=== fifo_stream_reader_flat ===
`config.mk`:
```
export PLATFORM = sky130hd
export DESIGN_NAME = fifo_stream_reader_flat
export DESIGN_NICKNAME = d
export VERILOG_FILES = /design/src/rtl/fifo_stream_reader_if.sv /design/src/rtl/fifo_stream_reader.sv /design/src/flat_wrapper.sv
export SDC_FILE = /design/constraint.sdc
export NUM_CORES = 1
export LEC_CHECK = 0
export CORE_MARGIN = 2
export CORE_UTILIZATION = 51
export CTS_CLUSTER_SIZE = 25
export DETAILED_ROUTE_END_ITERATION = 6
export PLACE_DENSITY = 0.78
export SLEW_MARGIN = 5
export SYNTH_ARGS = -nofsm -noshare
export SYNTH_HDL_FRONTEND = slang
export SYNTH_SLANG_ARGS = --single-unit
```
`constraint.sdc`:
```
create_clock -name clk -period 3.4 [get_ports clk]
set_input_delay 0.68 -clock clk [delete_from_list [all_inputs] [get_ports clk]]
set_output_delay 0.68 -clock clk [all_outputs]
set_load 0.005 [all_outputs]
```
`src/rtl/fifo_stream_reader_if.sv`:
```
// fifo_stream_reader_if: bundles the FIFO read port and the outgoing valid/ready stream.
// master: the reader block. slave: the FIFO plus the stream consumer.
interface fifo_stream_reader_if #(
  parameter int unsigned DATA_WIDTH = 8
) ();

  // FIFO read port
  logic                  fifo_rd_en;
  logic                  fifo_empty;
  logic [DATA_WIDTH-1:0] fifo_data;

  // Output stream
  logic [DATA_WIDTH-1:0] m_data;
  logic                  m_valid;
  logic                  m_ready;
  logic                  m_last;

  modport master (
    output fifo_rd_en,
    input  fifo_empty,
    input  fifo_data,
    output m_data,
    output m_valid,
    input  m_ready,
    output m_last
  );

  modport slave (
    input  fifo_rd_en,
    output fifo_empty,
    output fifo_data,
    input  m_data,
    input  m_valid,
    output m_ready,
    input  m_last
  );

endinterface

```
`src/rtl/fifo_stream_reader.sv`:
```
// fifo_stream_reader: pops words from a synchronous FIFO (one-cycle read latency) and presents
// them as a valid/ready stream through a 2-entry buffer. Reads are credit-limited so the buffer
// never overflows; words in flight when enable drops or Empty rises are still captured.
// Optional burst marking on m_last is built only when FIFO_STREAM_READER_LAST_EN is defined;
// otherwise m_last is tied low.
module fifo_stream_reader #(
  parameter int unsigned DATA_WIDTH = 8,
  parameter int unsigned BURST_LEN  = 16
) (
  input logic                 clk,
  input logic                 reset,
  input logic                 enable,
  fifo_stream_reader_if.master bus
);

  if (BURST_LEN < 2 || BURST_LEN > 65535) begin : gen_burst_len_check
    $fatal(1, "fifo_stream_reader: BURST_LEN must be in 2..65535");
  end

  typedef enum logic [1:0] {
    StEmpty = 2'd0,
    StOne   = 2'd1,
    StTwo   = 2'd2
  } occ_e;

  occ_e                  occ_q, occ_d;
  logic                  inflight_q;
  logic                  head_q;
  logic                  tail_q;
  logic [DATA_WIDTH-1:0] buf_q [2];

  logic       m_valid;
  logic       pop;
  logic       capture;
  logic       rd_en;
  logic [1:0] occ_cnt;

  assign occ_cnt = occ_q;
  assign m_valid = (occ_q != StEmpty);
  assign pop     = m_valid & bus.m_ready;
  // The word read last cycle is on fifo_data now.
  assign capture = inflight_q;

  // occ + inflight - pop < 2, rearranged to avoid a signed subtraction. The pop term gives
  // same-cycle credit when the consumer accepts.
  assign rd_en = reset & enable & ~bus.fifo_empty &
                 (({1'b0, occ_cnt} + {2'b00, inflight_q}) < (3'd2 + {2'b00, pop}));

  // Occupancy next-state: capture adds one, pop removes one, both together cancel.
  always_comb begin
    occ_d = occ_q;
    case (occ_q)
      StEmpty: begin
        if (capture) occ_d = StOne;
      end
      StOne: begin
        if (capture && !pop)      occ_d = StTwo;
        else if (!capture && pop) occ_d = StEmpty;
      end
      StTwo: begin
        if (pop && !capture) occ_d = StOne;
      end
      default: occ_d = StEmpty;
    endcase
  end

  // Occupancy, in-flight flag, pointers and buffer storage.
  always_ff @(posedge clk) begin
    if (!reset) begin
      occ_q      <= StEmpty;
      inflight_q <= 1'b0;
      head_q     <= 1'b0;
      tail_q     <= 1'b0;
      buf_q[0]   <= '0;
      buf_q[1]   <= '0;
    end else begin
      occ_q      <= occ_d;
      inflight_q <= rd_en;
      if (capture) begin
        buf_q[tail_q] <= bus.fifo_data;
        tail_q        <= ~tail_q;
      end
      if (pop) begin
        head_q <= ~head_q;
      end
    end
  end

  assign bus.fifo_rd_en = rd_en;
  assign bus.m_valid    = m_valid;
  // Head entry is a register and only changes on pop or capture into an empty buffer,
  // so data is stable under backpressure.
  assign bus.m_data     = buf_q[head_q];

`ifdef FIFO_STREAM_READER_LAST_EN
  localparam int unsigned CntW = $clog2(BURST_LEN);
  localparam logic [CntW-1:0] LastBeat = CntW'(BURST_LEN - 1);

  logic [CntW-1:0] beat_q;

  // Beat counter: advances on each accepted beat, wraps at the end of a burst.
  always_ff @(posedge clk) begin
    if (!reset) begin
      beat_q <= '0;
    end else if (pop) begin
      beat_q <= (beat_q == LastBeat) ? '0 : beat_q + 1'b1;
    end
  end

  assign bus.m_last = m_valid & (beat_q == LastBeat);
`else
  assign bus.m_last = 1'b0;
`endif

endmodule

```
`src/flat_wrapper.sv`:
```
// flat-port wrapper written by rule: the top's interface ports become plain ports
module fifo_stream_reader_flat 
#(
  parameter int unsigned DATA_WIDTH = 8,
  parameter int unsigned BURST_LEN  = 16
)
  (clk, reset, enable, bus_fifo_rd_en, bus_fifo_empty, bus_fifo_data, bus_m_data, bus_m_valid, bus_m_ready, bus_m_last);
  fifo_stream_reader_if #(.DATA_WIDTH(DATA_WIDTH)) bus_i ();
  input logic clk;
  input logic reset;
  input logic enable;
  output wire logic [$bits(bus_i.fifo_rd_en)-1:0] bus_fifo_rd_en;
  input wire logic [$bits(bus_i.fifo_empty)-1:0] bus_fifo_empty;
  input wire logic [$bits(bus_i.fifo_data)-1:0] bus_fifo_data;
  output wire logic [$bits(bus_i.m_data)-1:0] bus_m_data;
  output wire logic [$bits(bus_i.m_valid)-1:0] bus_m_valid;
  input wire logic [$bits(bus_i.m_ready)-1:0] bus_m_ready;
  output wire logic [$bits(bus_i.m_last)-1:0] bus_m_last;
  assign bus_fifo_rd_en = bus_i.fifo_rd_en;
  assign bus_i.fifo_empty = bus_fifo_empty;
  assign bus_i.fifo_data = bus_fifo_data;
  assign bus_m_data = bus_i.m_data;
  assign bus_m_valid = bus_i.m_valid;
  assign bus_i.m_ready = bus_m_ready;
  assign bus_m_last = bus_i.m_last;
  fifo_stream_reader #(.DATA_WIDTH(DATA_WIDTH), .BURST_LEN(BURST_LEN)) u_core (.clk(clk), .reset(reset), .enable(enable), .bus(bus_i));
endmodule
```
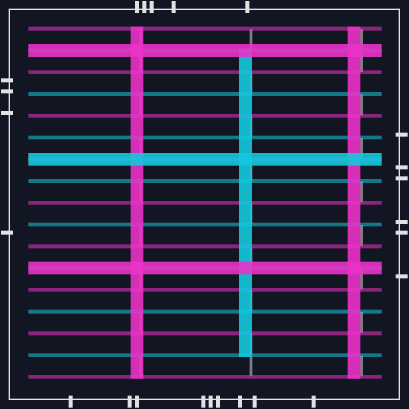
*Power grid, fifo_stream_reader_flat*
Scale: 8 px per um. Pins as bars on the die edge. Tap cells in grey.
VSS -> magenta
VDD -> cyan
met1 rails = 17
met5 straps = 3

==> Changelog: implementation <==
### Changed

* Reg2reg end: u_core.buf_q[0][6]
* DRC at 0
* Seq/Total Area, Yosys at 59.3%
* Nonclk inv count at 1
* Worst Skew at roughly 0.0076 ns
* Top cell excl fill/tap: clkdlybuf4s50_1
* Final Instance Area at 0.00129 mm2
* Final setup violation count at 0
* Max-area cell class: sequential cells
* Crit-path max FO at 4
* Status: finished, final reports clean
* CP bufs+invs at 2
* P_clk at 168 uW
* WP depth at 5
* M1 GR Usage at ~17%
* Comb pwr share at 10.3%
* NonClk Buf Share at approximately 17%
* DP Wirelength at about 1200 um
* Final Hold Viols at 0
* Asr flop ratio synth at 0%
* Chip area in the Yosys report at 0.00101 mm2
* Hold path startpoint: u_core.head_q
* WL met3 at 48 um
* Comb/total area at between 20% and 30%
* Die x size at 48.6 um
* DR iter-0 viols at 12
* Met3 Use GR at 2.78%
* H-tree Lvls at 1
* Seq. pwr at 305 uW
* First-pass GRT wire length at ~2800 um
* Clkbuf count at 4
* Max-cap violations at 0
* Nonclk buf count at 22
* Crit path launch type: primary input
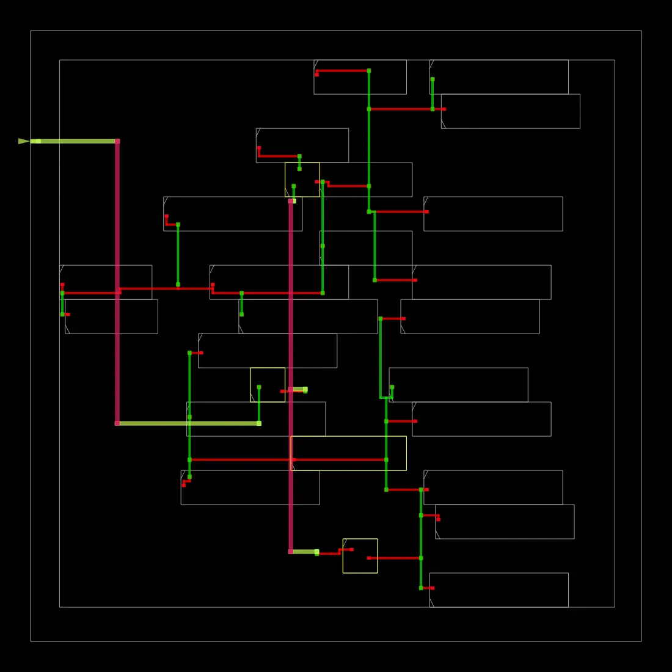
*Clock wiring as the flow saved it, fifo_stream_reader_flat*
clock latency (worst-skew pair): 0.31 ns
CTS Buf Count: 3
clk sinks: 22


=== video_pattern_engine ===
$ cat src/rtl/video_pattern_pkg.sv
// Shared types and colour constants for the video pattern engine.
// Mode 3 (SCROLL) is only live when VIDEO_PATTERN_SCROLL_EN is defined.
package video_pattern_pkg;

  typedef enum logic [1:0] {
    BARS     = 2'd0,
    CHECKER  = 2'd1,
    GRADIENT = 2'd2,
    SCROLL   = 2'd3
  } mode_e;

  localparam logic [23:0] C_WHITE   = 24'hFFFFFF;
  localparam logic [23:0] C_YELLOW  = 24'hFFFF00;
  localparam logic [23:0] C_CYAN    = 24'h00FFFF;
  localparam logic [23:0] C_GREEN   = 24'h00FF00;
  localparam logic [23:0] C_MAGENTA = 24'hFF00FF;
  localparam logic [23:0] C_RED     = 24'hFF0000;
  localparam logic [23:0] C_BLUE    = 24'h0000FF;
  localparam logic [23:0] C_BLACK   = 24'h000000;

  function automatic logic [23:0] bar_colour(input logic [2:0] idx);
    logic [23:0] c;
    case (idx)
      3'd0:    c = C_WHITE;
      3'd1:    c = C_YELLOW;
      3'd2:    c = C_CYAN;
      3'd3:    c = C_GREEN;
      3'd4:    c = C_MAGENTA;
      3'd5:    c = C_RED;
      3'd6:    c = C_BLUE;
      default: c = C_BLACK;
    endcase
    return c;
  endfunction

endpackage

$ cat src/rtl/video_timing_counter.sv
// Free-running H/V raster counters with combinational active-video and
// active-low sync decode of the current count.
module video_timing_counter #(
  parameter int H_VISIBLE = 640,
  parameter int H_FRONT   = 16,
  parameter int H_SYNC    = 96,
  parameter int H_BACK    = 48,
  parameter int V_VISIBLE = 480,
  parameter int V_FRONT   = 10,
  parameter int V_SYNC    = 2,
  parameter int V_BACK    = 33
) (
  input  logic       i_clk,
  input  logic       i_rst_n,
  output logic [9:0] o_hpos,
  output logic [9:0] o_vpos,
  output logic       o_visible,
  output logic       o_hsync,
  output logic       o_vsync,
  output logic       o_line_end,
  output logic       o_frame_start
);

  localparam int H_TOTAL = H_VISIBLE + H_FRONT + H_SYNC + H_BACK;
  localparam int V_TOTAL = V_VISIBLE + V_FRONT + V_SYNC + V_BACK;

  localparam logic [9:0] H_LAST   = 10'(H_TOTAL - 1);
  localparam logic [9:0] V_LAST   = 10'(V_TOTAL - 1);
  localparam logic [9:0] H_VIS_L  = 10'(H_VISIBLE);
  localparam logic [9:0] V_VIS_L  = 10'(V_VISIBLE);
  localparam logic [9:0] H_SYNC_S = 10'(H_VISIBLE + H_FRONT);
  localparam logic [9:0] H_SYNC_E = 10'(H_VISIBLE + H_FRONT + H_SYNC);
  localparam logic [9:0] V_SYNC_S = 10'(V_VISIBLE + V_FRONT);
  localparam logic [9:0] V_SYNC_E = 10'(V_VISIBLE + V_FRONT + V_SYNC);

  logic [9:0] r_hpos;
  logic [9:0] r_vpos;
  logic       w_h_wrap;
  logic       w_v_wrap;

  assign w_h_wrap = (r_hpos == H_LAST);
  assign w_v_wrap = (r_vpos == V_LAST);

  always_ff @(posedge i_clk or negedge i_rst_n) begin
    if (!i_rst_n) begin
      r_hpos <= '0;
      r_vpos <= '0;
    end else if (w_h_wrap) begin
      r_hpos <= '0;
      r_vpos <= w_v_wrap ? '0 : r_vpos + 10'd1;
    end else begin
      r_hpos <= r_hpos + 10'd1;
    end
  end

  assign o_hpos        = r_hpos;
  assign o_vpos        = r_vpos;
  assign o_visible     = (r_hpos < H_VIS_L) && (r_vpos < V_VIS_L);
  assign o_hsync       = !((r_hpos >= H_SYNC_S) && (r_hpos < H_SYNC_E));
  assign o_vsync       = !((r_vpos >= V_SYNC_S) && (r_vpos < V_SYNC_E));
  assign o_line_end    = w_h_wrap;
  assign o_frame_start = (r_hpos == 10'd0) && (r_vpos == 10'd0);

endmodule

$ cat src/rtl/video_pattern_engine.sv
// Test-pattern generator: raster timing, four selectable patterns and one
// registered output stage. Define VIDEO_PATTERN_SCROLL_EN to build mode 3.
module video_pattern_engine
  import video_pattern_pkg::*;
#(
  parameter int H_VISIBLE   = 640,
  parameter int H_FRONT     = 16,
  parameter int H_SYNC      = 96,
  parameter int H_BACK      = 48,
  parameter int V_VISIBLE   = 480,
  parameter int V_FRONT     = 10,
  parameter int V_SYNC      = 2,
  parameter int V_BACK      = 33,
  parameter int BAR_WIDTH   = 80,
  parameter int CHECK_SHIFT = 5
) (
  input  logic       i_clk,
  input  logic       i_rst_n,
  input  logic [1:0] i_mode,
  output logic [9:0] o_sdl_hpos,
  output logic [9:0] o_sdl_vpos,
  output logic       o_sdl_visible,
  output logic       o_hsync,
  output logic       o_vsync,
  output logic [7:0] o_sdl_r,
  output logic [7:0] o_sdl_g,
  output logic [7:0] o_sdl_b
);

  localparam logic [9:0] BAR_LAST = 10'(BAR_WIDTH - 1);

  logic [9:0]  w_hpos;
  logic [9:0]  w_vpos;
  logic        w_visible;
  logic        w_hsync;
  logic        w_vsync;
  logic        w_line_end;
  logic        w_frame_start;

  mode_e       r_mode;
  mode_e       w_mode;
  logic [2:0]  r_bar_idx;
  logic [9:0]  r_bar_sub;
  logic [23:0] w_rgb;

  logic [9:0]  r_out_hpos;
  logic [9:0]  r_out_vpos;
  logic        r_out_visible;
  logic        r_out_hsync;
  logic        r_out_vsync;
  logic [23:0] r_out_rgb;

  video_timing_counter #(
    .H_VISIBLE (H_VISIBLE),
    .H_FRONT   (H_FRONT),
    .H_SYNC    (H_SYNC),
    .H_BACK    (H_BACK),
    .V_VISIBLE (V_VISIBLE),
    .V_FRONT   (V_FRONT),
    .V_SYNC    (V_SYNC),
    .V_BACK    (V_BACK)
  ) u_timing (
    .i_clk         (i_clk),
    .i_rst_n       (i_rst_n),
    .o_hpos        (w_hpos),
    .o_vpos        (w_vpos),
    .o_visible     (w_visible),
    .o_hsync       (w_hsync),
    .o_vsync       (w_vsync),
    .o_line_end    (w_line_end),
    .o_frame_start (w_frame_start)
  );

  // The first pixel of a frame already uses the freshly sampled mode.
  assign w_mode = w_frame_start ? mode_e'(i_mode) : r_mode;

  always_ff @(posedge i_clk or negedge i_rst_n) begin
    if (!i_rst_n) begin
      r_mode <= BARS;
    end else if (w_frame_start) begin
      r_mode <= mode_e'(i_mode);
    end
  end

  // Bar index and sub-counter describe the current hpos; they return to
  // zero together with the horizontal counter.
  always_ff @(posedge i_clk or negedge i_rst_n) begin
    if (!i_rst_n) begin
      r_bar_idx <= '0;
      r_bar_sub <= '0;
    end else if (w_line_end) begin
      r_bar_idx <= '0;
      r_bar_sub <= '0;
    end else if (r_bar_sub == BAR_LAST) begin
      r_bar_sub <= '0;
      if (r_bar_idx != 3'd7) begin
        r_bar_idx <= r_bar_idx + 3'd1;
      end
    end else begin
      r_bar_sub <= r_bar_sub + 10'd1;
    end
  end

`ifdef VIDEO_PATTERN_SCROLL_EN
  localparam int         V_TOTAL = V_VISIBLE + V_FRONT + V_SYNC + V_BACK;
  localparam logic [9:0] V_LAST  = 10'(V_TOTAL - 1);

  logic [7:0] r_frame;
  logic [9:0] w_scroll_h;

  always_ff @(posedge i_clk or negedge i_rst_n) begin
    if (!i_rst_n) begin
      r_frame <= '0;
    end else if (w_line_end && (w_vpos == V_LAST)) begin
      r_frame <= r_frame + 8'd1;
    end
  end

  assign w_scroll_h = w_hpos + {2'b00, r_frame};
`endif

  always_comb begin
    w_rgb = C_BLACK;
    case (w_mode)
      BARS:     w_rgb = bar_colour(r_bar_idx);
      CHECKER:  w_rgb = (w_hpos[CHECK_SHIFT] ^ w_vpos[CHECK_SHIFT]) ? C_WHITE : C_BLACK;
      GRADIENT: w_rgb = {w_hpos[7:0], w_vpos[7:0], 8'h80};
`ifdef VIDEO_PATTERN_SCROLL_EN
      SCROLL:   w_rgb = (w_scroll_h[CHECK_SHIFT] ^ w_vpos[CHECK_SHIFT]) ? C_WHITE : C_BLACK;
`else
      SCROLL:   w_rgb = C_BLACK;
`endif
      default:  w_rgb = C_BLACK;
    endcase
    if (!w_visible) begin
      w_rgb = C_BLACK;
    end
  end

  // Single output stage: colour and all raster qualifiers leave together.
  always_ff @(posedge i_clk or negedge i_rst_n) begin
    if (!i_rst_n) begin
      r_out_hpos    <= '0;
      r_out_vpos    <= '0;
      r_out_visible <= 1'b0;
      r_out_hsync   <= 1'b1;
      r_out_vsync   <= 1'b1;
      r_out_rgb     <= '0;
    end else begin
      r_out_hpos    <= w_hpos;
      r_out_vpos    <= w_vpos;
      r_out_visible <= w_visible;
      r_out_hsync   <= w_hsync;
      r_out_vsync   <= w_vsync;
      r_out_rgb     <= w_rgb;
    end
  end

  assign o_sdl_hpos    = r_out_hpos;
  assign o_sdl_vpos    = r_out_vpos;
  assign o_sdl_visible = r_out_visible;
  assign o_hsync       = r_out_hsync;
  assign o_vsync       = r_out_vsync;
  assign o_sdl_r       = r_out_rgb[23:16];
  assign o_sdl_g       = r_out_rgb[15:8];
  assign o_sdl_b       = r_out_rgb[7:0];

endmodule
$ cat config.mk
export PLATFORM = sky130hd
export DESIGN_NAME = video_pattern_engine
export DESIGN_NICKNAME = d
export VERILOG_FILES = /design/src/rtl/video_pattern_pkg.sv /design/src/rtl/video_timing_counter.sv /design/src/rtl/video_pattern_engine.sv
export SDC_FILE = /design/constraint.sdc
export NUM_CORES = 1
export LEC_CHECK = 0
export CORE_MARGIN = 2
export CORE_UTILIZATION = 27
export CTS_CLUSTER_DIAMETER = 120
export CTS_CLUSTER_SIZE = 16
export DETAILED_ROUTE_END_ITERATION = 7
export GPL_ROUTABILITY_DRIVEN = 1
export GPL_TIMING_DRIVEN = 0
export PLACE_DENSITY = 0.54
export REMOVE_ABC_BUFFERS = 1
export SLEW_MARGIN = 20
export SYNTH_ARGS = -nofsm -noshare
export SYNTH_HDL_FRONTEND = slang
export SYNTH_SLANG_ARGS = --single-unit
$ cat constraint.sdc
create_clock -name i_clk -period 2.32 [get_ports i_clk]
set_input_delay 0.58 -clock i_clk [delete_from_list [all_inputs] [get_ports i_clk]]
set_output_delay 0.58 -clock i_clk [all_outputs]
set_load 0.03 [all_outputs]
==> Changelog: implementation <==
### Changed

* Status: finished, final reports clean
* Post-synth EDFFs at 0
* Via density at approximately 4.6
* CTS resizes at 9
* Met3 Use GR at under 10%
* Layout cells sized above 1 at 22.2%
* DP Wirelength at 5360 um
* Crit path launch type: flip-flop
* Count leader, synth: dfrtp_1
* Fin Setup TNS at 0 ns
* NonClk Buf Share at approximately 15%
* Cell area leaders: dfrtp_1, o32ai_2, ha_1, xnor2_1, nor2_1
* Crit path DAT at 2.49 ns
* Worst Skew at 0.00589 ns
* Reg2reg start: u_timing.o_vpos[6]
* Final setup violation count at 0
* CP delay by family, top: simple AND/OR/NAND/NOR gates
* Flop pwr share at 44.6%
* Largest logic family: simple AND/OR/NAND/NOR gates
* Worst R2R Setup Slack at 0.06 ns
* Post-CTS Setup Bufs at 12
* Critical Path End: r_out_rgb[10]
* Register bit total from synthesis at roughly 76
* Drt wl/cell at ~15 um
* Antenna Diode Count at 0
* Number of global-route vias before repair at around 2.5k
* Max reg flops at 18
* Max Transition Viols Final at 0
* Power Dens Cells at 639 mW/mm2
* Die Footprint at 0.0141 mm2
* DR vias at roughly 2.5k
* IO Port Bufs at 50
* M1 GR Usage at 15.6%
* Comb/total area at between 30% and 40%
* Top cells excl fill/tap: dfrtp_1, clkdlybuf4s50_1, nor2_1
* OpenROAD warnings at 32
* Setup crit end kind: flip-flop
* Asr flop ratio synth at 100%
* ClkCell Share at between 6 and 7%
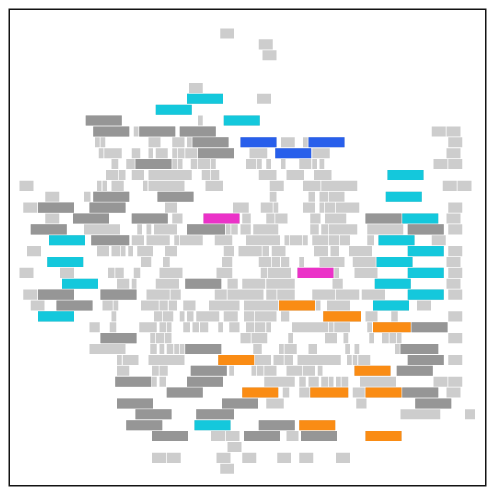
*Register map, names as in the netlist, video_pattern_engine*
Scale: 4 px per um. Other sequential cells in the stronger grey, the rest of the logic in the fainter grey.
`u_timing.o_hpos` -> orange  # flops 10
`r_mode` -> magenta  # flops 2
`r_bar_idx` -> blue  # flops 3
`r_out_rgb` -> cyan  # flops 18

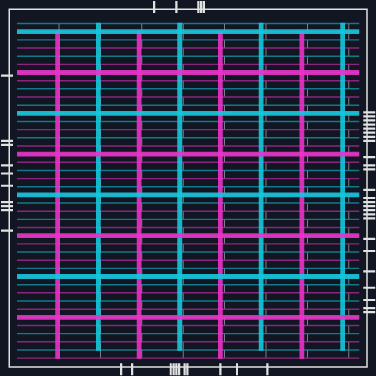
*Power grid, video_pattern_engine*
Scale: 3 px per um. Pins as bars on the die edge. Tap cells in grey.
VSS -> magenta
VDD -> cyan
met4 straps = 8
signal pins = 51
met1 rails = 42
rows = 41

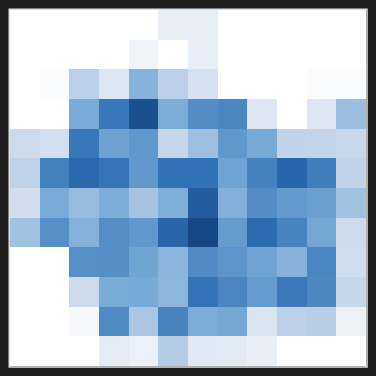
*Cell area per tile, video_pattern_engine*
Scale: 3 px per um. The die is cut into 12 by 12 equal tiles; white is low, dark blue is high, 0 to 100% covered.
nearly empty tiles = 27%
densest ninth of the die = centre
mean over tiles = 32%
emptiest ninth of the die = north-east
fin util: 37.4%
CORE AREA: 0.0127 mm2
FP Core Util: 28.0%


=== ram_arbiter_flat ===
### Register map, names as in the netlist, ram_arbiter_flat

Scale: 4 px per um. Other sequential cells in the stronger grey, the rest of the logic in the fainter grey.
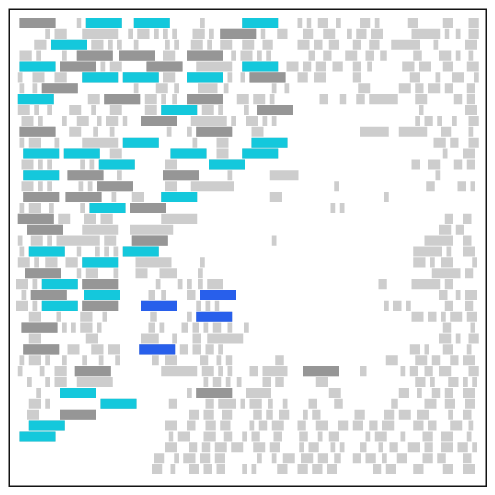
===== src/rtl/ram_arb_pkg.sv =====
//------------------------------------------------------------------------------
// Module  : ram_arb_pkg
// Purpose : Shared definitions for the two-master RAM arbiter: grant-select
//           encoding and the legal upper limit of the starvation hold count.
// Ports   : none (package)
// Revision: 1.0 - initial release
//------------------------------------------------------------------------------
`default_nettype none

package ram_arb_pkg;

  // Which requester (if any) owns the RAM this cycle
  typedef enum logic [1:0] {
    SEL_NONE = 2'd0,
    SEL_M0   = 2'd1,
    SEL_M1   = 2'd2
  } sel_e;

  // HOLD_MAX is legal in 1..HOLD_MAX_LIMIT
  localparam int HOLD_MAX_MIN   = 1;
  localparam int HOLD_MAX_LIMIT = 15;

  // Counter wide enough for any legal HOLD_MAX
  localparam int WAIT_W = $clog2(HOLD_MAX_LIMIT + 1);

endpackage

`default_nettype wire


===== src/rtl/ram_arbiter_if.sv =====
//------------------------------------------------------------------------------
// Module  : ram_arbiter_if
// Purpose : Bundles both requester handshakes and the shared RAM port.
// Ports   : mX_req/addr/wdata/wen   requester command (X = 0 CPU, 1 loader)
//           mX_gnt/rvalid/rdata     arbiter response to requester X
//           ram_addr/wdata/wen      muxed command to the shared RAM
//           ram_rdata               combinational RAM read data
//           modport slave  : arbiter side
//           modport master : requesters + RAM side
// Revision: 1.0 - initial release
//------------------------------------------------------------------------------
`default_nettype none

interface ram_arbiter_if;
  logic        m0_req;
  logic [31:0] m0_addr;
  logic [31:0] m0_wdata;
  logic [3:0]  m0_wen;
  logic        m0_gnt;
  logic        m0_rvalid;
  logic [31:0] m0_rdata;

  logic        m1_req;
  logic [31:0] m1_addr;
  logic [31:0] m1_wdata;
  logic [3:0]  m1_wen;
  logic        m1_gnt;
  logic        m1_rvalid;
  logic [31:0] m1_rdata;

  logic [31:0] ram_addr;
  logic [31:0] ram_wdata;
  logic [3:0]  ram_wen;
  logic [31:0] ram_rdata;

  modport slave (
    input  m0_req, m0_addr, m0_wdata, m0_wen,
    input  m1_req, m1_addr, m1_wdata, m1_wen,
    input  ram_rdata,
    output m0_gnt, m0_rvalid, m0_rdata,
    output m1_gnt, m1_rvalid, m1_rdata,
    output ram_addr, ram_wdata, ram_wen
  );

  modport master (
    output m0_req, m0_addr, m0_wdata, m0_wen,
    output m1_req, m1_addr, m1_wdata, m1_wen,
    output ram_rdata,
    input  m0_gnt, m0_rvalid, m0_rdata,
    input  m1_gnt, m1_rvalid, m1_rdata,
    input  ram_addr, ram_wdata, ram_wen
  );
endinterface

`default_nettype wire


===== src/rtl/arb_wait_counter.sv =====
//------------------------------------------------------------------------------
// Module  : arb_wait_counter
// Purpose : Counts consecutive denied cycles of the low-priority requester,
//           saturating at HOLD_MAX.
// Ports   : clk    clock
//           rst_n  asynchronous reset, active-high
//           inc    requester asked and was denied this cycle
//           clr    requester granted or idle this cycle
//           at_max count has reached HOLD_MAX (forces next grant)
// Revision: 1.0 - initial release
//------------------------------------------------------------------------------
`default_nettype none

module arb_wait_counter
  import ram_arb_pkg::*;
#(
  parameter int HOLD_MAX = 4
) (
  input  logic clk,
  input  logic rst_n,
  input  logic inc,
  input  logic clr,
  output logic at_max
);

  logic [WAIT_W-1:0] cnt;

  assign at_max = (cnt == WAIT_W'(HOLD_MAX));

  // Clear wins over increment; hold at HOLD_MAX once reached
  always_ff @(posedge clk or posedge rst_n) begin
    if (rst_n) begin
      cnt <= '0;
    end else if (clr) begin
      cnt <= '0;
    end else if (inc && !at_max) begin
      cnt <= cnt + 1'b1;
    end
  end

endmodule

`default_nettype wire


===== src/rtl/ram_arbiter.sv =====
//------------------------------------------------------------------------------
// Module  : ram_arbiter
// Purpose : Two-master arbiter for a single-port RAM with combinational read.
//           m0 has fixed priority; m1 is guaranteed a slot after HOLD_MAX
//           consecutive denials. Grant is same-cycle, response one cycle later.
// Ports   : clk    clock, rising edge
//           rst_n  asynchronous reset, active-high (gates grants immediately)
//           bus    ram_arbiter_if.slave - both requesters and the RAM port
// Params  : HOLD_MAX  max consecutive m1 denials, 1..15
// Revision: 1.0 - initial release
//------------------------------------------------------------------------------
`default_nettype none

module ram_arbiter
  import ram_arb_pkg::*;
#(
  parameter int HOLD_MAX = 4
) (
  input  logic          clk,
  input  logic          rst_n,
  ram_arbiter_if.slave  bus
);

  sel_e sel;
  logic at_max;
  logic wait_inc;
  logic wait_clr;

  // Grant decision. Reset suppresses every grant combinationally so no RAM
  // write can commit while reset is held.
  always_comb begin
    sel = SEL_NONE;
    if (!rst_n) begin
      if (bus.m1_req && (!bus.m0_req || at_max)) begin
        sel = SEL_M1;
      end else if (bus.m0_req) begin
        sel = SEL_M0;
      end
    end
  end

  assign bus.m0_gnt = (sel == SEL_M0);
  assign bus.m1_gnt = (sel == SEL_M1);

  // RAM command mux; idle bus is all-zero
  always_comb begin
    bus.ram_addr  = '0;
    bus.ram_wdata = '0;
    bus.ram_wen   = '0;
    unique case (sel)
      SEL_M0: begin
        bus.ram_addr  = bus.m0_addr;
        bus.ram_wdata = bus.m0_wdata;
        bus.ram_wen   = bus.m0_wen;
      end
      SEL_M1: begin
        bus.ram_addr  = bus.m1_addr;
        bus.ram_wdata = bus.m1_wdata;
        bus.ram_wen   = bus.m1_wen;
      end
      default: ;
    endcase
  end

  // Starvation tracking: a dropped request forgets its accumulated wait
  assign wait_inc = bus.m1_req && (sel != SEL_M1);
  assign wait_clr = !bus.m1_req || (sel == SEL_M1);

  arb_wait_counter #(
    .HOLD_MAX (HOLD_MAX)
  ) u_wait_counter (
    .clk    (clk),
    .rst_n  (rst_n),
    .inc    (wait_inc),
    .clr    (wait_clr),
    .at_max (at_max)
  );

  // Response path: rvalid follows every grant; rdata captures only on reads
  always_ff @(posedge clk or posedge rst_n) begin
    if (rst_n) begin
      bus.m0_rvalid <= 1'b0;
      bus.m1_rvalid <= 1'b0;
      bus.m0_rdata  <= '0;
      bus.m1_rdata  <= '0;
    end else begin
      bus.m0_rvalid <= (sel == SEL_M0);
      bus.m1_rvalid <= (sel == SEL_M1);
      if ((sel == SEL_M0) && (bus.m0_wen == 4'h0)) begin
        bus.m0_rdata <= bus.ram_rdata;
      end
      if ((sel == SEL_M1) && (bus.m1_wen == 4'h0)) begin
        bus.m1_rdata <= bus.ram_rdata;
      end
    end
  end

endmodule

`default_nettype wire


===== src/flat_wrapper.sv =====
// flat-port wrapper written by rule: the top's interface ports become plain ports
module ram_arbiter_flat import ram_arb_pkg::*;
#(
  parameter int HOLD_MAX = 4
)
  (clk, rst_n, bus_m0_req, bus_m0_addr, bus_m0_wdata, bus_m0_wen, bus_m1_req, bus_m1_addr, bus_m1_wdata, bus_m1_wen, bus_ram_rdata, bus_m0_gnt, bus_m0_rvalid, bus_m0_rdata, bus_m1_gnt, bus_m1_rvalid, bus_m1_rdata, bus_ram_addr, bus_ram_wdata, bus_ram_wen);
  ram_arbiter_if bus_i ();
  input  logic clk;
  input  logic rst_n;
  input wire logic [$bits(bus_i.m0_req)-1:0] bus_m0_req;
  input wire logic [$bits(bus_i.m0_addr)-1:0] bus_m0_addr;
  input wire logic [$bits(bus_i.m0_wdata)-1:0] bus_m0_wdata;
  input wire logic [$bits(bus_i.m0_wen)-1:0] bus_m0_wen;
  input wire logic [$bits(bus_i.m1_req)-1:0] bus_m1_req;
  input wire logic [$bits(bus_i.m1_addr)-1:0] bus_m1_addr;
  input wire logic [$bits(bus_i.m1_wdata)-1:0] bus_m1_wdata;
  input wire logic [$bits(bus_i.m1_wen)-1:0] bus_m1_wen;
  input wire logic [$bits(bus_i.ram_rdata)-1:0] bus_ram_rdata;
  output wire logic [$bits(bus_i.m0_gnt)-1:0] bus_m0_gnt;
  output wire logic [$bits(bus_i.m0_rvalid)-1:0] bus_m0_rvalid;
  output wire logic [$bits(bus_i.m0_rdata)-1:0] bus_m0_rdata;
  output wire logic [$bits(bus_i.m1_gnt)-1:0] bus_m1_gnt;
  output wire logic [$bits(bus_i.m1_rvalid)-1:0] bus_m1_rvalid;
  output wire logic [$bits(bus_i.m1_rdata)-1:0] bus_m1_rdata;
  output wire logic [$bits(bus_i.ram_addr)-1:0] bus_ram_addr;
  output wire logic [$bits(bus_i.ram_wdata)-1:0] bus_ram_wdata;
  output wire logic [$bits(bus_i.ram_wen)-1:0] bus_ram_wen;
  assign bus_i.m0_req = bus_m0_req;
  assign bus_i.m0_addr = bus_m0_addr;
  assign bus_i.m0_wdata = bus_m0_wdata;
  assign bus_i.m0_wen = bus_m0_wen;
  assign bus_i.m1_req = bus_m1_req;
  assign bus_i.m1_addr = bus_m1_addr;
  assign bus_i.m1_wdata = bus_m1_wdata;
  assign bus_i.m1_wen = bus_m1_wen;
  assign bus_i.ram_rdata = bus_ram_rdata;
  assign bus_m0_gnt = bus_i.m0_gnt;
  assign bus_m0_rvalid = bus_i.m0_rvalid;
  assign bus_m0_rdata = bus_i.m0_rdata;
  assign bus_m1_gnt = bus_i.m1_gnt;
  assign bus_m1_rvalid = bus_i.m1_rvalid;
  assign bus_m1_rdata = bus_i.m1_rdata;
  assign bus_ram_addr = bus_i.ram_addr;
  assign bus_ram_wdata = bus_i.ram_wdata;
  assign bus_ram_wen = bus_i.ram_wen;
  ram_arbiter #(.HOLD_MAX(HOLD_MAX)) u_core (.clk(clk), .rst_n(rst_n), .bus(bus_i));
endmodule

===== config.mk =====
export PLATFORM = sky130hd
export DESIGN_NAME = ram_arbiter_flat
export DESIGN_NICKNAME = d
export VERILOG_FILES = /design/src/rtl/ram_arb_pkg.sv /design/src/rtl/ram_arbiter_if.sv /design/src/rtl/arb_wait_counter.sv /design/src/rtl/ram_arbiter.sv /design/src/flat_wrapper.sv
export SDC_FILE = /design/constraint.sdc
export NUM_CORES = 1
export LEC_CHECK = 0
export ABC_AREA = 1
export CELL_PAD_IN_SITES_DETAIL_PLACEMENT = 1
export CELL_PAD_IN_SITES_GLOBAL_PLACEMENT = 2
export CORE_UTILIZATION = 32
export DETAILED_ROUTE_END_ITERATION = 8
export DONT_BUFFER_PORTS = 1
export PLACE_DENSITY = 0.88
export SLEW_MARGIN = 0
export SYNTH_ARGS = -nofsm -noshare
export SYNTH_HDL_FRONTEND = slang
export SYNTH_HIERARCHICAL = 1
export SYNTH_SLANG_ARGS = --single-unit

===== constraint.sdc =====
create_clock -name clk -period 6.55 [get_ports clk]
set_input_delay 1.965 -clock clk [delete_from_list [all_inputs] [get_ports clk]]
set_output_delay 1.965 -clock clk [all_outputs]
set_load 0.05 [all_outputs]

==> Changelog: implementation <==
### Changed

* Max Transition Viols Final at 0
* Nonclk inv count at 44
* Hold path startpoint: u_core/u_wait_counter/cnt[2]
* Crit path launch type: primary input
* Die Footprint at approximately 0.014 mm2
* Critical Path RT at 4.59 ns
* Final Instance Area at 0.00546 mm2
* Largest net degree at the start of global routing at just over 70
* CTS root buffer: clkbuf_16
* IO Port Bufs at 0
* DR vias at between 4k and 5k
* WHS at 0.584 ns
* Maximum vdd drop at 0.243 mV
* P_int at 952 uW
* Clock latency (worst-skew pair) at 0.33 ns
* Post-route setup slack at 0.812 ns
* Synth warnings at 6
* FP Core Util at 32.9%
* Antenna Diode Count at 0
* First-pass GRT wire length at 23900 um
* Drt wl/cell at 21.1 um
* Setup crit end kind: primary output
* Simple-Gate Area Share at around 25%
* Total power at 1570 uW
* Mux contribution to synthesized area at 0%
* Mi-comb count at 369
* Clock-pin transition on the worst setup and hold timing paths at 0.06 ns
* CP delay by family, top: adder cells
* OpenROAD warnings at 28
* Crit-path max FO at 68
* # IOs at 308
* Asr flop ratio synth at 100%
* Status: finished, final reports clean
* Cell count listed in synth_stat.txt at roughly 530
* Sequential Area at 0.00175 mm2
* Largest logic family: simple AND/OR/NAND/NOR gates
* Post-Syn Nets at ~710
* GRT met2 Usage at 38.2%
* Pre-CTS setup slack at 0.846 ns
* Critical Path End: bus_ram_addr[25]
* Top cell excl fill/tap: nand2_1
* Total grt overflow at 0
* Via density at 5.46
* Fillers at ~1.6k
* Register bit total from synthesis at 70
* Clock network power share at 37.0%
* Crit path DAT at 3.77 ns
* Tmin final at about 5.7 ns
* Comb pwr share at around 16%
* NonClk Buf Share at 12.2%
* Post-CTS Setup Bufs at 0
* Max-area cell class: combinational gates
* Largest registers: u_core/bus.m0_rdata: 32 flops, u_core/bus.m1_rdata: 32 flops, u_core/u_wait_counter/cnt: 4 flops
About 'Register map, names as in the netlist' of ram_arbiter_flat:
`u_core/u_wait_counter/cnt` -> blue  # flops 4
`u_core/bus.m0_rdata` -> cyan  # flops 32


=== vga_timing_decoder ===
### Wiring by layer, vga_timing_decoder

Scale: 4 px per um.
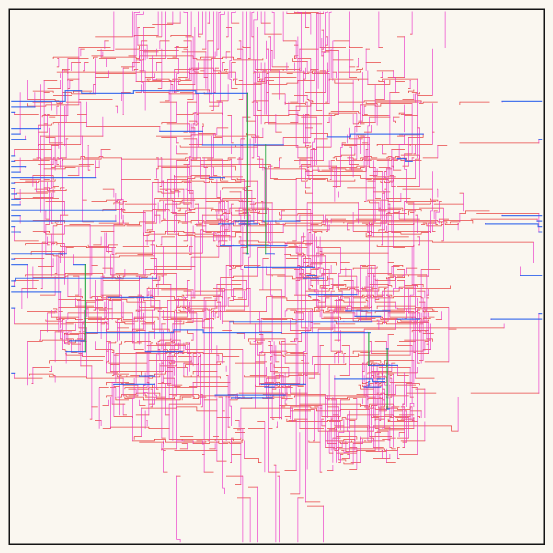
### Clock wiring as the flow saved it, vga_timing_decoder

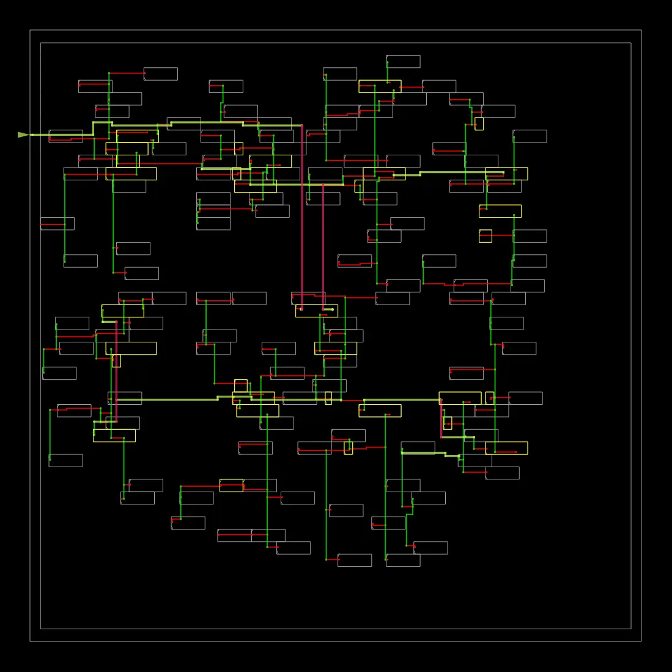
==> src/rtl/vga_timing_decoder.sv <==
// Recovers pixel coordinates from a sampled VGA stream and locks onto H_TOTAL x V_TOTAL timing.
// Define VGA_DEC_CHECKSUM_EN to add the per-frame r+g+b checksum outputs (frame_sum, frame_sum_valid).
module vga_timing_decoder #(
    parameter int H_TOTAL     = 800,
    parameter int V_TOTAL     = 525,
    parameter int LOCK_FRAMES = 2
) (
    input  logic        clock,
    input  logic        reset,
    input  logic        pix_en,
    input  logic        hsync,
    input  logic        vsync,
    input  logic        blank,
    input  logic [7:0]  r,
    input  logic [7:0]  g,
    input  logic [7:0]  b,
    output logic        pix_valid,
    output logic [9:0]  pix_x,
    output logic [9:0]  pix_y,
    output logic [23:0] pix_rgb,
    output logic [10:0] line_len,
    output logic        locked,
    output logic        sync_err
`ifdef VGA_DEC_CHECKSUM_EN
    ,
    output logic [15:0] frame_sum,
    output logic        frame_sum_valid
`endif
);
    localparam logic [1:0] ST_SEARCH  = 2'd0;
    localparam logic [1:0] ST_MEASURE = 2'd1;
    localparam logic [1:0] ST_LOCKED  = 2'd2;

    logic        hs_prev_q, hs_prev_d, vs_prev_q, vs_prev_d;
    logic [10:0] hcount_q, hcount_d, line_len_q, line_len_d;
    logic [9:0]  vcount_q, vcount_d, x_q, x_d, y_q, y_d;
    logic        line_act_q, line_act_d, first_line_q, first_line_d;
    logic [1:0]  state_q, state_d;
    logic [7:0]  good_q, good_d, good_inc;
    logic        locked_q, locked_d, sync_err_q, sync_err_d;
    logic        pix_valid_q, pix_valid_d;
    logic [9:0]  pix_x_q, pix_x_d, pix_y_q, pix_y_d;
    logic [23:0] pix_rgb_q, pix_rgb_d;

    logic        hs_fall, vs_fall, h_fail, v_fail, capture;
    logic [10:0] hcount_inc;
    logic [9:0]  vcount_line, x_cur, y_cur;

    assign hs_fall     = pix_en & hs_prev_q & ~hsync;
    assign vs_fall     = pix_en & vs_prev_q & ~vsync;
    assign hcount_inc  = (hcount_q == 11'h7FF) ? hcount_q : hcount_q + 11'd1;
    // The line ending on this sample is counted before any vertical check.
    assign vcount_line = (hs_fall && vcount_q != 10'h3FF) ? vcount_q + 10'd1 : vcount_q;
    assign x_cur       = hs_fall ? 10'd0 : x_q;
    assign y_cur       = vs_fall ? 10'd0 :
                         ((hs_fall && line_act_q && y_q != 10'h3FF) ? y_q + 10'd1 : y_q);
    assign h_fail      = (state_q != ST_SEARCH) && hs_fall && !first_line_q
                         && (32'(hcount_inc) != H_TOTAL);
    assign v_fail      = (state_q != ST_SEARCH) && vs_fall && (32'(vcount_line) != V_TOTAL);
    assign capture     = pix_en && blank && (state_q == ST_LOCKED);
    assign good_inc    = good_q + 8'd1;

    always_comb begin
        hs_prev_d    = hs_prev_q;
        vs_prev_d    = vs_prev_q;
        hcount_d     = hcount_q;
        line_len_d   = line_len_q;
        vcount_d     = vcount_q;
        x_d          = x_q;
        y_d          = y_q;
        line_act_d   = line_act_q;
        first_line_d = first_line_q;
        state_d      = state_q;
        good_d       = good_q;
        locked_d     = locked_q;
        sync_err_d   = 1'b0;
        pix_valid_d  = 1'b0;
        pix_x_d      = pix_x_q;
        pix_y_d      = pix_y_q;
        pix_rgb_d    = pix_rgb_q;
        if (pix_en) begin
            hs_prev_d  = hsync;
            vs_prev_d  = vsync;
            hcount_d   = hs_fall ? 11'd0 : hcount_inc;
            if (hs_fall) begin
                line_len_d = hcount_inc;
            end
            vcount_d   = vs_fall ? 10'd0 : vcount_line;
            x_d        = (blank && x_cur != 10'h3FF) ? x_cur + 10'd1 : x_cur;
            y_d        = y_cur;
            line_act_d = (hs_fall ? 1'b0 : line_act_q) | blank;
            if (capture) begin
                pix_valid_d = 1'b1;
                pix_x_d     = x_cur;
                pix_y_d     = y_cur;
                pix_rgb_d   = {r, g, b};
            end
            if (state_q == ST_SEARCH) begin
                if (vs_fall) begin
                    state_d      = ST_MEASURE;
                    good_d       = 8'd0;
                    first_line_d = 1'b1;
                end
            end else begin
                if (hs_fall) begin
                    first_line_d = 1'b0;
                end
                if (h_fail || v_fail) begin
                    sync_err_d = 1'b1;
                    good_d     = 8'd0;
                    locked_d   = 1'b0;
                    state_d    = ST_SEARCH;
                end else if (vs_fall && state_q == ST_MEASURE) begin
                    good_d = good_inc;
                    if (32'(good_inc) == LOCK_FRAMES) begin
                        state_d  = ST_LOCKED;
                        locked_d = 1'b1;
                    end
                end
            end
        end
    end

    always_ff @(posedge clock) begin
        if (reset) begin
            hs_prev_q    <= 1'b1;
            vs_prev_q    <= 1'b1;
            hcount_q     <= '0;
            line_len_q   <= '0;
            vcount_q     <= '0;
            x_q          <= '0;
            y_q          <= '0;
            line_act_q   <= 1'b0;
            first_line_q <= 1'b0;
            state_q      <= ST_SEARCH;
            good_q       <= '0;
            locked_q     <= 1'b0;
            sync_err_q   <= 1'b0;
            pix_valid_q  <= 1'b0;
            pix_x_q      <= '0;
            pix_y_q      <= '0;
            pix_rgb_q    <= '0;
        end else begin
            hs_prev_q    <= hs_prev_d;
            vs_prev_q    <= vs_prev_d;
            hcount_q     <= hcount_d;
            line_len_q   <= line_len_d;
            vcount_q     <= vcount_d;
            x_q          <= x_d;
            y_q          <= y_d;
            line_act_q   <= line_act_d;
            first_line_q <= first_line_d;
            state_q      <= state_d;
            good_q       <= good_d;
            locked_q     <= locked_d;
            sync_err_q   <= sync_err_d;
            pix_valid_q  <= pix_valid_d;
            pix_x_q      <= pix_x_d;
            pix_y_q      <= pix_y_d;
            pix_rgb_q    <= pix_rgb_d;
        end
    end

    assign pix_valid = pix_valid_q;
    assign pix_x     = pix_x_q;
    assign pix_y     = pix_y_q;
    assign pix_rgb   = pix_rgb_q;
    assign line_len  = line_len_q;
    assign locked    = locked_q;
    assign sync_err  = sync_err_q;

`ifdef VGA_DEC_CHECKSUM_EN
    logic [15:0] acc_q, acc_d, acc_base, frame_sum_q, frame_sum_d, rgb_sum;
    logic        frame_sum_valid_q, frame_sum_valid_d;

    assign rgb_sum = 16'(r) + 16'(g) + 16'(b);

    // Accumulator only runs while locked; a pixel on the presenting sample starts the new frame.
    always_comb begin
        acc_d             = acc_q;
        acc_base          = acc_q;
        frame_sum_d       = frame_sum_q;
        frame_sum_valid_d = 1'b0;
        if (pix_en) begin
            if (state_q != ST_LOCKED) begin
                acc_d = '0;
            end else begin
                if (vs_fall) begin
                    frame_sum_d       = acc_q;
                    frame_sum_valid_d = 1'b1;
                    acc_base          = '0;
                end
                acc_d = acc_base + (blank ? rgb_sum : 16'd0);
            end
        end
    end

    always_ff @(posedge clock) begin
        if (reset) begin
            acc_q             <= '0;
            frame_sum_q       <= '0;
            frame_sum_valid_q <= 1'b0;
        end else begin
            acc_q             <= acc_d;
            frame_sum_q       <= frame_sum_d;
            frame_sum_valid_q <= frame_sum_valid_d;
        end
    end

    assign frame_sum       = frame_sum_q;
    assign frame_sum_valid = frame_sum_valid_q;
`endif

endmodule
==> config.mk <==
export PLATFORM = sky130hd
export DESIGN_NAME = vga_timing_decoder
export DESIGN_NICKNAME = d
export VERILOG_FILES = /design/src/rtl/vga_timing_decoder.sv
export SDC_FILE = /design/constraint.sdc
export NUM_CORES = 1
export LEC_CHECK = 0
export CAP_MARGIN = 20
export CORE_MARGIN = 2
export CORE_UTILIZATION = 31
export CTS_CLUSTER_DIAMETER = 50
export DETAILED_ROUTE_END_ITERATION = 6
export REMOVE_ABC_BUFFERS = 1
export SLEW_MARGIN = 10
export SYNTH_ARGS = -nofsm -noshare
export SYNTH_HDL_FRONTEND = slang
export SYNTH_SLANG_ARGS = --single-unit
==> constraint.sdc <==
create_clock -name clock -period 7.25 [get_ports clock]
set_input_delay 0.725 -clock clock [delete_from_list [all_inputs] [get_ports clock]]
set_output_delay 0.725 -clock clock [all_outputs]
set_load 0.01 [all_outputs]
==> Changelog: implementation <==
### Changed

* Final Instance Area at approximately 0.0068 mm2
* Seq/Total Area, Yosys at 43.6%
* Power Dens Cells at 223 mW/mm2
* RSZ-0062 raised after global routing: no
* WL met3 at 680 um
* Post-CTS Setup Bufs at 0
* Total power at 1510 uW
* Fin Setup TNS at 0 ns
* Setup crit end kind: flip-flop
* Slew HR at 34.9%
* Critical Path RT at 7.57 ns
* Fin util at between 40% and 50%
* Die y size at 133 um
* DP Wirelength at between 8000 and 9000 um
* Pre-CTS setup slack at about 3 ns
* FFs & Latches at roughly 110
* Top_reg_cell synth: dfxtp_1
* Adder share at 1.45%
* GRT met2 Usage at 24.5%
* Largest logic family: simple AND/OR/NAND/NOR gates
* Post-synth EDFFs at 0
* Post-DRT Antenna Nets at 0
* P_clk at 796 uW
* Sequential Area at 0.00226 mm2
* Commonest cells in the netlist: dfxtp_1, nand2_1, a21oi_1, nor2_1, clkbuf_1
* Hold Crit Depth at 2
* Antenna Diode Count at 0
* GRT busiest layer: met2
* Status: finished, final reports clean
* CP delay by family, top: simple AND/OR/NAND/NOR gates
* TAP cells at 220
* Post-synth top area cell: dfxtp_1
* Gr usage total at 14.9%
* ClkCell Share at 8.43%
* Largest power group: the clock network
* Top cell excl fill/tap: dfxtp_1
* Initial antenna violation count at 0
* First-pass iteration count of the detailed router at 6
* Max incr delay on CP at between 0.6 and 0.7 ns
* Top cells excl fill/tap: dfxtp_1, nand2_1, clkdlybuf4s50_1
* Length in cells of the worst reg-to-reg path at 9
* DR vias at approximately 4.7k
* Tmin final at between 3 and 4 ns
* Nonclk buf count at roughly 94
* Die Footprint at about 0.018 mm2
* Flop pwr share at 42.0%
* Hold Crit Class: reg2reg
* CTS resizes at 0
* Reg2reg end: x_q[7]
* Asr flop ratio synth at 0%
* Switching Share at 21.8%
* Critical-path cell list: clkdlybuf4s50_1 > buf_4 > nand3b_2 > and2_1 > ha_1 > nand4_1 > o311ai_0 > nor3_1 > nand4_1 > xor2_1 > nor3_1
* Cell area leaders: dfxtp_1, nand2_1, a21oi_1, nor2_1, xor2_1
## Picture notes: 'Wiring by layer' of vga_timing_decoder
metal 1 -> red  # wire length 5990 um
metal 3 -> blue  # wire length 680 um
metal 4 -> green  # wire length 112 um
metal 2 -> magenta  # wire length 6180 um

## Picture notes: 'Clock wiring as the flow saved it' of vga_timing_decoder
clkbuf count: 20
clock latency (worst-skew pair): 0.41 ns
CTS Buf Count: 17
Worst Skew: 0.00726 ns
clk sinks: 113


=== regfile_sb ===
### Wiring by layer, regfile_sb

Scale: 1.5 px per um.
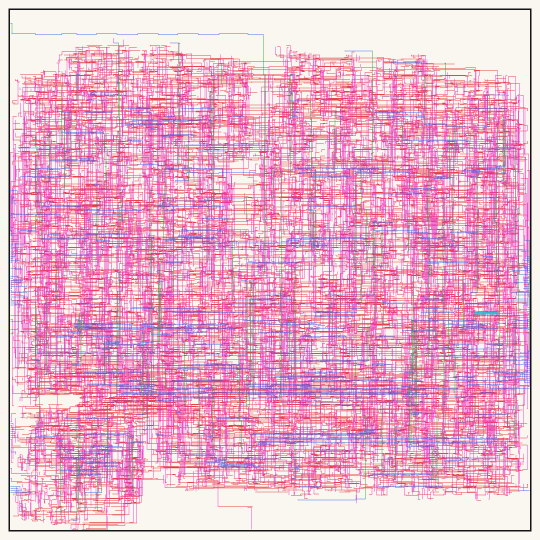
### Register map, names as in the netlist, regfile_sb

Scale: 1.5 px per um. Other sequential cells in the stronger grey, the rest of the logic in the fainter grey.
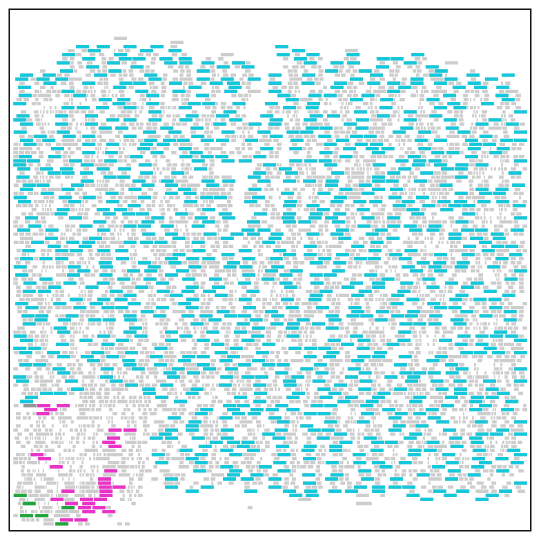
`config.mk`:
```
export PLATFORM = sky130hd
export DESIGN_NAME = regfile_sb
export DESIGN_NICKNAME = d
export VERILOG_FILES = /design/src/rtl/regfile_pkg.sv /design/src/rtl/regfile_sb_scoreboard.sv /design/src/rtl/regfile_sb.sv
export SDC_FILE = /design/constraint.sdc
export NUM_CORES = 2
export LEC_CHECK = 0
export CAP_MARGIN = 10
export CORE_MARGIN = 1.5
export CORE_UTILIZATION = 50
export CTS_CLUSTER_SIZE = 12
export DETAILED_ROUTE_END_ITERATION = 8
export PLACE_DENSITY_LB_ADDON = 0.2
export SLEW_MARGIN = 10
export SYNTH_ARGS = -nofsm -noshare
export SYNTH_HDL_FRONTEND = slang
export SYNTH_HIERARCHICAL = 1
export SYNTH_SLANG_ARGS = --single-unit
export TNS_END_PERCENT = 50
```
`constraint.sdc`:
```
create_clock -name clk -period 6.4 [get_ports clk]
set_input_delay 0.64 -clock clk [delete_from_list [all_inputs] [get_ports clk]]
set_output_delay 0.64 -clock clk [all_outputs]
set_load 0.005 [all_outputs]
```
`src/rtl/regfile_pkg.sv`:
```
// Shared widths and types for the scoreboarded register file.
package regfile_pkg;
   localparam int unsigned ADDR_WIDTH = 5;
   localparam int unsigned REG_DATA_W = 32;

   typedef logic [ADDR_WIDTH-1:0] reg_idx_t;
   typedef logic [REG_DATA_W-1:0] reg_data_t;
endpackage : regfile_pkg

```
`src/rtl/regfile_sb_scoreboard.sv`:
```
// Pending-bit scoreboard: per-register reservation flags, live count and unreserved-write pulse.
// REGFILE_BYPASS_EN: a same-cycle write to the read index reports the port as not busy.
module regfile_sb_scoreboard
   import regfile_pkg::*;
#(
   parameter int unsigned ADDR_WIDTH = regfile_pkg::ADDR_WIDTH,
   parameter int unsigned N_RD       = 2
) (
   input  logic                       clk,
   input  logic                       ares,
   input  logic                       wen,
   input  logic [ADDR_WIDTH-1:0]      waddr,
   input  logic                       rsv_en,
   input  logic [ADDR_WIDTH-1:0]      rsv_addr,
   input  logic [N_RD*ADDR_WIDTH-1:0] raddr,
   output logic [N_RD-1:0]            rbusy,
   output logic                       wr_unres,
   output logic [ADDR_WIDTH:0]        busy_cnt
);
   localparam int unsigned NREG = 2**ADDR_WIDTH;

   logic [NREG-1:0]     pend_q, pend_d;
   logic [ADDR_WIDTH:0] cnt_q, cnt_d;
   logic                unres_q, unres_d;

   always_comb begin
      pend_d = pend_q;
      // Clear before set so a same-index reserve wins over the write's release.
      if (wen) pend_d[waddr] = 1'b0;
      if (rsv_en) pend_d[rsv_addr] = 1'b1;
      pend_d[0] = 1'b0;
      cnt_d = '0;
      for (int unsigned i = 0; i < NREG; i++) begin
         cnt_d = cnt_d + {{ADDR_WIDTH{1'b0}}, pend_d[i]};
      end
      unres_d = wen && (waddr != '0) && !pend_q[waddr];
   end

   always_ff @(posedge clk or negedge ares) begin
      if (!ares) begin
         pend_q  <= '0;
         cnt_q   <= '0;
         unres_q <= 1'b0;
      end else begin
         pend_q  <= pend_d;
         cnt_q   <= cnt_d;
         unres_q <= unres_d;
      end
   end

   always_comb begin
      rbusy = '0;
      for (int unsigned k = 0; k < N_RD; k++) begin
         rbusy[k] = pend_q[raddr[k*ADDR_WIDTH +: ADDR_WIDTH]];
`ifdef REGFILE_BYPASS_EN
         if (wen && (waddr != '0) && (waddr == raddr[k*ADDR_WIDTH +: ADDR_WIDTH]))
            rbusy[k] = 1'b0;
`endif
      end
   end

   assign wr_unres = unres_q;
   assign busy_cnt = cnt_q;
endmodule : regfile_sb_scoreboard

```
`src/rtl/regfile_sb.sv`:
```
// Multi-read-port register file with x0 hardwired to zero and a pending-write scoreboard.
// REGFILE_BYPASS_EN: same-cycle write data is forwarded to matching read ports.
module regfile_sb
   import regfile_pkg::*;
#(
   parameter int unsigned ADDR_WIDTH = regfile_pkg::ADDR_WIDTH,
   parameter int unsigned REG_DATA_W = regfile_pkg::REG_DATA_W,
   parameter int unsigned N_RD       = 2
) (
   input  logic                       clk,
   input  logic                       ares,
   input  logic                       wen,
   input  logic [ADDR_WIDTH-1:0]      waddr,
   input  logic [REG_DATA_W-1:0]      wdata,
   input  logic                       rsv_en,
   input  logic [ADDR_WIDTH-1:0]      rsv_addr,
   input  logic [N_RD*ADDR_WIDTH-1:0] raddr,
   output logic [N_RD*REG_DATA_W-1:0] rdata,
   output logic [N_RD-1:0]            rbusy,
   output logic                       wr_unres,
   output logic [ADDR_WIDTH:0]        busy_cnt
);
   localparam int unsigned NREG = 2**ADDR_WIDTH;

   logic [REG_DATA_W-1:0] regs_q [NREG];

   // Entry 0 is only ever written by reset, so it reads as zero forever.
   always_ff @(posedge clk or negedge ares) begin
      if (!ares) begin
         for (int unsigned i = 0; i < NREG; i++) regs_q[i] <= '0;
      end else if (wen && (waddr != '0)) begin
         regs_q[waddr] <= wdata;
      end
   end

   always_comb begin
      rdata = '0;
      for (int unsigned k = 0; k < N_RD; k++) begin
         rdata[k*REG_DATA_W +: REG_DATA_W] = regs_q[raddr[k*ADDR_WIDTH +: ADDR_WIDTH]];
`ifdef REGFILE_BYPASS_EN
         if (wen && (waddr != '0) && (waddr == raddr[k*ADDR_WIDTH +: ADDR_WIDTH]))
            rdata[k*REG_DATA_W +: REG_DATA_W] = wdata;
`endif
      end
   end

   regfile_sb_scoreboard #(
      .ADDR_WIDTH (ADDR_WIDTH),
      .N_RD       (N_RD)
   ) u_sb (
      .clk      (clk),
      .ares     (ares),
      .wen      (wen),
      .waddr    (waddr),
      .rsv_en   (rsv_en),
      .rsv_addr (rsv_addr),
      .raddr    (raddr),
      .rbusy    (rbusy),
      .wr_unres (wr_unres),
      .busy_cnt (busy_cnt)
   );
endmodule : regfile_sb

```
==> Changelog: implementation <==
### Changed

* Status: complete, but fails checks
* Failing checks: negative hold slack
* Max incr delay on CP at 0.56 ns
* Gate Area at 0.0299 mm2
* CTS root buffer: clkbuf_16
* CORE AREA at 0.117 mm2
* Crit path DAT at ~6.6 ns
* Total power at 22300 uW
* Chip area in the Yosys report at between 0.05 and 0.06 mm2
* P_int at around 15000 uW
* CTS resizes at 0
* Switching Share at 30.6%
* Fin util at 56.1%
* Crit-path max FO at 7
* Via density at 6.43
* Die y size at 347 um
* Comb/total area at between 40% and 50%
* WHS at -0.0334 ns
* M1 GR Usage at approximately two fifths
* Max-cap violations at 0
* Critical Path Most Common Cell: fa_1
* Total grt overflow at 0
* Simple-Gate Area Share at 4.79%
* # IOs at 129
* Gate count after technology mapping at 4903
* Mux contribution to synthesized area at 37.1%
* Nonclk buf count at 284
* Post-synthesis xor/xnor area fraction at 0.0445%
* NonClk Buf Share at 4.47%
* Crit path launch type: primary input
* Placed insts at 6231
* Post-CTS Setup Bufs at 0
* Cell area leaders: dfrtp_1, mux2_2, mux2i_1, a22oi_1, a22o_1
* Top cells excl fill/tap: dfrtp_1, mux2i_1, mux2_2
* Max reg flops at 1024
* Die Footprint at 0.120 mm2
* Seq. pwr at 9070 uW
* Fillers at between 9k and 10k
* Setup crit end kind: flip-flop
* Sequential Area at 0.0266 mm2
* CTS Hold Buffers Added at 0
* DR top layer: met5
* H-tree Lvls at 3
* Psw at 6820 uW
* Post-route clock period utilization at 93.8%
* Layout cells sized above 1 at roughly 28%
* Flop pwr share at 40.7%
* Cell Area, Synth at 0.0591 mm2
* Final setup violation count at 0
* CTS tree: done
* First-pass GRT wire length at around 270000 um
* Pleak at approximately 0.031 uW
* WL met3 at 11800 um
* Commonest cells in the netlist: dfrtp_1, mux2i_1, mux2_2
* Worst slew pin tran at 1.28 ns
* Reg2reg start: u_sb/pend_q[6]
* Clkbuf count at 174
* DP Wirelength at between 100000 and 150000 um
* Power Dens Cells at approximately 340 mW/mm2
* Largest logic family: multiplexers
* Synth warnings at 6
* Worst R2R Setup Slack at 0.99 ns
* GRT met2 Usage at 47.6%
* Final Hold Viols at 3
* ClkCell Share at 6.10%
* Comb group at 6190 uW
* Clock-pin transition on the worst setup and hold timing paths at approximately 0.060 ns
* Clock network power share at between 30% and 40%
* CTS Buf Count at 116
* DR iter-0 viols at 3401
Notes on 'Wiring by layer' of regfile_sb above:
metal 1 -> red  # wire length 81.5 mm
metal 2 -> magenta  # wire length 84.3 mm
metal 5 -> cyan  # wire length 13.8 um
metal 3 -> blue  # wire length 11800 um
metal 4 -> green  # wire length 5520 um
final wirelength: 183000 um
gr usage total: 30.0%
DR vias: 41.5k
drt wl/cell: 28.4 um

Notes on 'Register map, names as in the netlist' of regfile_sb above:
`u_sb/pend_q` -> magenta  # flops 31, where south-west
`u_sb/busy_cnt` -> green  # flops 6, where south-west
`regs_q` -> cyan  # flops 1024, where spread over the die
not coloured = 1


=== regfile ===
### Wiring by layer, regfile

Scale: 4 px per um.
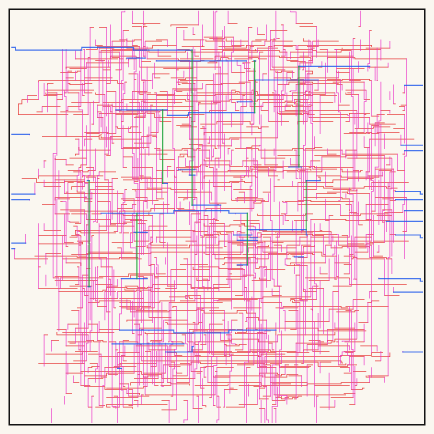
<file path="config.mk">
export PLATFORM = sky130hd
export DESIGN_NAME = regfile
export DESIGN_NICKNAME = d
export VERILOG_FILES = /design/src/rtl/regfile_pkg.sv /design/src/rtl/regfile_dec.sv /design/src/rtl/regfile.sv
export SDC_FILE = /design/constraint.sdc
export NUM_CORES = 1
export LEC_CHECK = 0
export CAP_MARGIN = 0
export CORE_MARGIN = 2
export CORE_UTILIZATION = 60
export CTS_BUF_LIST = sky130_fd_sc_hd__clkbuf_2 sky130_fd_sc_hd__clkbuf_4 sky130_fd_sc_hd__clkbuf_8
export CTS_CLUSTER_DIAMETER = 80
export DETAILED_ROUTE_END_ITERATION = 6
export PLACE_DENSITY = 0.81
export SLEW_MARGIN = 20
export SYNTH_ARGS = -nofsm -noshare
export SYNTH_HDL_FRONTEND = slang
export SYNTH_SLANG_ARGS = --single-unit
</file>
<file path="constraint.sdc">
create_clock -name clk -period 6.6 [get_ports clk]
set_input_delay 0.99 -clock clk [delete_from_list [all_inputs] [get_ports clk]]
set_output_delay 0.99 -clock clk [all_outputs]
set_load 0.05 [all_outputs]
</file>
<file path="src/rtl/regfile_pkg.sv">
// Shared sizing and one-hot select constants for the register file.
package regfile_pkg;

  localparam int DATA_W = 16;
  localparam int NREGS  = 8;
  localparam int ADDR_W = $clog2(NREGS);

  localparam logic [7:0] SEL0 = 8'b0000_0001;
  localparam logic [7:0] SEL1 = 8'b0000_0010;
  localparam logic [7:0] SEL2 = 8'b0000_0100;
  localparam logic [7:0] SEL3 = 8'b0000_1000;
  localparam logic [7:0] SEL4 = 8'b0001_0000;
  localparam logic [7:0] SEL5 = 8'b0010_0000;
  localparam logic [7:0] SEL6 = 8'b0100_0000;
  localparam logic [7:0] SEL7 = 8'b1000_0000;

endpackage

</file>
<file path="src/rtl/regfile_dec.sv">
// Binary to one-hot decoder, n inputs to 2^n outputs.
module regfile_dec #(
  parameter int N = 3
) (
  input  logic [N-1:0]    bin_i,
  output logic [2**N-1:0] onehot_o
);

  always_comb begin
    onehot_o = '0;
    for (int i = 0; i < 2**N; i++) begin
      onehot_o[i] = (bin_i == N'(i));
    end
  end

endmodule

</file>
<file path="src/rtl/regfile.sv">
// Eight-entry register file: one synchronous write port, one combinational
// one-hot AND-OR read port, asynchronous active-high clear.
module regfile #(
  parameter int DATA_W = regfile_pkg::DATA_W,
  parameter int NREGS  = regfile_pkg::NREGS
) (
  input  logic [DATA_W-1:0]        data_in,
  input  logic [$clog2(NREGS)-1:0] writenum,
  input  logic                     write,
  input  logic [$clog2(NREGS)-1:0] readnum,
  input  logic                     clk,
  output logic [DATA_W-1:0]        data_out,
  input  logic                     reset
);

  import regfile_pkg::*;

  localparam int AW = $clog2(NREGS);

  logic [NREGS-1:0]  decOutWrite;
  logic [NREGS-1:0]  decOutRead;
  logic [NREGS-1:0]  load;
  logic [DATA_W-1:0] regs_q [NREGS];

  logic [DATA_W-1:0] R0, R1, R2, R3, R4, R5, R6, R7;

  regfile_dec #(.N(AW)) u_dec_write (
    .bin_i    (writenum),
    .onehot_o (decOutWrite)
  );

  regfile_dec #(.N(AW)) u_dec_read (
    .bin_i    (readnum),
    .onehot_o (decOutRead)
  );

  // An X/Z on write makes load unknown, which the if() below treats as no-load.
  always_comb begin
    load = '0;
    for (int n = 0; n < NREGS; n++) begin
      load[n] = write & decOutWrite[n];
    end
  end

  always_ff @(posedge clk or posedge reset) begin
    if (reset) begin
      for (int n = 0; n < NREGS; n++) regs_q[n] <= '0;
    end else begin
      for (int n = 0; n < NREGS; n++) begin
        if (load[n]) regs_q[n] <= data_in;
      end
    end
  end

  assign R0 = regs_q[0];
  assign R1 = regs_q[1];
  assign R2 = regs_q[2];
  assign R3 = regs_q[3];
  assign R4 = regs_q[4];
  assign R5 = regs_q[5];
  assign R6 = regs_q[6];
  assign R7 = regs_q[7];

  always_comb begin
    data_out = ({DATA_W{decOutRead[0]}} & R0)
             | ({DATA_W{decOutRead[1]}} & R1)
             | ({DATA_W{decOutRead[2]}} & R2)
             | ({DATA_W{decOutRead[3]}} & R3)
             | ({DATA_W{decOutRead[4]}} & R4)
             | ({DATA_W{decOutRead[5]}} & R5)
             | ({DATA_W{decOutRead[6]}} & R6)
             | ({DATA_W{decOutRead[7]}} & R7);
  end

endmodule

</file>
==> Changelog: implementation <==
### Changed

* Mux contribution to synthesized area at about two fifths
* RePlAce Congestion at 0.696
* CP delay by family, top: buffers and inverters
* Hold path startpoint: R1[4]
* Non-filler instance count after layout at 523
* Gate count after technology mapping at between 300 and 400
* Register bit total from synthesis at 128
* Fillers at 626
* CTS resizes at 0
* FP Core Util at 61.4%
* Synth warnings at 0
* Metal2 WL at between 5000 and 6000 um
* Reg2reg start: R7[10]
* Status: finished, final reports clean
* GRT met2 Usage at 37.7%
* Clock network power share at 32.1%
* FFs & Latches at 128
* Final Instance Area at between 0.006 and 0.007 mm2
* Max-cap violations at 0
* Maximum vdd drop at 0.150 mV
* Nonclk inv count at 1
* Post-Syn Nets at 363
* Critical setup path kind: in2out
About 'Wiring by layer' of regfile:
metal 2 -> magenta  # wire length 5790 um
metal 3 -> blue  # wire length 408 um
metal 1 -> red  # wire length 4980 um
metal 4 -> green  # wire length 163 um
DR vias: 3177
drt wl/cell: 21.7 um
gr usage total: 22.5%


=== line_fill_buffer ===
### Signal wires on met4, line_fill_buffer

Scale: 4 px per um. Supply wires on this layer in grey. Cells faint in the background.
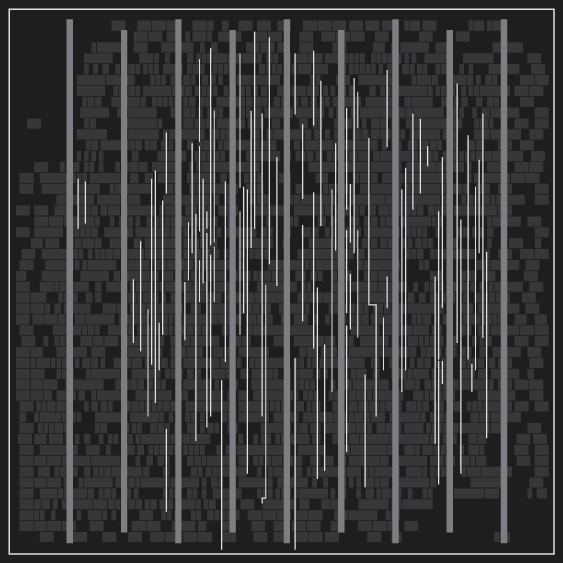
### Clock wiring as the flow saved it, line_fill_buffer

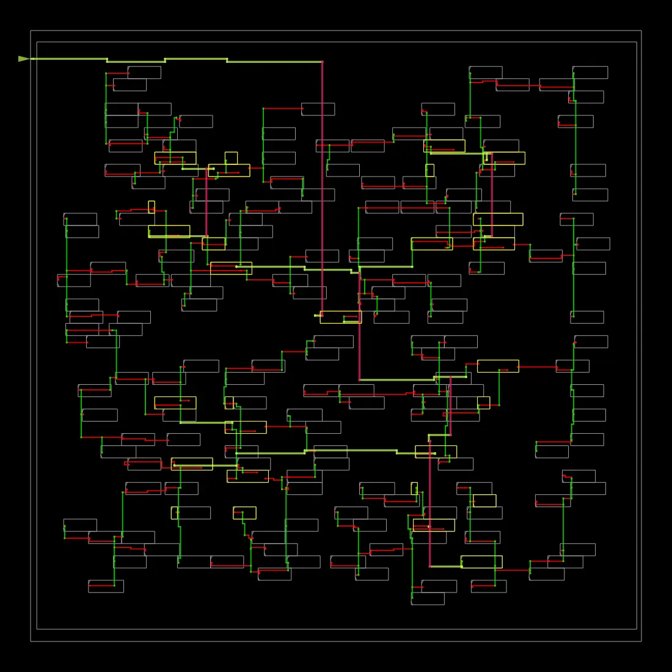
===== src/rtl/line_fill_buffer_pkg.sv =====
// Shared types for the line fill buffer and the cache datapath that reuses its word mux.
package lc3b_types;

    typedef logic [15:0] lc3b_word;
    typedef logic [15:0] lc3b_mem_addr;

    localparam int LFB_LINE_BITS = 128;
    localparam int OFF_BITS      = $clog2(LFB_LINE_BITS / 8);

    typedef logic [LFB_LINE_BITS-1:0] mem_bus;

    typedef enum logic {
        IDLE = 1'b0,
        FILL = 1'b1
    } fill_state_t;

    // Clears the within-line byte offset of an address.
    function automatic lc3b_mem_addr line_align(input lc3b_mem_addr addr, input int off_bits);
        lc3b_mem_addr mask;
        mask = (lc3b_mem_addr'(1) << off_bits) - lc3b_mem_addr'(1);
        return addr & ~mask;
    endfunction

endpackage


===== src/rtl/line_fill_buffer_word_select.sv =====
// Combinational word mux: picks word idx out of a full line (word 0 in the low bits).
module line_word_select
    import lc3b_types::*;
#(
    parameter int LINE_BITS = 128,
    parameter int WORD_BITS = 16,
    localparam int IDX_BITS = $clog2(LINE_BITS / WORD_BITS)
) (
    input  logic [LINE_BITS-1:0] line,
    input  logic [IDX_BITS-1:0]  idx,
    output logic [WORD_BITS-1:0] word
);

    assign word = line[idx*WORD_BITS +: WORD_BITS];

endmodule


===== src/rtl/line_fill_buffer.sv =====
// One-line fill buffer: bursts a line in beat-by-beat and serves word reads
// as soon as the beat holding the word has landed.
//
//   state | meaning
//   IDLE  | no burst outstanding; held line (if any) is readable
//   FILL  | burst in progress; mem_read held, beats land at beat_cnt
module line_fill_buffer
    import lc3b_types::*;
#(
    parameter int LINE_BITS = 128,
    parameter int BEAT_BITS = 32,
    parameter int WORD_BITS = 16
) (
    input  logic                 clk,
    input  logic                 rst,
    input  logic                 fill_req,
    input  lc3b_mem_addr         fill_addr,
    input  logic                 invalidate,
    output logic                 mem_read,
    output lc3b_mem_addr         mem_address,
    input  logic                 mem_resp,
    input  logic [BEAT_BITS-1:0] mem_rdata,
    output logic                 busy,
    output logic                 line_valid,
    output lc3b_mem_addr         line_tag,
    output logic [LINE_BITS-1:0] line_data,
    input  lc3b_mem_addr         rd_addr,
    output logic                 rd_hit,
    output logic [WORD_BITS-1:0] rd_word
);

    localparam int BEATS     = LINE_BITS / BEAT_BITS;
    localparam int LINE_OFF  = $clog2(LINE_BITS / 8);
    localparam int BEAT_LSB  = $clog2(BEAT_BITS / 8);
    localparam int WORD_LSB  = $clog2(WORD_BITS / 8);
    localparam int CNT_BITS  = $clog2(BEATS);
    localparam int WIDX_BITS = $clog2(LINE_BITS / WORD_BITS);

    localparam lc3b_mem_addr        BEAT_BYTES = lc3b_mem_addr'(BEAT_BITS / 8);
    localparam logic [CNT_BITS-1:0] LAST_BEAT  = CNT_BITS'(BEATS - 1);

    fill_state_t          state, state_next;
    logic [CNT_BITS-1:0]  beat_cnt;
    logic [BEATS-1:0]     beat_valid;
    logic                 pend_inv;
    logic                 start_fill, beat_take, last_take, drop;
    logic [CNT_BITS-1:0]  rd_beat;
    logic [WIDX_BITS-1:0] rd_widx;

    always_comb begin
        state_next = state;
        start_fill = 1'b0;
        beat_take  = 1'b0;
        last_take  = 1'b0;
        case (state)
            IDLE: begin
                if (fill_req) begin
                    start_fill = 1'b1;
                    state_next = FILL;
                end
            end
            FILL: begin
                if (mem_resp) begin
                    beat_take = 1'b1;
                    if (beat_cnt == LAST_BEAT) begin
                        last_take  = 1'b1;
                        state_next = IDLE;
                    end
                end
            end
            default: state_next = IDLE;
        endcase
    end

    // An invalidate on the final beat counts just like one seen earlier in the burst.
    assign drop = pend_inv | invalidate;

    always_ff @(posedge clk) begin
        if (rst) state <= IDLE;
        else     state <= state_next;
    end

    always_ff @(posedge clk) begin
        if (rst) begin
            mem_read    <= 1'b0;
            busy        <= 1'b0;
            mem_address <= '0;
            line_tag    <= '0;
            line_data   <= '0;
            line_valid  <= 1'b0;
            beat_valid  <= '0;
            beat_cnt    <= '0;
            pend_inv    <= 1'b0;
        end else begin
            mem_read <= (state_next == FILL);
            busy     <= (state_next == FILL);

            if (start_fill) begin
                line_tag    <= line_align(fill_addr, LINE_OFF);
                mem_address <= line_align(fill_addr, LINE_OFF);
                beat_valid  <= '0;
                line_valid  <= 1'b0;
                beat_cnt    <= '0;
                pend_inv    <= 1'b0;
            end else if (state == IDLE && invalidate) begin
                line_valid <= 1'b0;
                beat_valid <= '0;
            end

            if (state == FILL && invalidate) pend_inv <= 1'b1;

            if (beat_take) begin
                line_data[beat_cnt*BEAT_BITS +: BEAT_BITS] <= mem_rdata;
                beat_cnt    <= beat_cnt + 1'b1;
                mem_address <= mem_address + BEAT_BYTES;
                if (last_take) begin
                    mem_address <= line_tag;
                    line_valid  <= ~drop;
                    beat_valid  <= drop ? '0 : '1;
                    pend_inv    <= 1'b0;
                end else begin
                    beat_valid[beat_cnt] <= 1'b1;
                end
            end
        end
    end

    assign rd_beat = rd_addr[LINE_OFF-1:BEAT_LSB];
    assign rd_widx = rd_addr[LINE_OFF-1:WORD_LSB];
    assign rd_hit  = (line_align(rd_addr, LINE_OFF) == line_tag) && beat_valid[rd_beat];

    line_word_select #(
        .LINE_BITS(LINE_BITS),
        .WORD_BITS(WORD_BITS)
    ) u_word_select (
        .line(line_data),
        .idx (rd_widx),
        .word(rd_word)
    );

endmodule


===== config.mk =====
export PLATFORM = sky130hd
export DESIGN_NAME = line_fill_buffer
export DESIGN_NICKNAME = d
export VERILOG_FILES = /design/src/rtl/line_fill_buffer_pkg.sv /design/src/rtl/line_fill_buffer_word_select.sv /design/src/rtl/line_fill_buffer.sv
export SDC_FILE = /design/constraint.sdc
export NUM_CORES = 1
export LEC_CHECK = 0
export ABC_AREA = 1
export CAP_MARGIN = 20
export CORE_UTILIZATION = 48
export CTS_CLUSTER_SIZE = 16
export DETAILED_ROUTE_END_ITERATION = 16
export GPL_TIMING_DRIVEN = 0
export PLACE_DENSITY = 0.81
export SYNTH_ARGS = -nofsm -noshare
export SYNTH_HDL_FRONTEND = slang
export SYNTH_HIERARCHICAL = 1
export SYNTH_SLANG_ARGS = --single-unit

===== constraint.sdc =====
create_clock -name clk -period 1.87 [get_ports clk]
set_input_delay 0.2805 -clock clk [delete_from_list [all_inputs] [get_ports clk]]
set_output_delay 0.2805 -clock clk [all_outputs]
set_load 0.005 [all_outputs]

==> Changelog: implementation <==
### Changed

* WL met3 at 4210 um
* Hold path startpoint: fill_addr[15]
* Non-filler instance count after layout at 1831
* Status: complete, but fails checks
* Post-route setup slack at -0.00774 ns
* Pleak at 0.00516 uW
* DR top layer: met4
* Psw at 2260 uW
* GRT met2 Usage at around three fifths
* Reg2reg end: line_data[120]
* Cell area leaders: dfxtp_1, nand2_1, inv_1, a21oi_1, nand3_1
* Fin Setup TNS at -0.00774 ns
* Max Transition Viols Final at 0
* Hold Crit Depth at 3
* Crit path launch type: flip-flop
* Critical setup path kind: reg2reg
* Fillers at 1419
* Final setup violation count at 1
* Flop pwr share at a little over two fifths
* Cell Area, Synth at around 0.0086 mm2
* Gr usage total at 37.8%
* Hold Crit Class: in2reg
* Nets at 1674
* Largest logic family: simple AND/OR/NAND/NOR gates
* IO Port Bufs at 237
* CTS resizes at roughly 180
* Top cell excl fill/tap: nand2_1
* Distinct lib cells at 39
* Commonest cells in the netlist: nand2_1, inv_1, dfxtp_1
* Crit path DAT at around 2.2 ns
* Worst Skew at approximately 0.0059 ns
* Seq/Total Area, Yosys at 38.0%
* RePlAce Congestion at 0.966
* Asr flop ratio synth at 0%
* Placed insts at 1776
* Mi-comb count at 832
* Failing checks: negative setup slack
* Top-area cell share at 38.0%
* Pre-CTS setup slack at -0.751 ns
* Clock-pin transition on the worst setup and hold timing paths at 0.06 ns
* Area post-placement at 0.0113 mm2
* Comb group at about 1400 uW
* Die Footprint at 0.0184 mm2
* Fin util at 71.0%
## Picture notes: 'Signal wires on met4' of line_fill_buffer
main direction = vertical
nets with wire on the layer = 65
share of all routed wire = 7.2%
wire length on this layer = 2540 um
longest straight run = 75.5 um

## Picture notes: 'Clock wiring as the flow saved it' of line_fill_buffer
clk sinks: 163
CTS Buf Count: 17
FFs & Latches: 163


=== vga_timing_gen ===
### Wiring by layer, vga_timing_gen

Scale: 4 px per um.
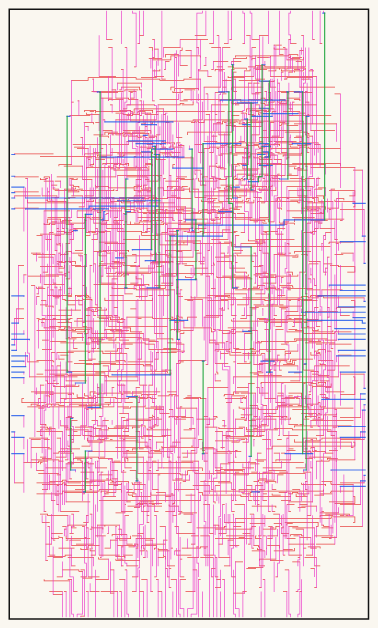
===== src/rtl/vga_timing_gen.sv =====
// vga_timing_gen: two-axis VGA timing generator.
// Horizontal and vertical counters advance on a synchronised pixel-clock tick.
// The segment lengths are run-time inputs. Sync polarity is programmable.
// Optional feature: define VGA_FRAME_COUNT_EN to add an 8-bit FrameCount output.
module vga_timing_gen #(
  parameter int XW = 10,
  parameter int YW = 10
) (
  input  logic          CLK,
  input  logic          RESET,
  input  logic          PixelClock,
  input  logic          Restart,
  input  logic [XW-1:0] HActive,
  input  logic [XW-1:0] HFront,
  input  logic [XW-1:0] HSync,
  input  logic [XW-1:0] HBack,
  input  logic [YW-1:0] VActive,
  input  logic [YW-1:0] VFront,
  input  logic [YW-1:0] VSync,
  input  logic [YW-1:0] VBack,
  input  logic          HSyncPol,
  input  logic          VSyncPol,
  output logic          hsync,
  output logic          vsync,
  output logic          DisplayEnable,
  output logic [XW-1:0] xposition,
  output logic [YW-1:0] yposition,
  output logic          LineEnd,
  output logic          FrameEnd
`ifdef VGA_FRAME_COUNT_EN
  ,
  output logic [7:0]    FrameCount
`endif
);

  // Segment sums are two bits wider than the counters so that they cannot overflow.
  localparam int HW = XW + 2;
  localparam int VW = YW + 2;

  logic [HW-1:0] h_total, h_last, hs_start, hs_end;
  logic [VW-1:0] v_total, v_last, vs_start, vs_end;

  logic [1:0]    pix_sync_q, pix_sync_d;
  logic          pix_prev_q, pix_prev_d;
  logic [1:0]    rst_sync_q, rst_sync_d;
  logic          rst_prev_q, rst_prev_d;
  logic          tick, restart_pulse;

  logic [XW-1:0] x_q, x_d;
  logic [YW-1:0] y_q, y_d;
  logic          x_wrap, y_wrap;
  logic [HW-1:0] x_ext;
  logic [VW-1:0] y_ext;
  logic          hsync_q, hsync_d;
  logic          vsync_q, vsync_d;
  logic          de_q, de_d;
  logic          le_q, le_d;
  logic          fe_q, fe_d;

  // Segment boundaries derived from the current inputs.
  always_comb begin
    h_total  = {2'b00, HActive} + {2'b00, HFront} + {2'b00, HSync} + {2'b00, HBack};
    h_last   = h_total - HW'(1);
    hs_start = {2'b00, HActive} + {2'b00, HFront};
    hs_end   = hs_start + {2'b00, HSync};
    v_total  = {2'b00, VActive} + {2'b00, VFront} + {2'b00, VSync} + {2'b00, VBack};
    v_last   = v_total - VW'(1);
    vs_start = {2'b00, VActive} + {2'b00, VFront};
    vs_end   = vs_start + {2'b00, VSync};
  end

  // Synchronise the pixel strobe and Restart, then detect rising edges on both.
  always_comb begin
    pix_sync_d    = {pix_sync_q[0], PixelClock};
    pix_prev_d    = pix_sync_q[1];
    rst_sync_d    = {rst_sync_q[0], Restart};
    rst_prev_d    = rst_sync_q[1];
    tick          = pix_sync_q[1] & ~pix_prev_q;
    restart_pulse = rst_sync_q[1] & ~rst_prev_q;
  end

  // Counter next state. Reset and Restart load the pre-frame position.
  // The >= compares make the counters wrap when the segments shrink.
  always_comb begin
    x_wrap = ({2'b00, x_q} >= h_last);
    y_wrap = ({2'b00, y_q} >= v_last);
    x_d    = x_q;
    y_d    = y_q;
    if (!RESET || restart_pulse) begin
      x_d = h_last[XW-1:0];
      y_d = v_last[YW-1:0];
    end else if (tick) begin
      if (x_wrap) begin
        x_d = '0;
        if (y_wrap) y_d = '0;
        else        y_d = y_q + 1'b1;
      end else begin
        x_d = x_q + 1'b1;
      end
    end
  end

  // Decode the outputs from the next-state position so that flags and coordinates change on the same edge.
  always_comb begin
    x_ext   = {2'b00, x_d};
    y_ext   = {2'b00, y_d};
    de_d    = (x_ext < {2'b00, HActive}) && (y_ext < {2'b00, VActive});
    hsync_d = ((x_ext >= hs_start) && (x_ext < hs_end)) ? HSyncPol : ~HSyncPol;
    vsync_d = ((y_ext >= vs_start) && (y_ext < vs_end)) ? VSyncPol : ~VSyncPol;
    le_d    = (x_ext == h_last);
    fe_d    = le_d && (y_ext == v_last);
  end

  // Synchroniser flops are cleared by reset. The counter and output flops already take the reset value from their _d logic.
  always_ff @(posedge CLK) begin
    if (!RESET) begin
      pix_sync_q <= '0;
      pix_prev_q <= 1'b0;
      rst_sync_q <= '0;
      rst_prev_q <= 1'b0;
    end else begin
      pix_sync_q <= pix_sync_d;
      pix_prev_q <= pix_prev_d;
      rst_sync_q <= rst_sync_d;
      rst_prev_q <= rst_prev_d;
    end
    x_q     <= x_d;
    y_q     <= y_d;
    hsync_q <= hsync_d;
    vsync_q <= vsync_d;
    de_q    <= de_d;
    le_q    <= le_d;
    fe_q    <= fe_d;
  end

`ifdef VGA_FRAME_COUNT_EN
  logic [7:0] frame_cnt_q, frame_cnt_d;

  // Count every tick that wraps both axes. Restart drops the tick, so it does not count.
  always_comb begin
    frame_cnt_d = frame_cnt_q + 8'((tick && !restart_pulse && x_wrap && y_wrap) ? 1 : 0);
  end

  // The frame counter is cleared only by reset.
  always_ff @(posedge CLK) begin
    if (!RESET) frame_cnt_q <= 8'd0;
    else        frame_cnt_q <= frame_cnt_d;
  end

  assign FrameCount = frame_cnt_q;
`else
  // No frame counter in this build.
`endif

  assign hsync         = hsync_q;
  assign vsync         = vsync_q;
  assign DisplayEnable = de_q;
  assign xposition     = x_q;
  assign yposition     = y_q;
  assign LineEnd       = le_q;
  assign FrameEnd      = fe_q;

endmodule


===== config.mk =====
export PLATFORM = sky130hd
export DESIGN_NAME = vga_timing_gen
export DESIGN_NICKNAME = d
export VERILOG_FILES = /design/src/rtl/vga_timing_gen.sv
export SDC_FILE = /design/constraint.sdc
export NUM_CORES = 1
export LEC_CHECK = 0
export CAP_MARGIN = 5
export CORE_ASPECT_RATIO = 1.75
export CORE_MARGIN = 3
export CORE_UTILIZATION = 52
export CTS_BUF_LIST = sky130_fd_sc_hd__clkbuf_8 sky130_fd_sc_hd__clkbuf_16
export DETAILED_ROUTE_END_ITERATION = 16
export GPL_TIMING_DRIVEN = 1
export PLACE_DENSITY = 0.79
export SYNTH_ARGS = -nofsm -noshare
export SYNTH_HDL_FRONTEND = slang
export SYNTH_SLANG_ARGS = --single-unit

===== constraint.sdc =====
create_clock -name CLK -period 12.6 [get_ports CLK]
set_input_delay 3.78 -clock CLK [delete_from_list [all_inputs] [get_ports CLK]]
set_output_delay 3.78 -clock CLK [all_outputs]
set_load 0.05 [all_outputs]

==> Changelog: implementation <==
### Changed

* Reg2reg end: vsync
* Top cells excl fill/tap: ha_1, inv_1, clkdlybuf4s50_1
* Chip area in the Yosys report at approximately 0.0063 mm2
* M1 wire length at 6140 um
* Sequential Area at 621 um2
* Slew HR at 36.4%
* Reg2reg start: xposition[0]
* Tmin final at 11.81 ns
* Die x size at between 80 and 90 um
* Number of global-route vias before repair at 6319
* Status: finished, final reports clean
* Simple-Gate Area Share at 13.6%
* Non-filler instance count after layout at 1065
* # IOs at 111
* Setup crit end kind: flip-flop
* DRC at 0
* Synth warnings at 0
* Asr flop ratio synth at 0%
* Critical setup path kind: in2reg
About 'Wiring by layer' of vga_timing_gen:
metal 2 -> magenta  # wire length 9880 um
metal 1 -> red  # wire length 6140 um
metal 4 -> green  # wire length 1010 um
metal 3 -> blue  # wire length 585 um
final wirelength: 17600 um
DR vias: 6158
gr usage total: 26.6%
drt wl/cell: 16.5 um


=== writeback_stage ===
### Wiring by layer, writeback_stage

Scale: 6 px per um.
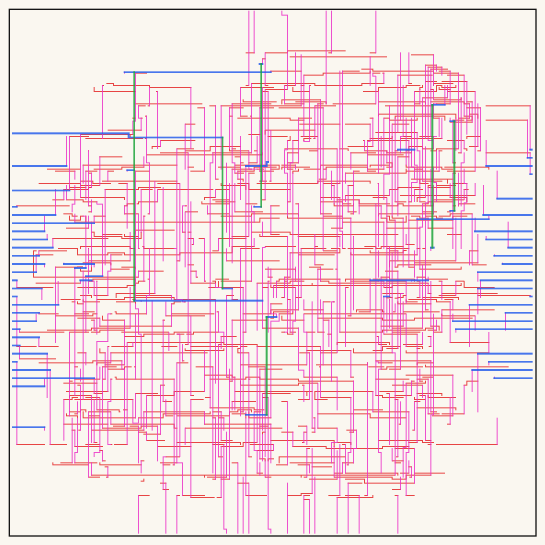
### Register map, names as in the netlist, writeback_stage

Scale: 6 px per um. Other sequential cells in the stronger grey, the rest of the logic in the fainter grey.
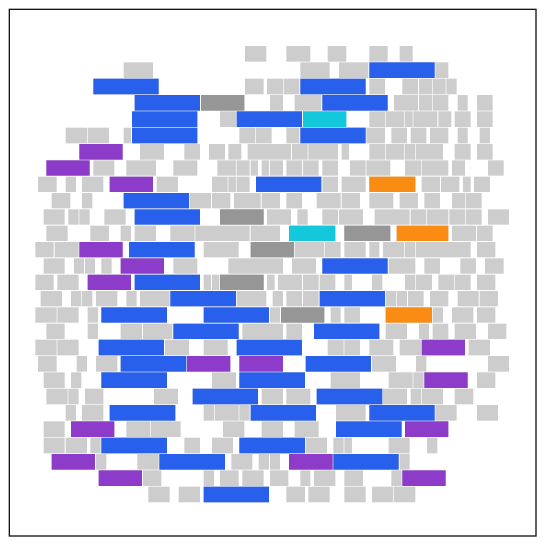
### Cell area per tile, writeback_stage

Scale: 4 px per um. The die is cut into 9 by 9 equal tiles; white is low, dark blue is high, 0 to 100% covered.
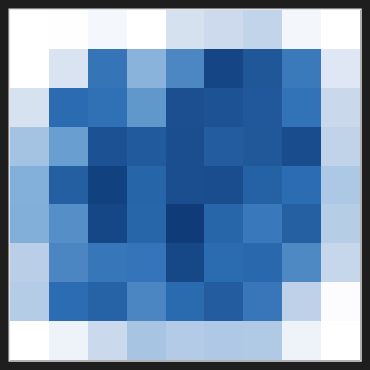
## config.mk

```make
export PLATFORM = sky130hd
export DESIGN_NAME = writeback_stage
export DESIGN_NICKNAME = d
export VERILOG_FILES = /design/src/rtl/risc_pkg.sv /design/src/rtl/wb_fifo.sv /design/src/rtl/writeback_stage.sv
export SDC_FILE = /design/constraint.sdc
export NUM_CORES = 1
export LEC_CHECK = 0
export ABC_CLOCK_PERIOD_IN_PS = 1870
export CORE_MARGIN = 4
export CORE_UTILIZATION = 44
export DETAILED_ROUTE_END_ITERATION = 12
export PLACE_DENSITY = 0.76
export SKIP_LAST_GASP = 1
export SLEW_MARGIN = 30
export SYNTH_ARGS = -nofsm -noshare
export SYNTH_HDL_FRONTEND = slang
export SYNTH_SLANG_ARGS = --single-unit
```

## constraint.sdc

```tcl
create_clock -name clk -period 1.87 [get_ports clk]
set_clock_uncertainty 0.05 [all_clocks]
set_input_delay 0.561 -clock clk [delete_from_list [all_inputs] [get_ports clk]]
set_output_delay 0.561 -clock clk [all_outputs]
set_load 0.02 [all_outputs]
```

## src/rtl/risc_pkg.sv

```systemverilog
// Shared widths and the writeback entry type for the writeback stage.
package risc_pkg;

    localparam int DATA_W   = 16;
    localparam int REG_AW   = 3;
    localparam int NUM_REGS = 2 ** REG_AW;

    typedef struct packed {
        logic [REG_AW-1:0] tgt;
        logic [DATA_W-1:0] data;
    } wb_entry_t;

    function automatic logic [NUM_REGS-1:0] tgt_onehot(input logic [REG_AW-1:0] t);
        logic [NUM_REGS-1:0] oh;
        oh    = '0;
        oh[t] = 1'b1;
        return oh;
    endfunction

endpackage

```

## src/rtl/wb_fifo.sv

```systemverilog
// In-order FIFO of pending ALU writebacks; flush empties it at the edge.
// Per-entry valid and target vectors are exported so the top can build pend_mask.
module wb_fifo
    import risc_pkg::*;
#(
    parameter  int BUF_DEPTH = 2,
    localparam int PTR_W     = $clog2(BUF_DEPTH),
    localparam int CNT_W     = PTR_W + 1
) (
    input  logic                              clk,
    input  logic                              rst_n,
    input  logic                              i_push,
    input  wb_entry_t                         i_push_entry,
    input  logic                              i_pop,
    input  logic                              i_flush,
    output wb_entry_t                         o_head,
    output logic [CNT_W-1:0]                  o_count,
    output logic                              o_full,
    output logic                              o_empty,
    output logic [BUF_DEPTH-1:0]              o_valid,
    output logic [BUF_DEPTH-1:0][REG_AW-1:0]  o_tgt
);

    wb_entry_t            r_mem [BUF_DEPTH];
    logic [BUF_DEPTH-1:0] r_valid;
    logic [PTR_W-1:0]     r_wptr;
    logic [PTR_W-1:0]     r_rptr;
    logic [CNT_W-1:0]     r_count;
    logic                 w_push;
    logic                 w_pop;

    always_comb begin
        o_full  = (r_count == CNT_W'(BUF_DEPTH));
        o_empty = (r_count == '0);
        w_push  = i_push & ~o_full;
        w_pop   = i_pop & ~o_empty;
        o_count = r_count;
        o_valid = r_valid;
        o_head  = r_mem[r_rptr];
        for (int unsigned i = 0; i < BUF_DEPTH; i++) begin
            o_tgt[i] = r_mem[i].tgt;
        end
    end

    // Payload needs no reset: r_valid alone decides whether a slot is live.
    always_ff @(posedge clk) begin
        if (w_push) begin
            r_mem[r_wptr] <= i_push_entry;
        end
    end

    // Pointers wrap naturally because BUF_DEPTH is a power of two.
    always_ff @(posedge clk) begin
        if (!rst_n || i_flush) begin
            r_wptr  <= '0;
            r_rptr  <= '0;
            r_count <= '0;
            r_valid <= '0;
        end else begin
            if (w_push) begin
                r_valid[r_wptr] <= 1'b1;
                r_wptr          <= r_wptr + 1'b1;
            end
            if (w_pop) begin
                r_valid[r_rptr] <= 1'b0;
                r_rptr          <= r_rptr + 1'b1;
            end
            r_count <= r_count + CNT_W'(w_push) - CNT_W'(w_pop);
        end
    end

endmodule

```

## src/rtl/writeback_stage.sv

```systemverilog
// Register-file writeback: loads take priority, ALU results queue in wb_fifo.
// Optional macro WB_BYPASS_EN lets an ALU fire skip an empty FIFO (1-cycle latency).
module writeback_stage
    import risc_pkg::*;
#(
    parameter int BUF_DEPTH = 2
) (
    input  logic                clk,
    input  logic                rst_n,
    input  logic                alu_valid,
    output logic                alu_ready,
    input  logic [REG_AW-1:0]   alu_tgt,
    input  logic [DATA_W-1:0]   alu_data,
    input  logic                ld_valid,
    input  logic [REG_AW-1:0]   ld_tgt,
    input  logic [DATA_W-1:0]   ld_data,
    input  logic                flush,
    output logic                we_reg,
    output logic [REG_AW-1:0]   tgt,
    output logic [DATA_W-1:0]   write_data,
    output logic [NUM_REGS-1:0] pend_mask
);

    localparam int CNT_W = $clog2(BUF_DEPTH) + 1;

    logic                              r_we;
    logic [REG_AW-1:0]                 r_tgt;
    logic [DATA_W-1:0]                 r_data;

    wb_entry_t                         w_head;
    wb_entry_t                         w_alu_entry;
    logic [CNT_W-1:0]                  w_count;
    logic                              w_full;
    logic                              w_empty;
    logic [BUF_DEPTH-1:0]              w_fifo_valid;
    logic [BUF_DEPTH-1:0][REG_AW-1:0]  w_fifo_tgt;
    logic                              w_fire;
    logic                              w_ld;
    logic                              w_pop;
    logic                              w_byp;
    logic                              w_push;
    logic [NUM_REGS-1:0]               w_pend;

    always_comb begin
        alu_ready   = rst_n & (w_count < CNT_W'(BUF_DEPTH));
        w_fire      = alu_valid & alu_ready;
        w_ld        = ld_valid & (ld_tgt != '0);
        w_pop       = ~w_empty & ~flush & ~w_ld;
`ifdef WB_BYPASS_EN
        w_byp       = w_fire & (alu_tgt != '0) & w_empty & ~w_ld & ~flush;
`else
        w_byp       = 1'b0;
`endif
        // Target-0 fires are consumed here and never reach the FIFO.
        w_push      = w_fire & (alu_tgt != '0) & ~flush & ~w_byp & ~w_full;
        w_alu_entry = '{tgt: alu_tgt, data: alu_data};
    end

    wb_fifo #(
        .BUF_DEPTH (BUF_DEPTH)
    ) u_fifo (
        .clk          (clk),
        .rst_n        (rst_n),
        .i_push       (w_push),
        .i_push_entry (w_alu_entry),
        .i_pop        (w_pop),
        .i_flush      (flush),
        .o_head       (w_head),
        .o_count      (w_count),
        .o_full       (w_full),
        .o_empty      (w_empty),
        .o_valid      (w_fifo_valid),
        .o_tgt        (w_fifo_tgt)
    );

    always_ff @(posedge clk) begin
        if (!rst_n) begin
            r_we   <= 1'b0;
            r_tgt  <= '0;
            r_data <= '0;
        end else if (w_ld) begin
            r_we   <= 1'b1;
            r_tgt  <= ld_tgt;
            r_data <= ld_data;
        end else if (w_pop) begin
            r_we   <= 1'b1;
            r_tgt  <= w_head.tgt;
            r_data <= w_head.data;
        end else if (w_byp) begin
            r_we   <= 1'b1;
            r_tgt  <= alu_tgt;
            r_data <= alu_data;
        end else begin
            r_we   <= 1'b0;
        end
    end

    always_comb begin
        w_pend = '0;
        for (int unsigned i = 0; i < BUF_DEPTH; i++) begin
            if (w_fifo_valid[i]) begin
                w_pend = w_pend | tgt_onehot(w_fifo_tgt[i]);
            end
        end
        if (r_we) begin
            w_pend = w_pend | tgt_onehot(r_tgt);
        end
    end

    assign we_reg     = r_we;
    assign tgt        = r_tgt;
    assign write_data = r_data;
    assign pend_mask  = w_pend;

endmodule

```

==> Changelog: implementation <==
### Changed

* Aoi share at 9.21%
* Reg2reg start: u_fifo.o_count[1]
* Post-route setup slack at -0.211 ns
* RePlAce Congestion at 0.798
* Power Dens Cells at 726 mW/mm2
* Post-route clock period utilization at 111%
* First-pass iteration count of the detailed router at 5
* Cell Rows at 28
* Final setup violation count at 8
* Failing checks: negative setup slack
* OpenROAD warnings at 29
* WHS at 0.430 ns
* Non-filler instance count after layout at 416
* Mean Syn Cell Area at 12.8 um2
* Clk sinks at 65
* Worst setup path start: tgt[2]
* Layout cells sized above 1 at 34.3%
* Cell count listed in synth_stat.txt at 218
* Status: complete, but fails checks
* Critical-path cell list: nor4b_1 > a21oi_1 > o31ai_2 > buf_4
* DP Wirelength at 4910 um
* FFs & Latches at 65
* P_clk at 1050 uW
Notes on 'Wiring by layer' of writeback_stage above:
metal 4 -> green  # wire length 142 um
metal 2 -> magenta  # wire length 3580 um
metal 3 -> blue  # wire length 426 um
metal 1 -> red  # wire length 3070 um
gr usage total: 19.7%
drt wl/cell: 17.4 um
final wirelength: 7220 um
DR vias: 2234

Notes on 'Register map, names as in the netlist' of writeback_stage above:
`write_data` -> purple  # flops 16
`u_fifo.r_mem` -> blue  # flops 38
`tgt` -> orange  # flops 3
`u_fifo.o_valid` -> cyan  # flops 2
not coloured = 6

Notes on 'Cell area per tile' of writeback_stage above:
mean over tiles = 53%
nearly empty tiles = 9.9%
densest ninth of the die = centre
tiles over 75% full = 38%
emptiest ninth of the die = north-west
fin util: 69.2%
CORE AREA: 0.00603 mm2
FP Core Util: 46.2%


=== pyr_frame_sink ===
### Signal wires on met4, pyr_frame_sink

Scale: 6 px per um. Supply wires on this layer in grey. Cells faint in the background.
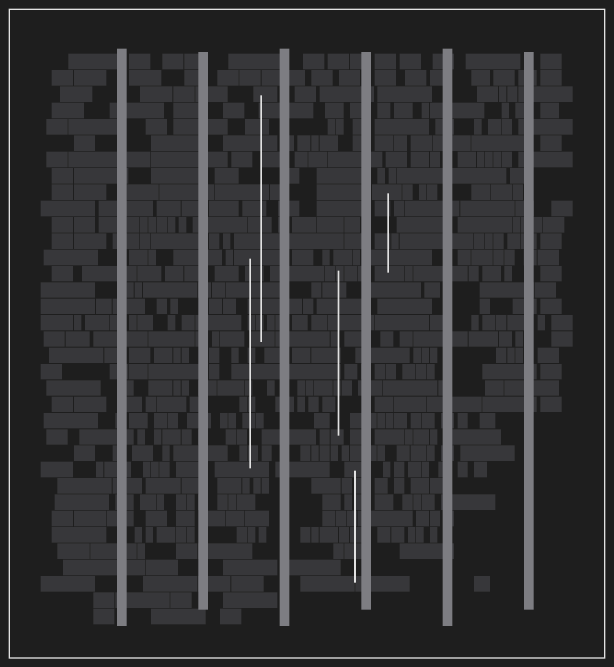
### Register map, names as in the netlist, pyr_frame_sink

Scale: 4 px per um. Other sequential cells in the stronger grey, the rest of the logic in the fainter grey.
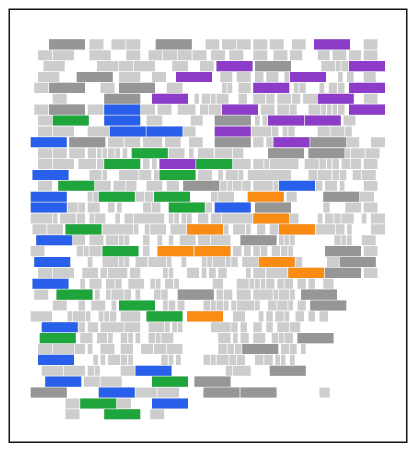
## config.mk

```make
export PLATFORM = sky130hd
export DESIGN_NAME = pyr_frame_sink
export DESIGN_NICKNAME = d
export VERILOG_FILES = /design/src/rtl/pyr_stream_pkg.sv /design/src/rtl/pyr_sink_addr_gen.sv /design/src/rtl/pyr_frame_sink.sv
export SDC_FILE = /design/constraint.sdc
export NUM_CORES = 1
export LEC_CHECK = 0
export CORE_ASPECT_RATIO = 1.1
export CORE_MARGIN = 5
export CORE_UTILIZATION = 55
export DETAILED_ROUTE_END_ITERATION = 10
export PLACE_DENSITY = 0.81
export SKIP_CTS_REPAIR_TIMING = 1
export SYNTH_ARGS = -nofsm -noshare
export SYNTH_HDL_FRONTEND = slang
export SYNTH_HIERARCHICAL = 1
export SYNTH_SLANG_ARGS = --single-unit
```

## constraint.sdc

```tcl
create_clock -name clk -period 9.91 [get_ports clk]
set_clock_uncertainty 0.1 [all_clocks]
set_input_delay 1.982 -clock clk [delete_from_list [all_inputs] [get_ports clk]]
set_output_delay 1.982 -clock clk [all_outputs]
set_load 0.03 [all_outputs]
```

## src/rtl/pyr_stream_pkg.sv

```systemverilog
// Shared types and constants for the pyramid-stream frame sink.
// CRC helper is used only when PYR_SINK_CRC_EN is defined.
package pyr_stream_pkg;

  typedef enum logic [1:0] {
    IDLE = 2'd0,
    RECV = 2'd1,
    DROP = 2'd2
  } sink_state_e;

  localparam int ERR_LINE  = 0;
  localparam int ERR_FRAME = 1;
  localparam int ERR_OVF   = 2;

  localparam logic [15:0] CRC_POLY = 16'h1021;

  // One MSB-first CRC-16/CCITT bit step.
  function automatic logic [15:0] crc16_bit(input logic [15:0] crc, input logic din);
    logic fb;
    fb = crc[15] ^ din;
    crc16_bit = {crc[14:0], 1'b0} ^ (fb ? CRC_POLY : 16'h0000);
  endfunction

endpackage

```

## src/rtl/pyr_sink_addr_gen.sv

```systemverilog
// Column/row/linear-address counters for the frame sink.
// Counters describe the position of the next expected pixel.
module pyr_sink_addr_gen #(
  parameter int IMG_W  = 512,
  parameter int IMG_H  = 384,
  parameter int ADDR_W = 18
) (
  input  logic              clk,
  input  logic              rst_n,
  input  logic              start,
  input  logic              step,
  input  logic [ADDR_W-1:0] base,
  output logic [ADDR_W-1:0] wr_addr,
  output logic              col_zero,
  output logic              at_last,
  output logic              past_end
);

  localparam int COL_W = (IMG_W > 1) ? $clog2(IMG_W) : 1;
  localparam int ROW_W = (IMG_H > 1) ? $clog2(IMG_H) : 1;
  localparam logic [COL_W-1:0] COL_LAST = COL_W'(IMG_W - 1);
  localparam logic [ROW_W-1:0] ROW_LAST = ROW_W'(IMG_H - 1);

  logic [COL_W-1:0]  col, cur_col, col_nxt;
  logic [ROW_W-1:0]  row, cur_row, row_nxt;
  logic [ADDR_W-1:0] addr, addr_nxt;
  logic              cur_past, cur_last, past_nxt;

  // A start beat is the pixel at (0,0) of the selected buffer.
  always_comb begin
    cur_col  = start ? '0 : col;
    cur_row  = start ? '0 : row;
    wr_addr  = start ? base : addr;
    cur_past = start ? 1'b0 : past_end;
    cur_last = (cur_col == COL_LAST) && (cur_row == ROW_LAST);
    col_nxt  = cur_col + 1'b1;
    row_nxt  = cur_row;
    if (cur_col == COL_LAST) begin
      col_nxt = '0;
      row_nxt = (cur_row == ROW_LAST) ? '0 : cur_row + 1'b1;
    end
    addr_nxt = wr_addr + 1'b1;
    past_nxt = cur_past | cur_last;
  end

  always_ff @(posedge clk or negedge rst_n) begin
    if (!rst_n) begin
      col      <= '0;
      row      <= '0;
      addr     <= '0;
      past_end <= 1'b0;
    end else if (start || step) begin
      col      <= col_nxt;
      row      <= row_nxt;
      addr     <= addr_nxt;
      past_end <= past_nxt;
    end
  end

  assign col_zero = (col == '0);
  assign at_last  = (col == COL_LAST) && (row == ROW_LAST);

endmodule

```

## src/rtl/pyr_frame_sink.sv

```systemverilog
// Pyramid-stream frame sink: framing checks, ping-pong buffer writes, frame handoff.
// Define PYR_SINK_CRC_EN to add the per-frame CRC-16 output frame_crc.
module pyr_frame_sink
  import pyr_stream_pkg::*;
#(
  parameter int IMG_W       = 512,
  parameter int IMG_H       = 384,
  parameter int PIXEL_WIDTH = 8,
  parameter int ADDR_W      = 18,
  parameter int BUF1_BASE   = 196608
) (
  input  logic                   clk,
  input  logic                   rst_n,
  input  logic [PIXEL_WIDTH-1:0] in_data,
  input  logic                   in_vld,
  input  logic                   in_sof,
  input  logic                   in_sol,
  input  logic                   in_eof,
  output logic                   mem_we,
  output logic [ADDR_W:0]        mem_addr,
  output logic [PIXEL_WIDTH-1:0] mem_wdata,
  output logic [1:0]             buf_full,
  input  logic [1:0]             buf_release,
  output logic                   frame_done,
  output logic                   done_buf,
  output logic                   frame_err,
  output logic [2:0]             err_code,
  input  logic                   err_clr,
  output logic [15:0]            frame_cnt,
`ifdef PYR_SINK_CRC_EN
  output logic [15:0]            frame_crc,
`endif
  output logic [1:0]             state_dbg
);

  // The input stream is valid-only: there is no ready, so every in_vld beat
  // is consumed in the cycle it is presented; sof/sol/eof mean nothing without in_vld.

  sink_state_e       state, state_nxt;
  logic              wr_buf, wr_buf_nxt, wr_buf_eff;
  logic              done_pend, done_nxt;
  logic [1:0]        full_eff, full_set;
  logic              adm_ok, adm_buf, admit;
  logic              start, step, we_nxt, we_buf;
  logic [ADDR_W-1:0] base_sel, gen_addr;
  logic              col_zero, at_last, past_end;
  logic              line_bad, frame_bad, err_pulse;
  logic [2:0]        err_set;

  pyr_sink_addr_gen #(
    .IMG_W (IMG_W),
    .IMG_H (IMG_H),
    .ADDR_W(ADDR_W)
  ) u_addr_gen (
    .clk     (clk),
    .rst_n   (rst_n),
    .start   (start),
    .step    (step),
    .base    (base_sel),
    .wr_addr (gen_addr),
    .col_zero(col_zero),
    .at_last (at_last),
    .past_end(past_end)
  );

  // A completion still pending this cycle already counts as full/toggled,
  // so a sof right behind a good eof sees the correct buffer state.
  always_comb begin
    wr_buf_eff = wr_buf ^ done_pend;
    full_set   = done_pend ? (2'b01 << wr_buf) : 2'b00;
    full_eff   = buf_full | full_set;
    adm_buf    = wr_buf_eff;
    adm_ok     = 1'b1;
    if (full_eff[wr_buf_eff]) begin
      adm_buf = ~wr_buf_eff;
      adm_ok  = !full_eff[~wr_buf_eff];
    end
    base_sel  = adm_buf ? ADDR_W'(BUF1_BASE) : '0;
    line_bad  = (in_sol && !col_zero) || (!in_sol && col_zero);
    frame_bad = (in_eof && !at_last) || past_end;
  end

  always_comb begin
    state_nxt  = state;
    wr_buf_nxt = wr_buf_eff;
    done_nxt   = 1'b0;
    admit      = 1'b0;
    start      = 1'b0;
    step       = 1'b0;
    we_nxt     = 1'b0;
    err_set    = 3'b000;
    err_pulse  = 1'b0;
    case (state)
      IDLE, DROP: begin
        if (in_vld && in_sof) admit = 1'b1;
        else if (state == DROP && in_vld && in_eof) state_nxt = IDLE;
      end
      RECV: begin
        if (in_vld) begin
          if (in_sof) begin
            err_set[ERR_FRAME] = 1'b1;
            err_pulse          = 1'b1;
            admit              = 1'b1;
          end else if (line_bad || frame_bad) begin
            err_set[ERR_LINE]  = line_bad;
            err_set[ERR_FRAME] = frame_bad;
            err_pulse          = 1'b1;
            state_nxt          = in_eof ? IDLE : DROP;
          end else begin
            step   = 1'b1;
            we_nxt = 1'b1;
            if (in_eof) begin
              state_nxt = IDLE;
              done_nxt  = 1'b1;
            end
          end
        end
      end
      default: state_nxt = IDLE;
    endcase
    if (admit) begin
      if (adm_ok) begin
        start      = 1'b1;
        we_nxt     = 1'b1;
        wr_buf_nxt = adm_buf;
        state_nxt  = RECV;
      end else begin
        err_set[ERR_OVF] = 1'b1;
        err_pulse        = 1'b1;
        state_nxt        = in_eof ? IDLE : DROP;
      end
    end
    we_buf = start ? adm_buf : wr_buf;
  end

  always_ff @(posedge clk or negedge rst_n) begin
    if (!rst_n) begin
      state      <= IDLE;
      wr_buf     <= 1'b0;
      done_pend  <= 1'b0;
      mem_we     <= 1'b0;
      mem_addr   <= '0;
      mem_wdata  <= '0;
      buf_full   <= 2'b00;
      frame_done <= 1'b0;
      done_buf   <= 1'b0;
      frame_err  <= 1'b0;
      err_code   <= 3'b000;
      frame_cnt  <= 16'd0;
    end else begin
      state      <= state_nxt;
      wr_buf     <= wr_buf_nxt;
      done_pend  <= done_nxt;
      mem_we     <= we_nxt;
      if (we_nxt) begin
        mem_addr  <= {we_buf, gen_addr};
        mem_wdata <= in_data;
      end
      // Set beats release for the same bit.
      buf_full   <= (buf_full & ~buf_release) | full_set;
      frame_done <= done_pend;
      if (done_pend) begin
        done_buf  <= wr_buf;
        frame_cnt <= frame_cnt + 16'd1;
      end
      frame_err  <= err_pulse;
      err_code   <= (err_clr ? 3'b000 : err_code) | err_set;
    end
  end

`ifdef PYR_SINK_CRC_EN
  logic [15:0] crc_acc, crc_calc;

  always_comb begin
    crc_calc = start ? 16'hFFFF : crc_acc;
    for (int i = PIXEL_WIDTH - 1; i >= 0; i--) begin
      crc_calc = crc16_bit(crc_calc, in_data[i]);
    end
  end

  always_ff @(posedge clk or negedge rst_n) begin
    if (!rst_n) begin
      crc_acc   <= 16'hFFFF;
      frame_crc <= 16'hFFFF;
    end else begin
      if (start || step) crc_acc <= crc_calc;
      if (done_pend) frame_crc <= crc_acc;
    end
  end
`endif

  assign state_dbg = state;

endmodule
```

==> Changelog: implementation <==
### Changed

* Status: finished, final reports clean
* Reg2reg end: u_addr_gen/row[8]
* RSZ-0062 raised after global routing: no
* Maximum vdd drop at 0.164 mV
* Top-area cell share at 48.6%
* Final setup violation count at 0
* Adder share at ~1.6%
* Aoi share at 9.80%
* Seq/Total Area, Yosys at 48.6%
* Reg2reg start: done_pend
* Slowest cell on the critical path: or4_4
* Commonest cells in the netlist: dfrtp_1, nand2_1, o21ai_0
* Gr usage total at between 10% and 20%
* Hold Crit Depth at 1
* Clock-pin transition on the worst setup and hold timing paths at roughly 0.09 ns
* Max-cap violations at 0
* WHS at between 0.3 and 0.4 ns
* Fraction of area in registers at 39.8%
* Length in cells of the worst reg-to-reg path at 15
* Cell count listed in synth_stat.txt at 435
* FP Core Util at 56.7%
* P_clk at approximately 250 uW
* Biggest register: mem_addr
* Gate count after technology mapping at ~440
* Comb group at 400 uW
* Die Footprint at 0.0107 mm2
* WL met3 at 373 um
* Tmin final at 5.41 ns
* Post-synth EDFFs at 0
* M1 GR Usage at 24.0%
* Psw at 406 uW
* Clock latency (worst-skew pair) at 0.36 ns
* Largest logic family: simple AND/OR/NAND/NOR gates
* DP Wirelength at around 7000 um
* Metal2 WL at ~5300 um
## Picture notes: 'Signal wires on met4' of pyr_frame_sink
share of all routed wire = 1.4%
main direction = vertical
DR vias: 3548
final wirelength: 9910 um

## Picture notes: 'Register map, names as in the netlist' of pyr_frame_sink
`u_addr_gen/row` -> orange  # flops 9
`u_addr_gen/addr` -> green  # flops 18
`frame_cnt` -> purple  # flops 16
`mem_addr` -> blue  # flops 19
not coloured = 31


=== key_search_ctrl ===
### Cell area per tile, key_search_ctrl

Scale: 4 px per um. The die is cut into 10 by 10 equal tiles; white is low, dark blue is high, 0 to 100% covered.
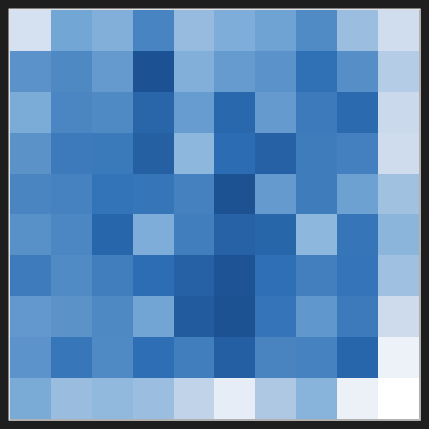
### Signal wires on met4, key_search_ctrl

Scale: 6 px per um. Supply wires on this layer in grey. Cells faint in the background.
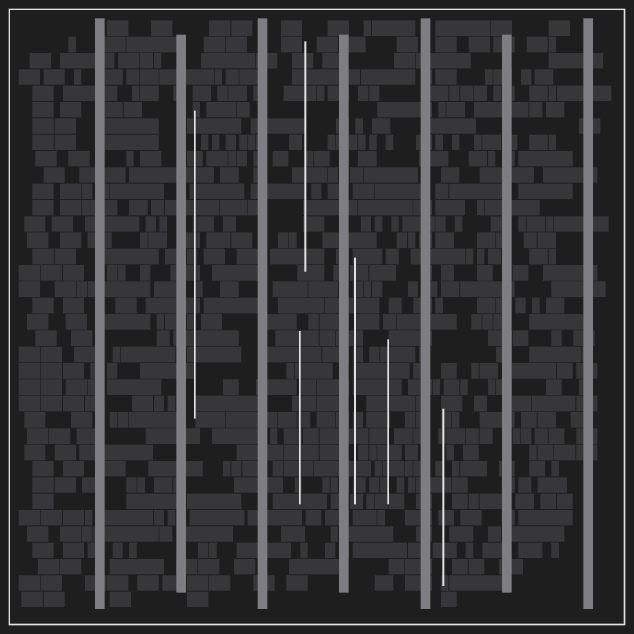
### Wiring by layer, key_search_ctrl

Scale: 4 px per um.
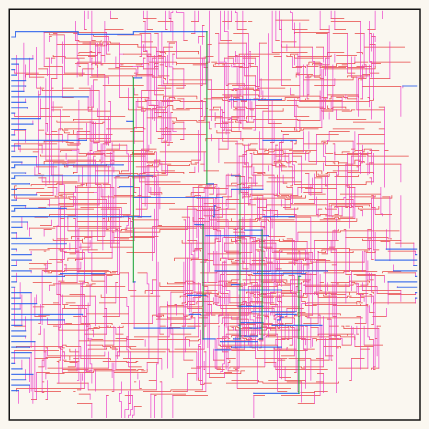
## src/rtl/rc4_pkg.sv

```systemverilog
// Shared types and constants for the RC4 key-search datapath and its controller.
package rc4_pkg;

    localparam int               KEY_W   = 24;
    localparam logic [KEY_W-1:0] KEY_MAX = 24'h3FFFFF;

    typedef enum logic [4:0] {
        IDLE,
        INIT_REQ, INIT_WAIT, INIT_DRAIN,
        SHUF_REQ, SHUF_WAIT, SHUF_DRAIN,
        DEC_REQ,  DEC_WAIT,  DEC_DRAIN,
        STEP_REQ, STEP_WAIT, STEP_DRAIN,
        CHECK,
        FOUND,
        EXHAUSTED,
        HUNG
    } ctrl_state_t;

    // Which engine the shared handshake block is currently talking to.
    typedef enum logic [1:0] {
        PH_INIT,
        PH_SHUF,
        PH_DEC,
        PH_STEP
    } phase_t;

    // Position inside one engine handshake.
    typedef enum logic [1:0] {
        HS_NONE,
        HS_REQ,
        HS_WAIT,
        HS_DRAIN
    } hs_stage_t;

    function automatic phase_t phase_of(input ctrl_state_t s);
        case (s)
            SHUF_REQ, SHUF_WAIT, SHUF_DRAIN: return PH_SHUF;
            DEC_REQ,  DEC_WAIT,  DEC_DRAIN:  return PH_DEC;
            STEP_REQ, STEP_WAIT, STEP_DRAIN: return PH_STEP;
            default:                         return PH_INIT;
        endcase
    endfunction

    function automatic hs_stage_t stage_of(input ctrl_state_t s);
        case (s)
            INIT_REQ,   SHUF_REQ,   DEC_REQ,   STEP_REQ:   return HS_REQ;
            INIT_WAIT,  SHUF_WAIT,  DEC_WAIT,  STEP_WAIT:  return HS_WAIT;
            INIT_DRAIN, SHUF_DRAIN, DEC_DRAIN, STEP_DRAIN: return HS_DRAIN;
            default:                                       return HS_NONE;
        endcase
    endfunction

endpackage

```

## src/rtl/engine_handshake.sv

```systemverilog
// Time-shared start/finish handshake with a hang watchdog. The controller
// selects the engine (phase) and the handshake position (stage); this block
// produces the start request, the "advance" condition and the timeout flag.
module engine_handshake
    import rc4_pkg::*;
#(
    parameter int TIMEOUT = 4096
) (
    input  logic      clk,
    input  logic      reset,
    input  phase_t    phase,
    input  hs_stage_t stage,
    input  logic      init_finish,
    input  logic      shuf_finish,
    input  logic      dec_finish,
    input  logic      step_finish,
    output logic      start,
    output logic      done,
    output logic      timeout
);

    localparam int              WD_W    = (TIMEOUT > 2) ? $clog2(TIMEOUT) : 1;
    localparam logic [WD_W-1:0] WD_LAST = WD_W'(TIMEOUT - 1);

    logic [WD_W-1:0] wd;
    logic            finish_sel;
    logic            watching;

    assign watching = (stage == HS_WAIT) || (stage == HS_DRAIN);

    // Route the finish line of the engine currently being served.
    always_comb begin
        finish_sel = 1'b0;
        case (phase)
            PH_INIT: finish_sel = init_finish;
            PH_SHUF: finish_sel = shuf_finish;
            PH_DEC:  finish_sel = dec_finish;
            PH_STEP: finish_sel = step_finish;
            default: finish_sel = 1'b0;
        endcase
    end

    // Watchdog: the request cycle is count 0, so the first wait cycle reads 1
    // and the limit is hit exactly TIMEOUT-1 cycles after the start pulse.
    always_ff @(posedge clk or posedge reset) begin
        if (reset) begin
            wd <= '0;
        end else if (stage == HS_REQ) begin
            wd <= WD_W'(1);
        end else if (watching && (wd != WD_LAST)) begin
            wd <= wd + 1'b1;
        end
    end

    assign start   = (stage == HS_REQ);
    assign done    = ((stage == HS_WAIT) && finish_sel) ||
                     ((stage == HS_DRAIN) && !finish_sel);
    assign timeout = watching && (wd == WD_LAST);

endmodule

```

## src/rtl/key_search_ctrl.sv

```systemverilog
// Top-level sequencer for the RC4 brute-force key search: walks each candidate
// key through init, shuffle, decrypt/check and key step, and owns the key,
// the attempt counter and the sticky result flags.
module key_search_ctrl
    import rc4_pkg::*;
#(
    parameter int               KEY_W   = rc4_pkg::KEY_W,
    parameter logic [KEY_W-1:0] KEY_MAX = rc4_pkg::KEY_MAX,
    parameter int               TIMEOUT = 4096
) (
    input  logic             clk,
    input  logic             reset,
    input  logic             go,
    input  logic             abort,
    input  logic [KEY_W-1:0] key_base,
    output logic             init_start,
    input  logic             init_finish,
    output logic             shuf_start,
    input  logic             shuf_finish,
    output logic             dec_start,
    input  logic             dec_finish,
    input  logic             dec_pass,
    output logic             step_start,
    input  logic             step_finish,
    input  logic [KEY_W-1:0] key_next,
    output logic [KEY_W-1:0] secret_key,
    output logic             busy,
    output logic             found,
    output logic             exhausted,
    output logic             hung,
    output logic [KEY_W-1:0] attempts
);

    ctrl_state_t state, state_n;
    phase_t      hs_phase;
    hs_stage_t   hs_stage;
    logic        hs_start, hs_done, hs_timeout;
    logic        load_base, load_next, latch_pass, count_attempt;
    logic        pass_q;

    assign hs_phase = phase_of(state);
    assign hs_stage = stage_of(state);

    engine_handshake #(
        .TIMEOUT (TIMEOUT)
    ) u_hs (
        .clk         (clk),
        .reset       (reset),
        .phase       (hs_phase),
        .stage       (hs_stage),
        .init_finish (init_finish),
        .shuf_finish (shuf_finish),
        .dec_finish  (dec_finish),
        .step_finish (step_finish),
        .start       (hs_start),
        .done        (hs_done),
        .timeout     (hs_timeout)
    );

    // Next-state and per-cycle control strobes; abort overrides everything.
    always_comb begin
        state_n       = state;
        load_base     = 1'b0;
        load_next     = 1'b0;
        latch_pass    = 1'b0;
        count_attempt = 1'b0;
        case (state)
            IDLE, FOUND, EXHAUSTED, HUNG: begin
                if (go) begin
                    load_base = 1'b1;
                    state_n   = INIT_REQ;
                end
            end
            INIT_REQ:   state_n = INIT_WAIT;
            INIT_WAIT:  if (hs_done) state_n = INIT_DRAIN; else if (hs_timeout) state_n = HUNG;
            INIT_DRAIN: if (hs_done) state_n = SHUF_REQ;   else if (hs_timeout) state_n = HUNG;
            SHUF_REQ:   state_n = SHUF_WAIT;
            SHUF_WAIT:  if (hs_done) state_n = SHUF_DRAIN; else if (hs_timeout) state_n = HUNG;
            SHUF_DRAIN: if (hs_done) state_n = DEC_REQ;    else if (hs_timeout) state_n = HUNG;
            DEC_REQ:    state_n = DEC_WAIT;
            DEC_WAIT: begin
                if (hs_done) begin
                    latch_pass = 1'b1;
                    state_n    = DEC_DRAIN;
                end else if (hs_timeout) begin
                    state_n = HUNG;
                end
            end
            DEC_DRAIN:  if (hs_done) state_n = CHECK;      else if (hs_timeout) state_n = HUNG;
            CHECK: begin
                count_attempt = 1'b1;
                if (pass_q)                     state_n = FOUND;
                else if (secret_key == KEY_MAX) state_n = EXHAUSTED;
                else                            state_n = STEP_REQ;
            end
            STEP_REQ:   state_n = STEP_WAIT;
            STEP_WAIT: begin
                if (hs_done) begin
                    load_next = 1'b1;
                    state_n   = STEP_DRAIN;
                end else if (hs_timeout) begin
                    state_n = HUNG;
                end
            end
            STEP_DRAIN: if (hs_done) state_n = INIT_REQ;   else if (hs_timeout) state_n = HUNG;
            default:    state_n = IDLE;
        endcase
        if (abort) begin
            state_n       = IDLE;
            load_base     = 1'b0;
            load_next     = 1'b0;
            latch_pass    = 1'b0;
            count_attempt = 1'b0;
        end
    end

    // State register.
    always_ff @(posedge clk or posedge reset) begin
        if (reset) state <= IDLE;
        else       state <= state_n;
    end

    // Candidate key: loaded on go and on a completed key step only.
    always_ff @(posedge clk or posedge reset) begin
        if (reset)          secret_key <= '0;
        else if (load_base) secret_key <= key_base;
        else if (load_next) secret_key <= key_next;
    end

    // Attempts counter, saturating at all-ones.
    always_ff @(posedge clk or posedge reset) begin
        if (reset)                               attempts <= '0;
        else if (load_base)                      attempts <= '0;
        else if (count_attempt && !(&attempts))  attempts <= attempts + 1'b1;
    end

    // Decrypt verdict, captured on the first cycle dec_finish is seen.
    always_ff @(posedge clk or posedge reset) begin
        if (reset)           pass_q <= 1'b0;
        else if (latch_pass) pass_q <= dec_pass;
    end

    // Sticky result flags track the terminal state being entered.
    always_ff @(posedge clk or posedge reset) begin
        if (reset) begin
            found     <= 1'b0;
            exhausted <= 1'b0;
            hung      <= 1'b0;
        end else begin
            found     <= (state_n == FOUND);
            exhausted <= (state_n == EXHAUSTED);
            hung      <= (state_n == HUNG);
        end
    end

    assign busy       = !((state == IDLE) || (state == FOUND) ||
                          (state == EXHAUSTED) || (state == HUNG));
    assign init_start = hs_start && !abort && (hs_phase == PH_INIT);
    assign shuf_start = hs_start && !abort && (hs_phase == PH_SHUF);
    assign dec_start  = hs_start && !abort && (hs_phase == PH_DEC);
    assign step_start = hs_start && !abort && (hs_phase == PH_STEP);

endmodule

```

## config.mk

```make
export PLATFORM = sky130hd
export DESIGN_NAME = key_search_ctrl
export DESIGN_NICKNAME = d
export VERILOG_FILES = /design/src/rtl/rc4_pkg.sv /design/src/rtl/engine_handshake.sv /design/src/rtl/key_search_ctrl.sv
export SDC_FILE = /design/constraint.sdc
export NUM_CORES = 1
export LEC_CHECK = 0
export CORE_UTILIZATION = 40
export CTS_CLUSTER_DIAMETER = 200
export CTS_CLUSTER_SIZE = 40
export DETAILED_ROUTE_END_ITERATION = 7
export GPL_ROUTABILITY_DRIVEN = 0
export PLACE_DENSITY_LB_ADDON = 0.08
export SYNTH_ARGS = -nofsm -noshare
export SYNTH_HDL_FRONTEND = slang
export SYNTH_SLANG_ARGS = --single-unit
```

## constraint.sdc

```tcl
create_clock -name clk -period 2.85 [get_ports clk]
set_input_delay 0.57 -clock clk [delete_from_list [all_inputs] [get_ports clk]]
set_output_delay 0.57 -clock clk [all_outputs]
set_load 0.01 [all_outputs]
```

==> Changelog: implementation <==
### Changed

* Adder share at 2.49%
* Met3 Use GR at 5.95%
* Final Hold Viols at 0
* Max-cap violations at 0
* Cell count listed in synth_stat.txt at 439
* Nonclk inv count at 11
* P&R area growth vs syn at 56.0%
* Pleak at 0.00266 uW
* Post-route setup slack at -0.0902 ns
* Final setup violation count at 24
* Power Dens Cells at 571 mW/mm2
* Gate count after technology mapping at 439
* Slowest cell on the critical path: dfrtp_2
* DR top layer: met4
* Worst R2R Setup Slack at -0.09 ns
* Final Instance Area at 0.00628 mm2
* Post-Syn Nets at 504
* Worst setup path start: state[0]
* GRT busiest layer: met2
* Seq/Total Area, Yosys at about 43%
* Fraction of area in registers at 27.5%
* Fin util at 64.2%
* Die x size at 102 um
* First-pass iteration count of the detailed router at 4
* Hold Crit Depth at 1
* Distinct lib cells at 57
* Layout cells sized above 1 at 20.7%
* Register bit total from synthesis at 69
* Mean Syn Cell Area at 9.17 um2
* Seq. pwr at 1290 uW
* Status: complete, but fails checks
* First-pass GRT wire length at 17900 um
* Asr flop ratio synth at 100%
* Post-DRT Antenna Nets at 0
* Die Footprint at 0.0105 mm2
* Total power at 3580 uW
* Fillers at between 800 and 900
* Mi-comb count at 340
* Psw at 1260 uW
* Failing checks: negative setup slack
* Top cells excl fill/tap: clkdlybuf4s50_1, dfrtp_1, nor2_1
* Clock-pin transition on the worst setup and hold timing paths at 0.09 ns
* Largest power group: combinational logic
* Clkbuf count at 9
* Clock network power share at 22.9%
* Length in cells of the worst reg-to-reg path at 15
* Mux contribution to synthesized area at 8.08%
* DP Wirelength at 7750 um
* Fin Setup TNS at -0.914 ns
* Critical setup path kind: reg2reg
* Slew HR at 54.8%
* Number of global-route vias before repair at 3667
* FFs & Latches at between 60 and 70
* Critical Path End: hung
* Clock latency (worst-skew pair) at roughly 0.35 ns
* TAP cells at 133
* Worst slew pin tran at just under 0.7 ns
* DRC at 0
* NonClk Buf Share at 26.1%
About 'Cell area per tile' of key_search_ctrl:
nearly empty tiles = 1.0%
tiles over 75% full = 18%
emptiest ninth of the die = south-east
fullest tile = 87%
mean over tiles = 58%

About 'Signal wires on met4' of key_search_ctrl:
longest straight run = 51.0 um
share of all routed wire = 1.8%
main direction = vertical
final wirelength: 11800 um
DR vias: 3878

About 'Wiring by layer' of key_search_ctrl:
metal 2 -> magenta  # wire length 5610 um
metal 1 -> red  # wire length 5260 um
metal 3 -> blue  # wire length 744 um
metal 4 -> green  # wire length 215 um



==> screenshots <==
Clock wiring as the flow saved it.
shot_01.png
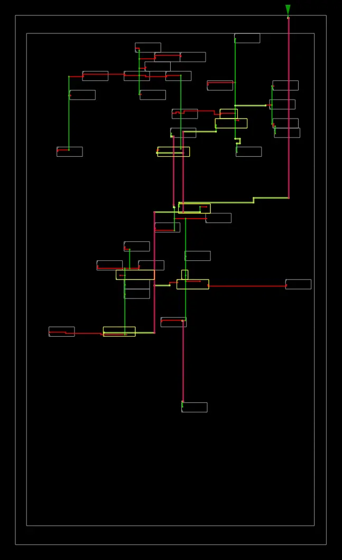
shot_02.png
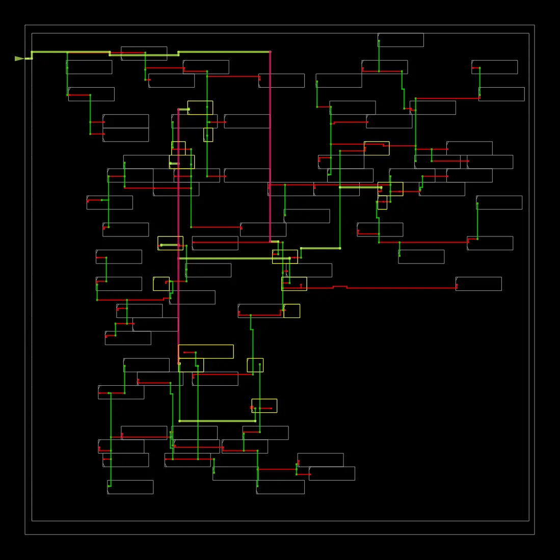
shot_03.png
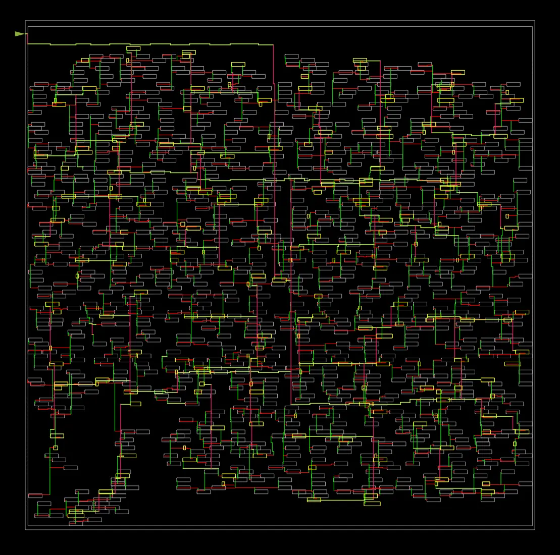
shot_04.png
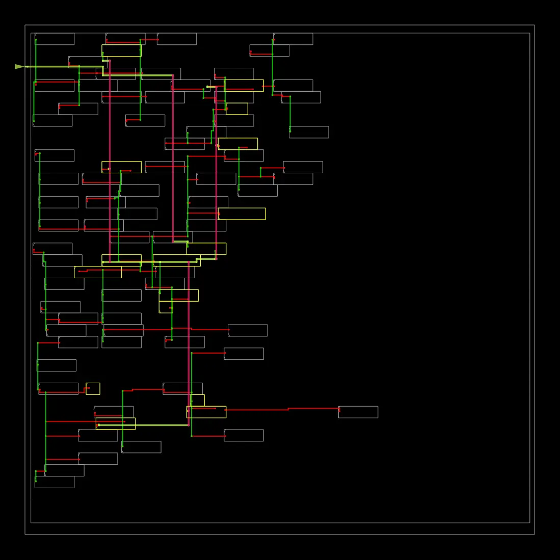
shot_05.png
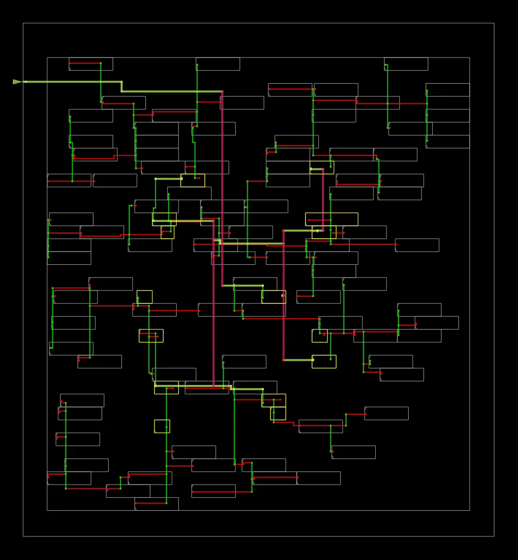
shot_06.png
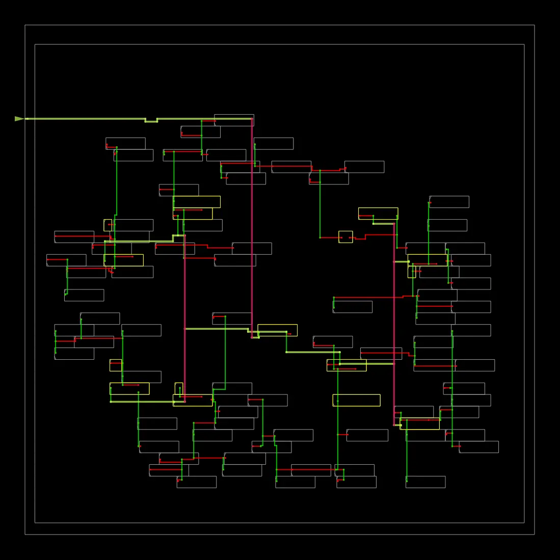
Of these, fewest clock buffers: shot_01.png
Of these, most sequential cells: shot_03.png
vga_timing_gen -> shot_01.png
pyr_frame_sink -> shot_05.png
video_pattern_engine -> shot_06.png
key_search_ctrl -> shot_02.png
regfile_sb -> shot_03.png
ram_arbiter_flat -> shot_04.png


==> layout pictures side by side <==
Power grid.
Plate I
Scale: 4 px per um. Pins as bars on the die edge. Tap cells in grey.
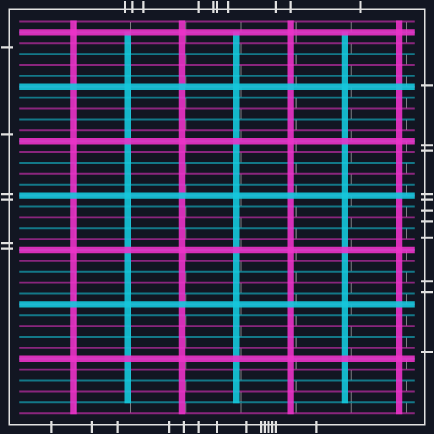
Plate II
Scale: 3 px per um. Pins as bars on the die edge. Tap cells in grey.
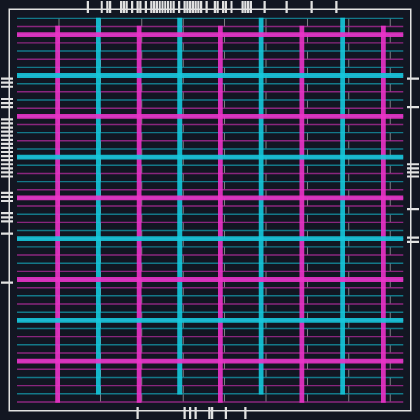
Plate III
Scale: 4 px per um. Pins as bars on the die edge. Tap cells in grey.
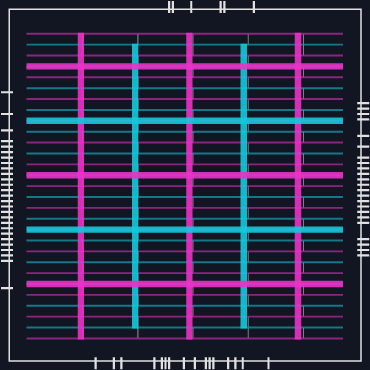
Plate II: vga_timing_decoder
Plate I: regfile
Plate III: writeback_stage
The one with the most pins is Plate II.
The one with the smallest die is Plate III.

Key to Plate III:
VSS -> magenta
VDD -> cyan
tap cells = 75
signal pins = 72
met5 straps = 5

No activity file was given, so power comes from the tool's default toggle rates.
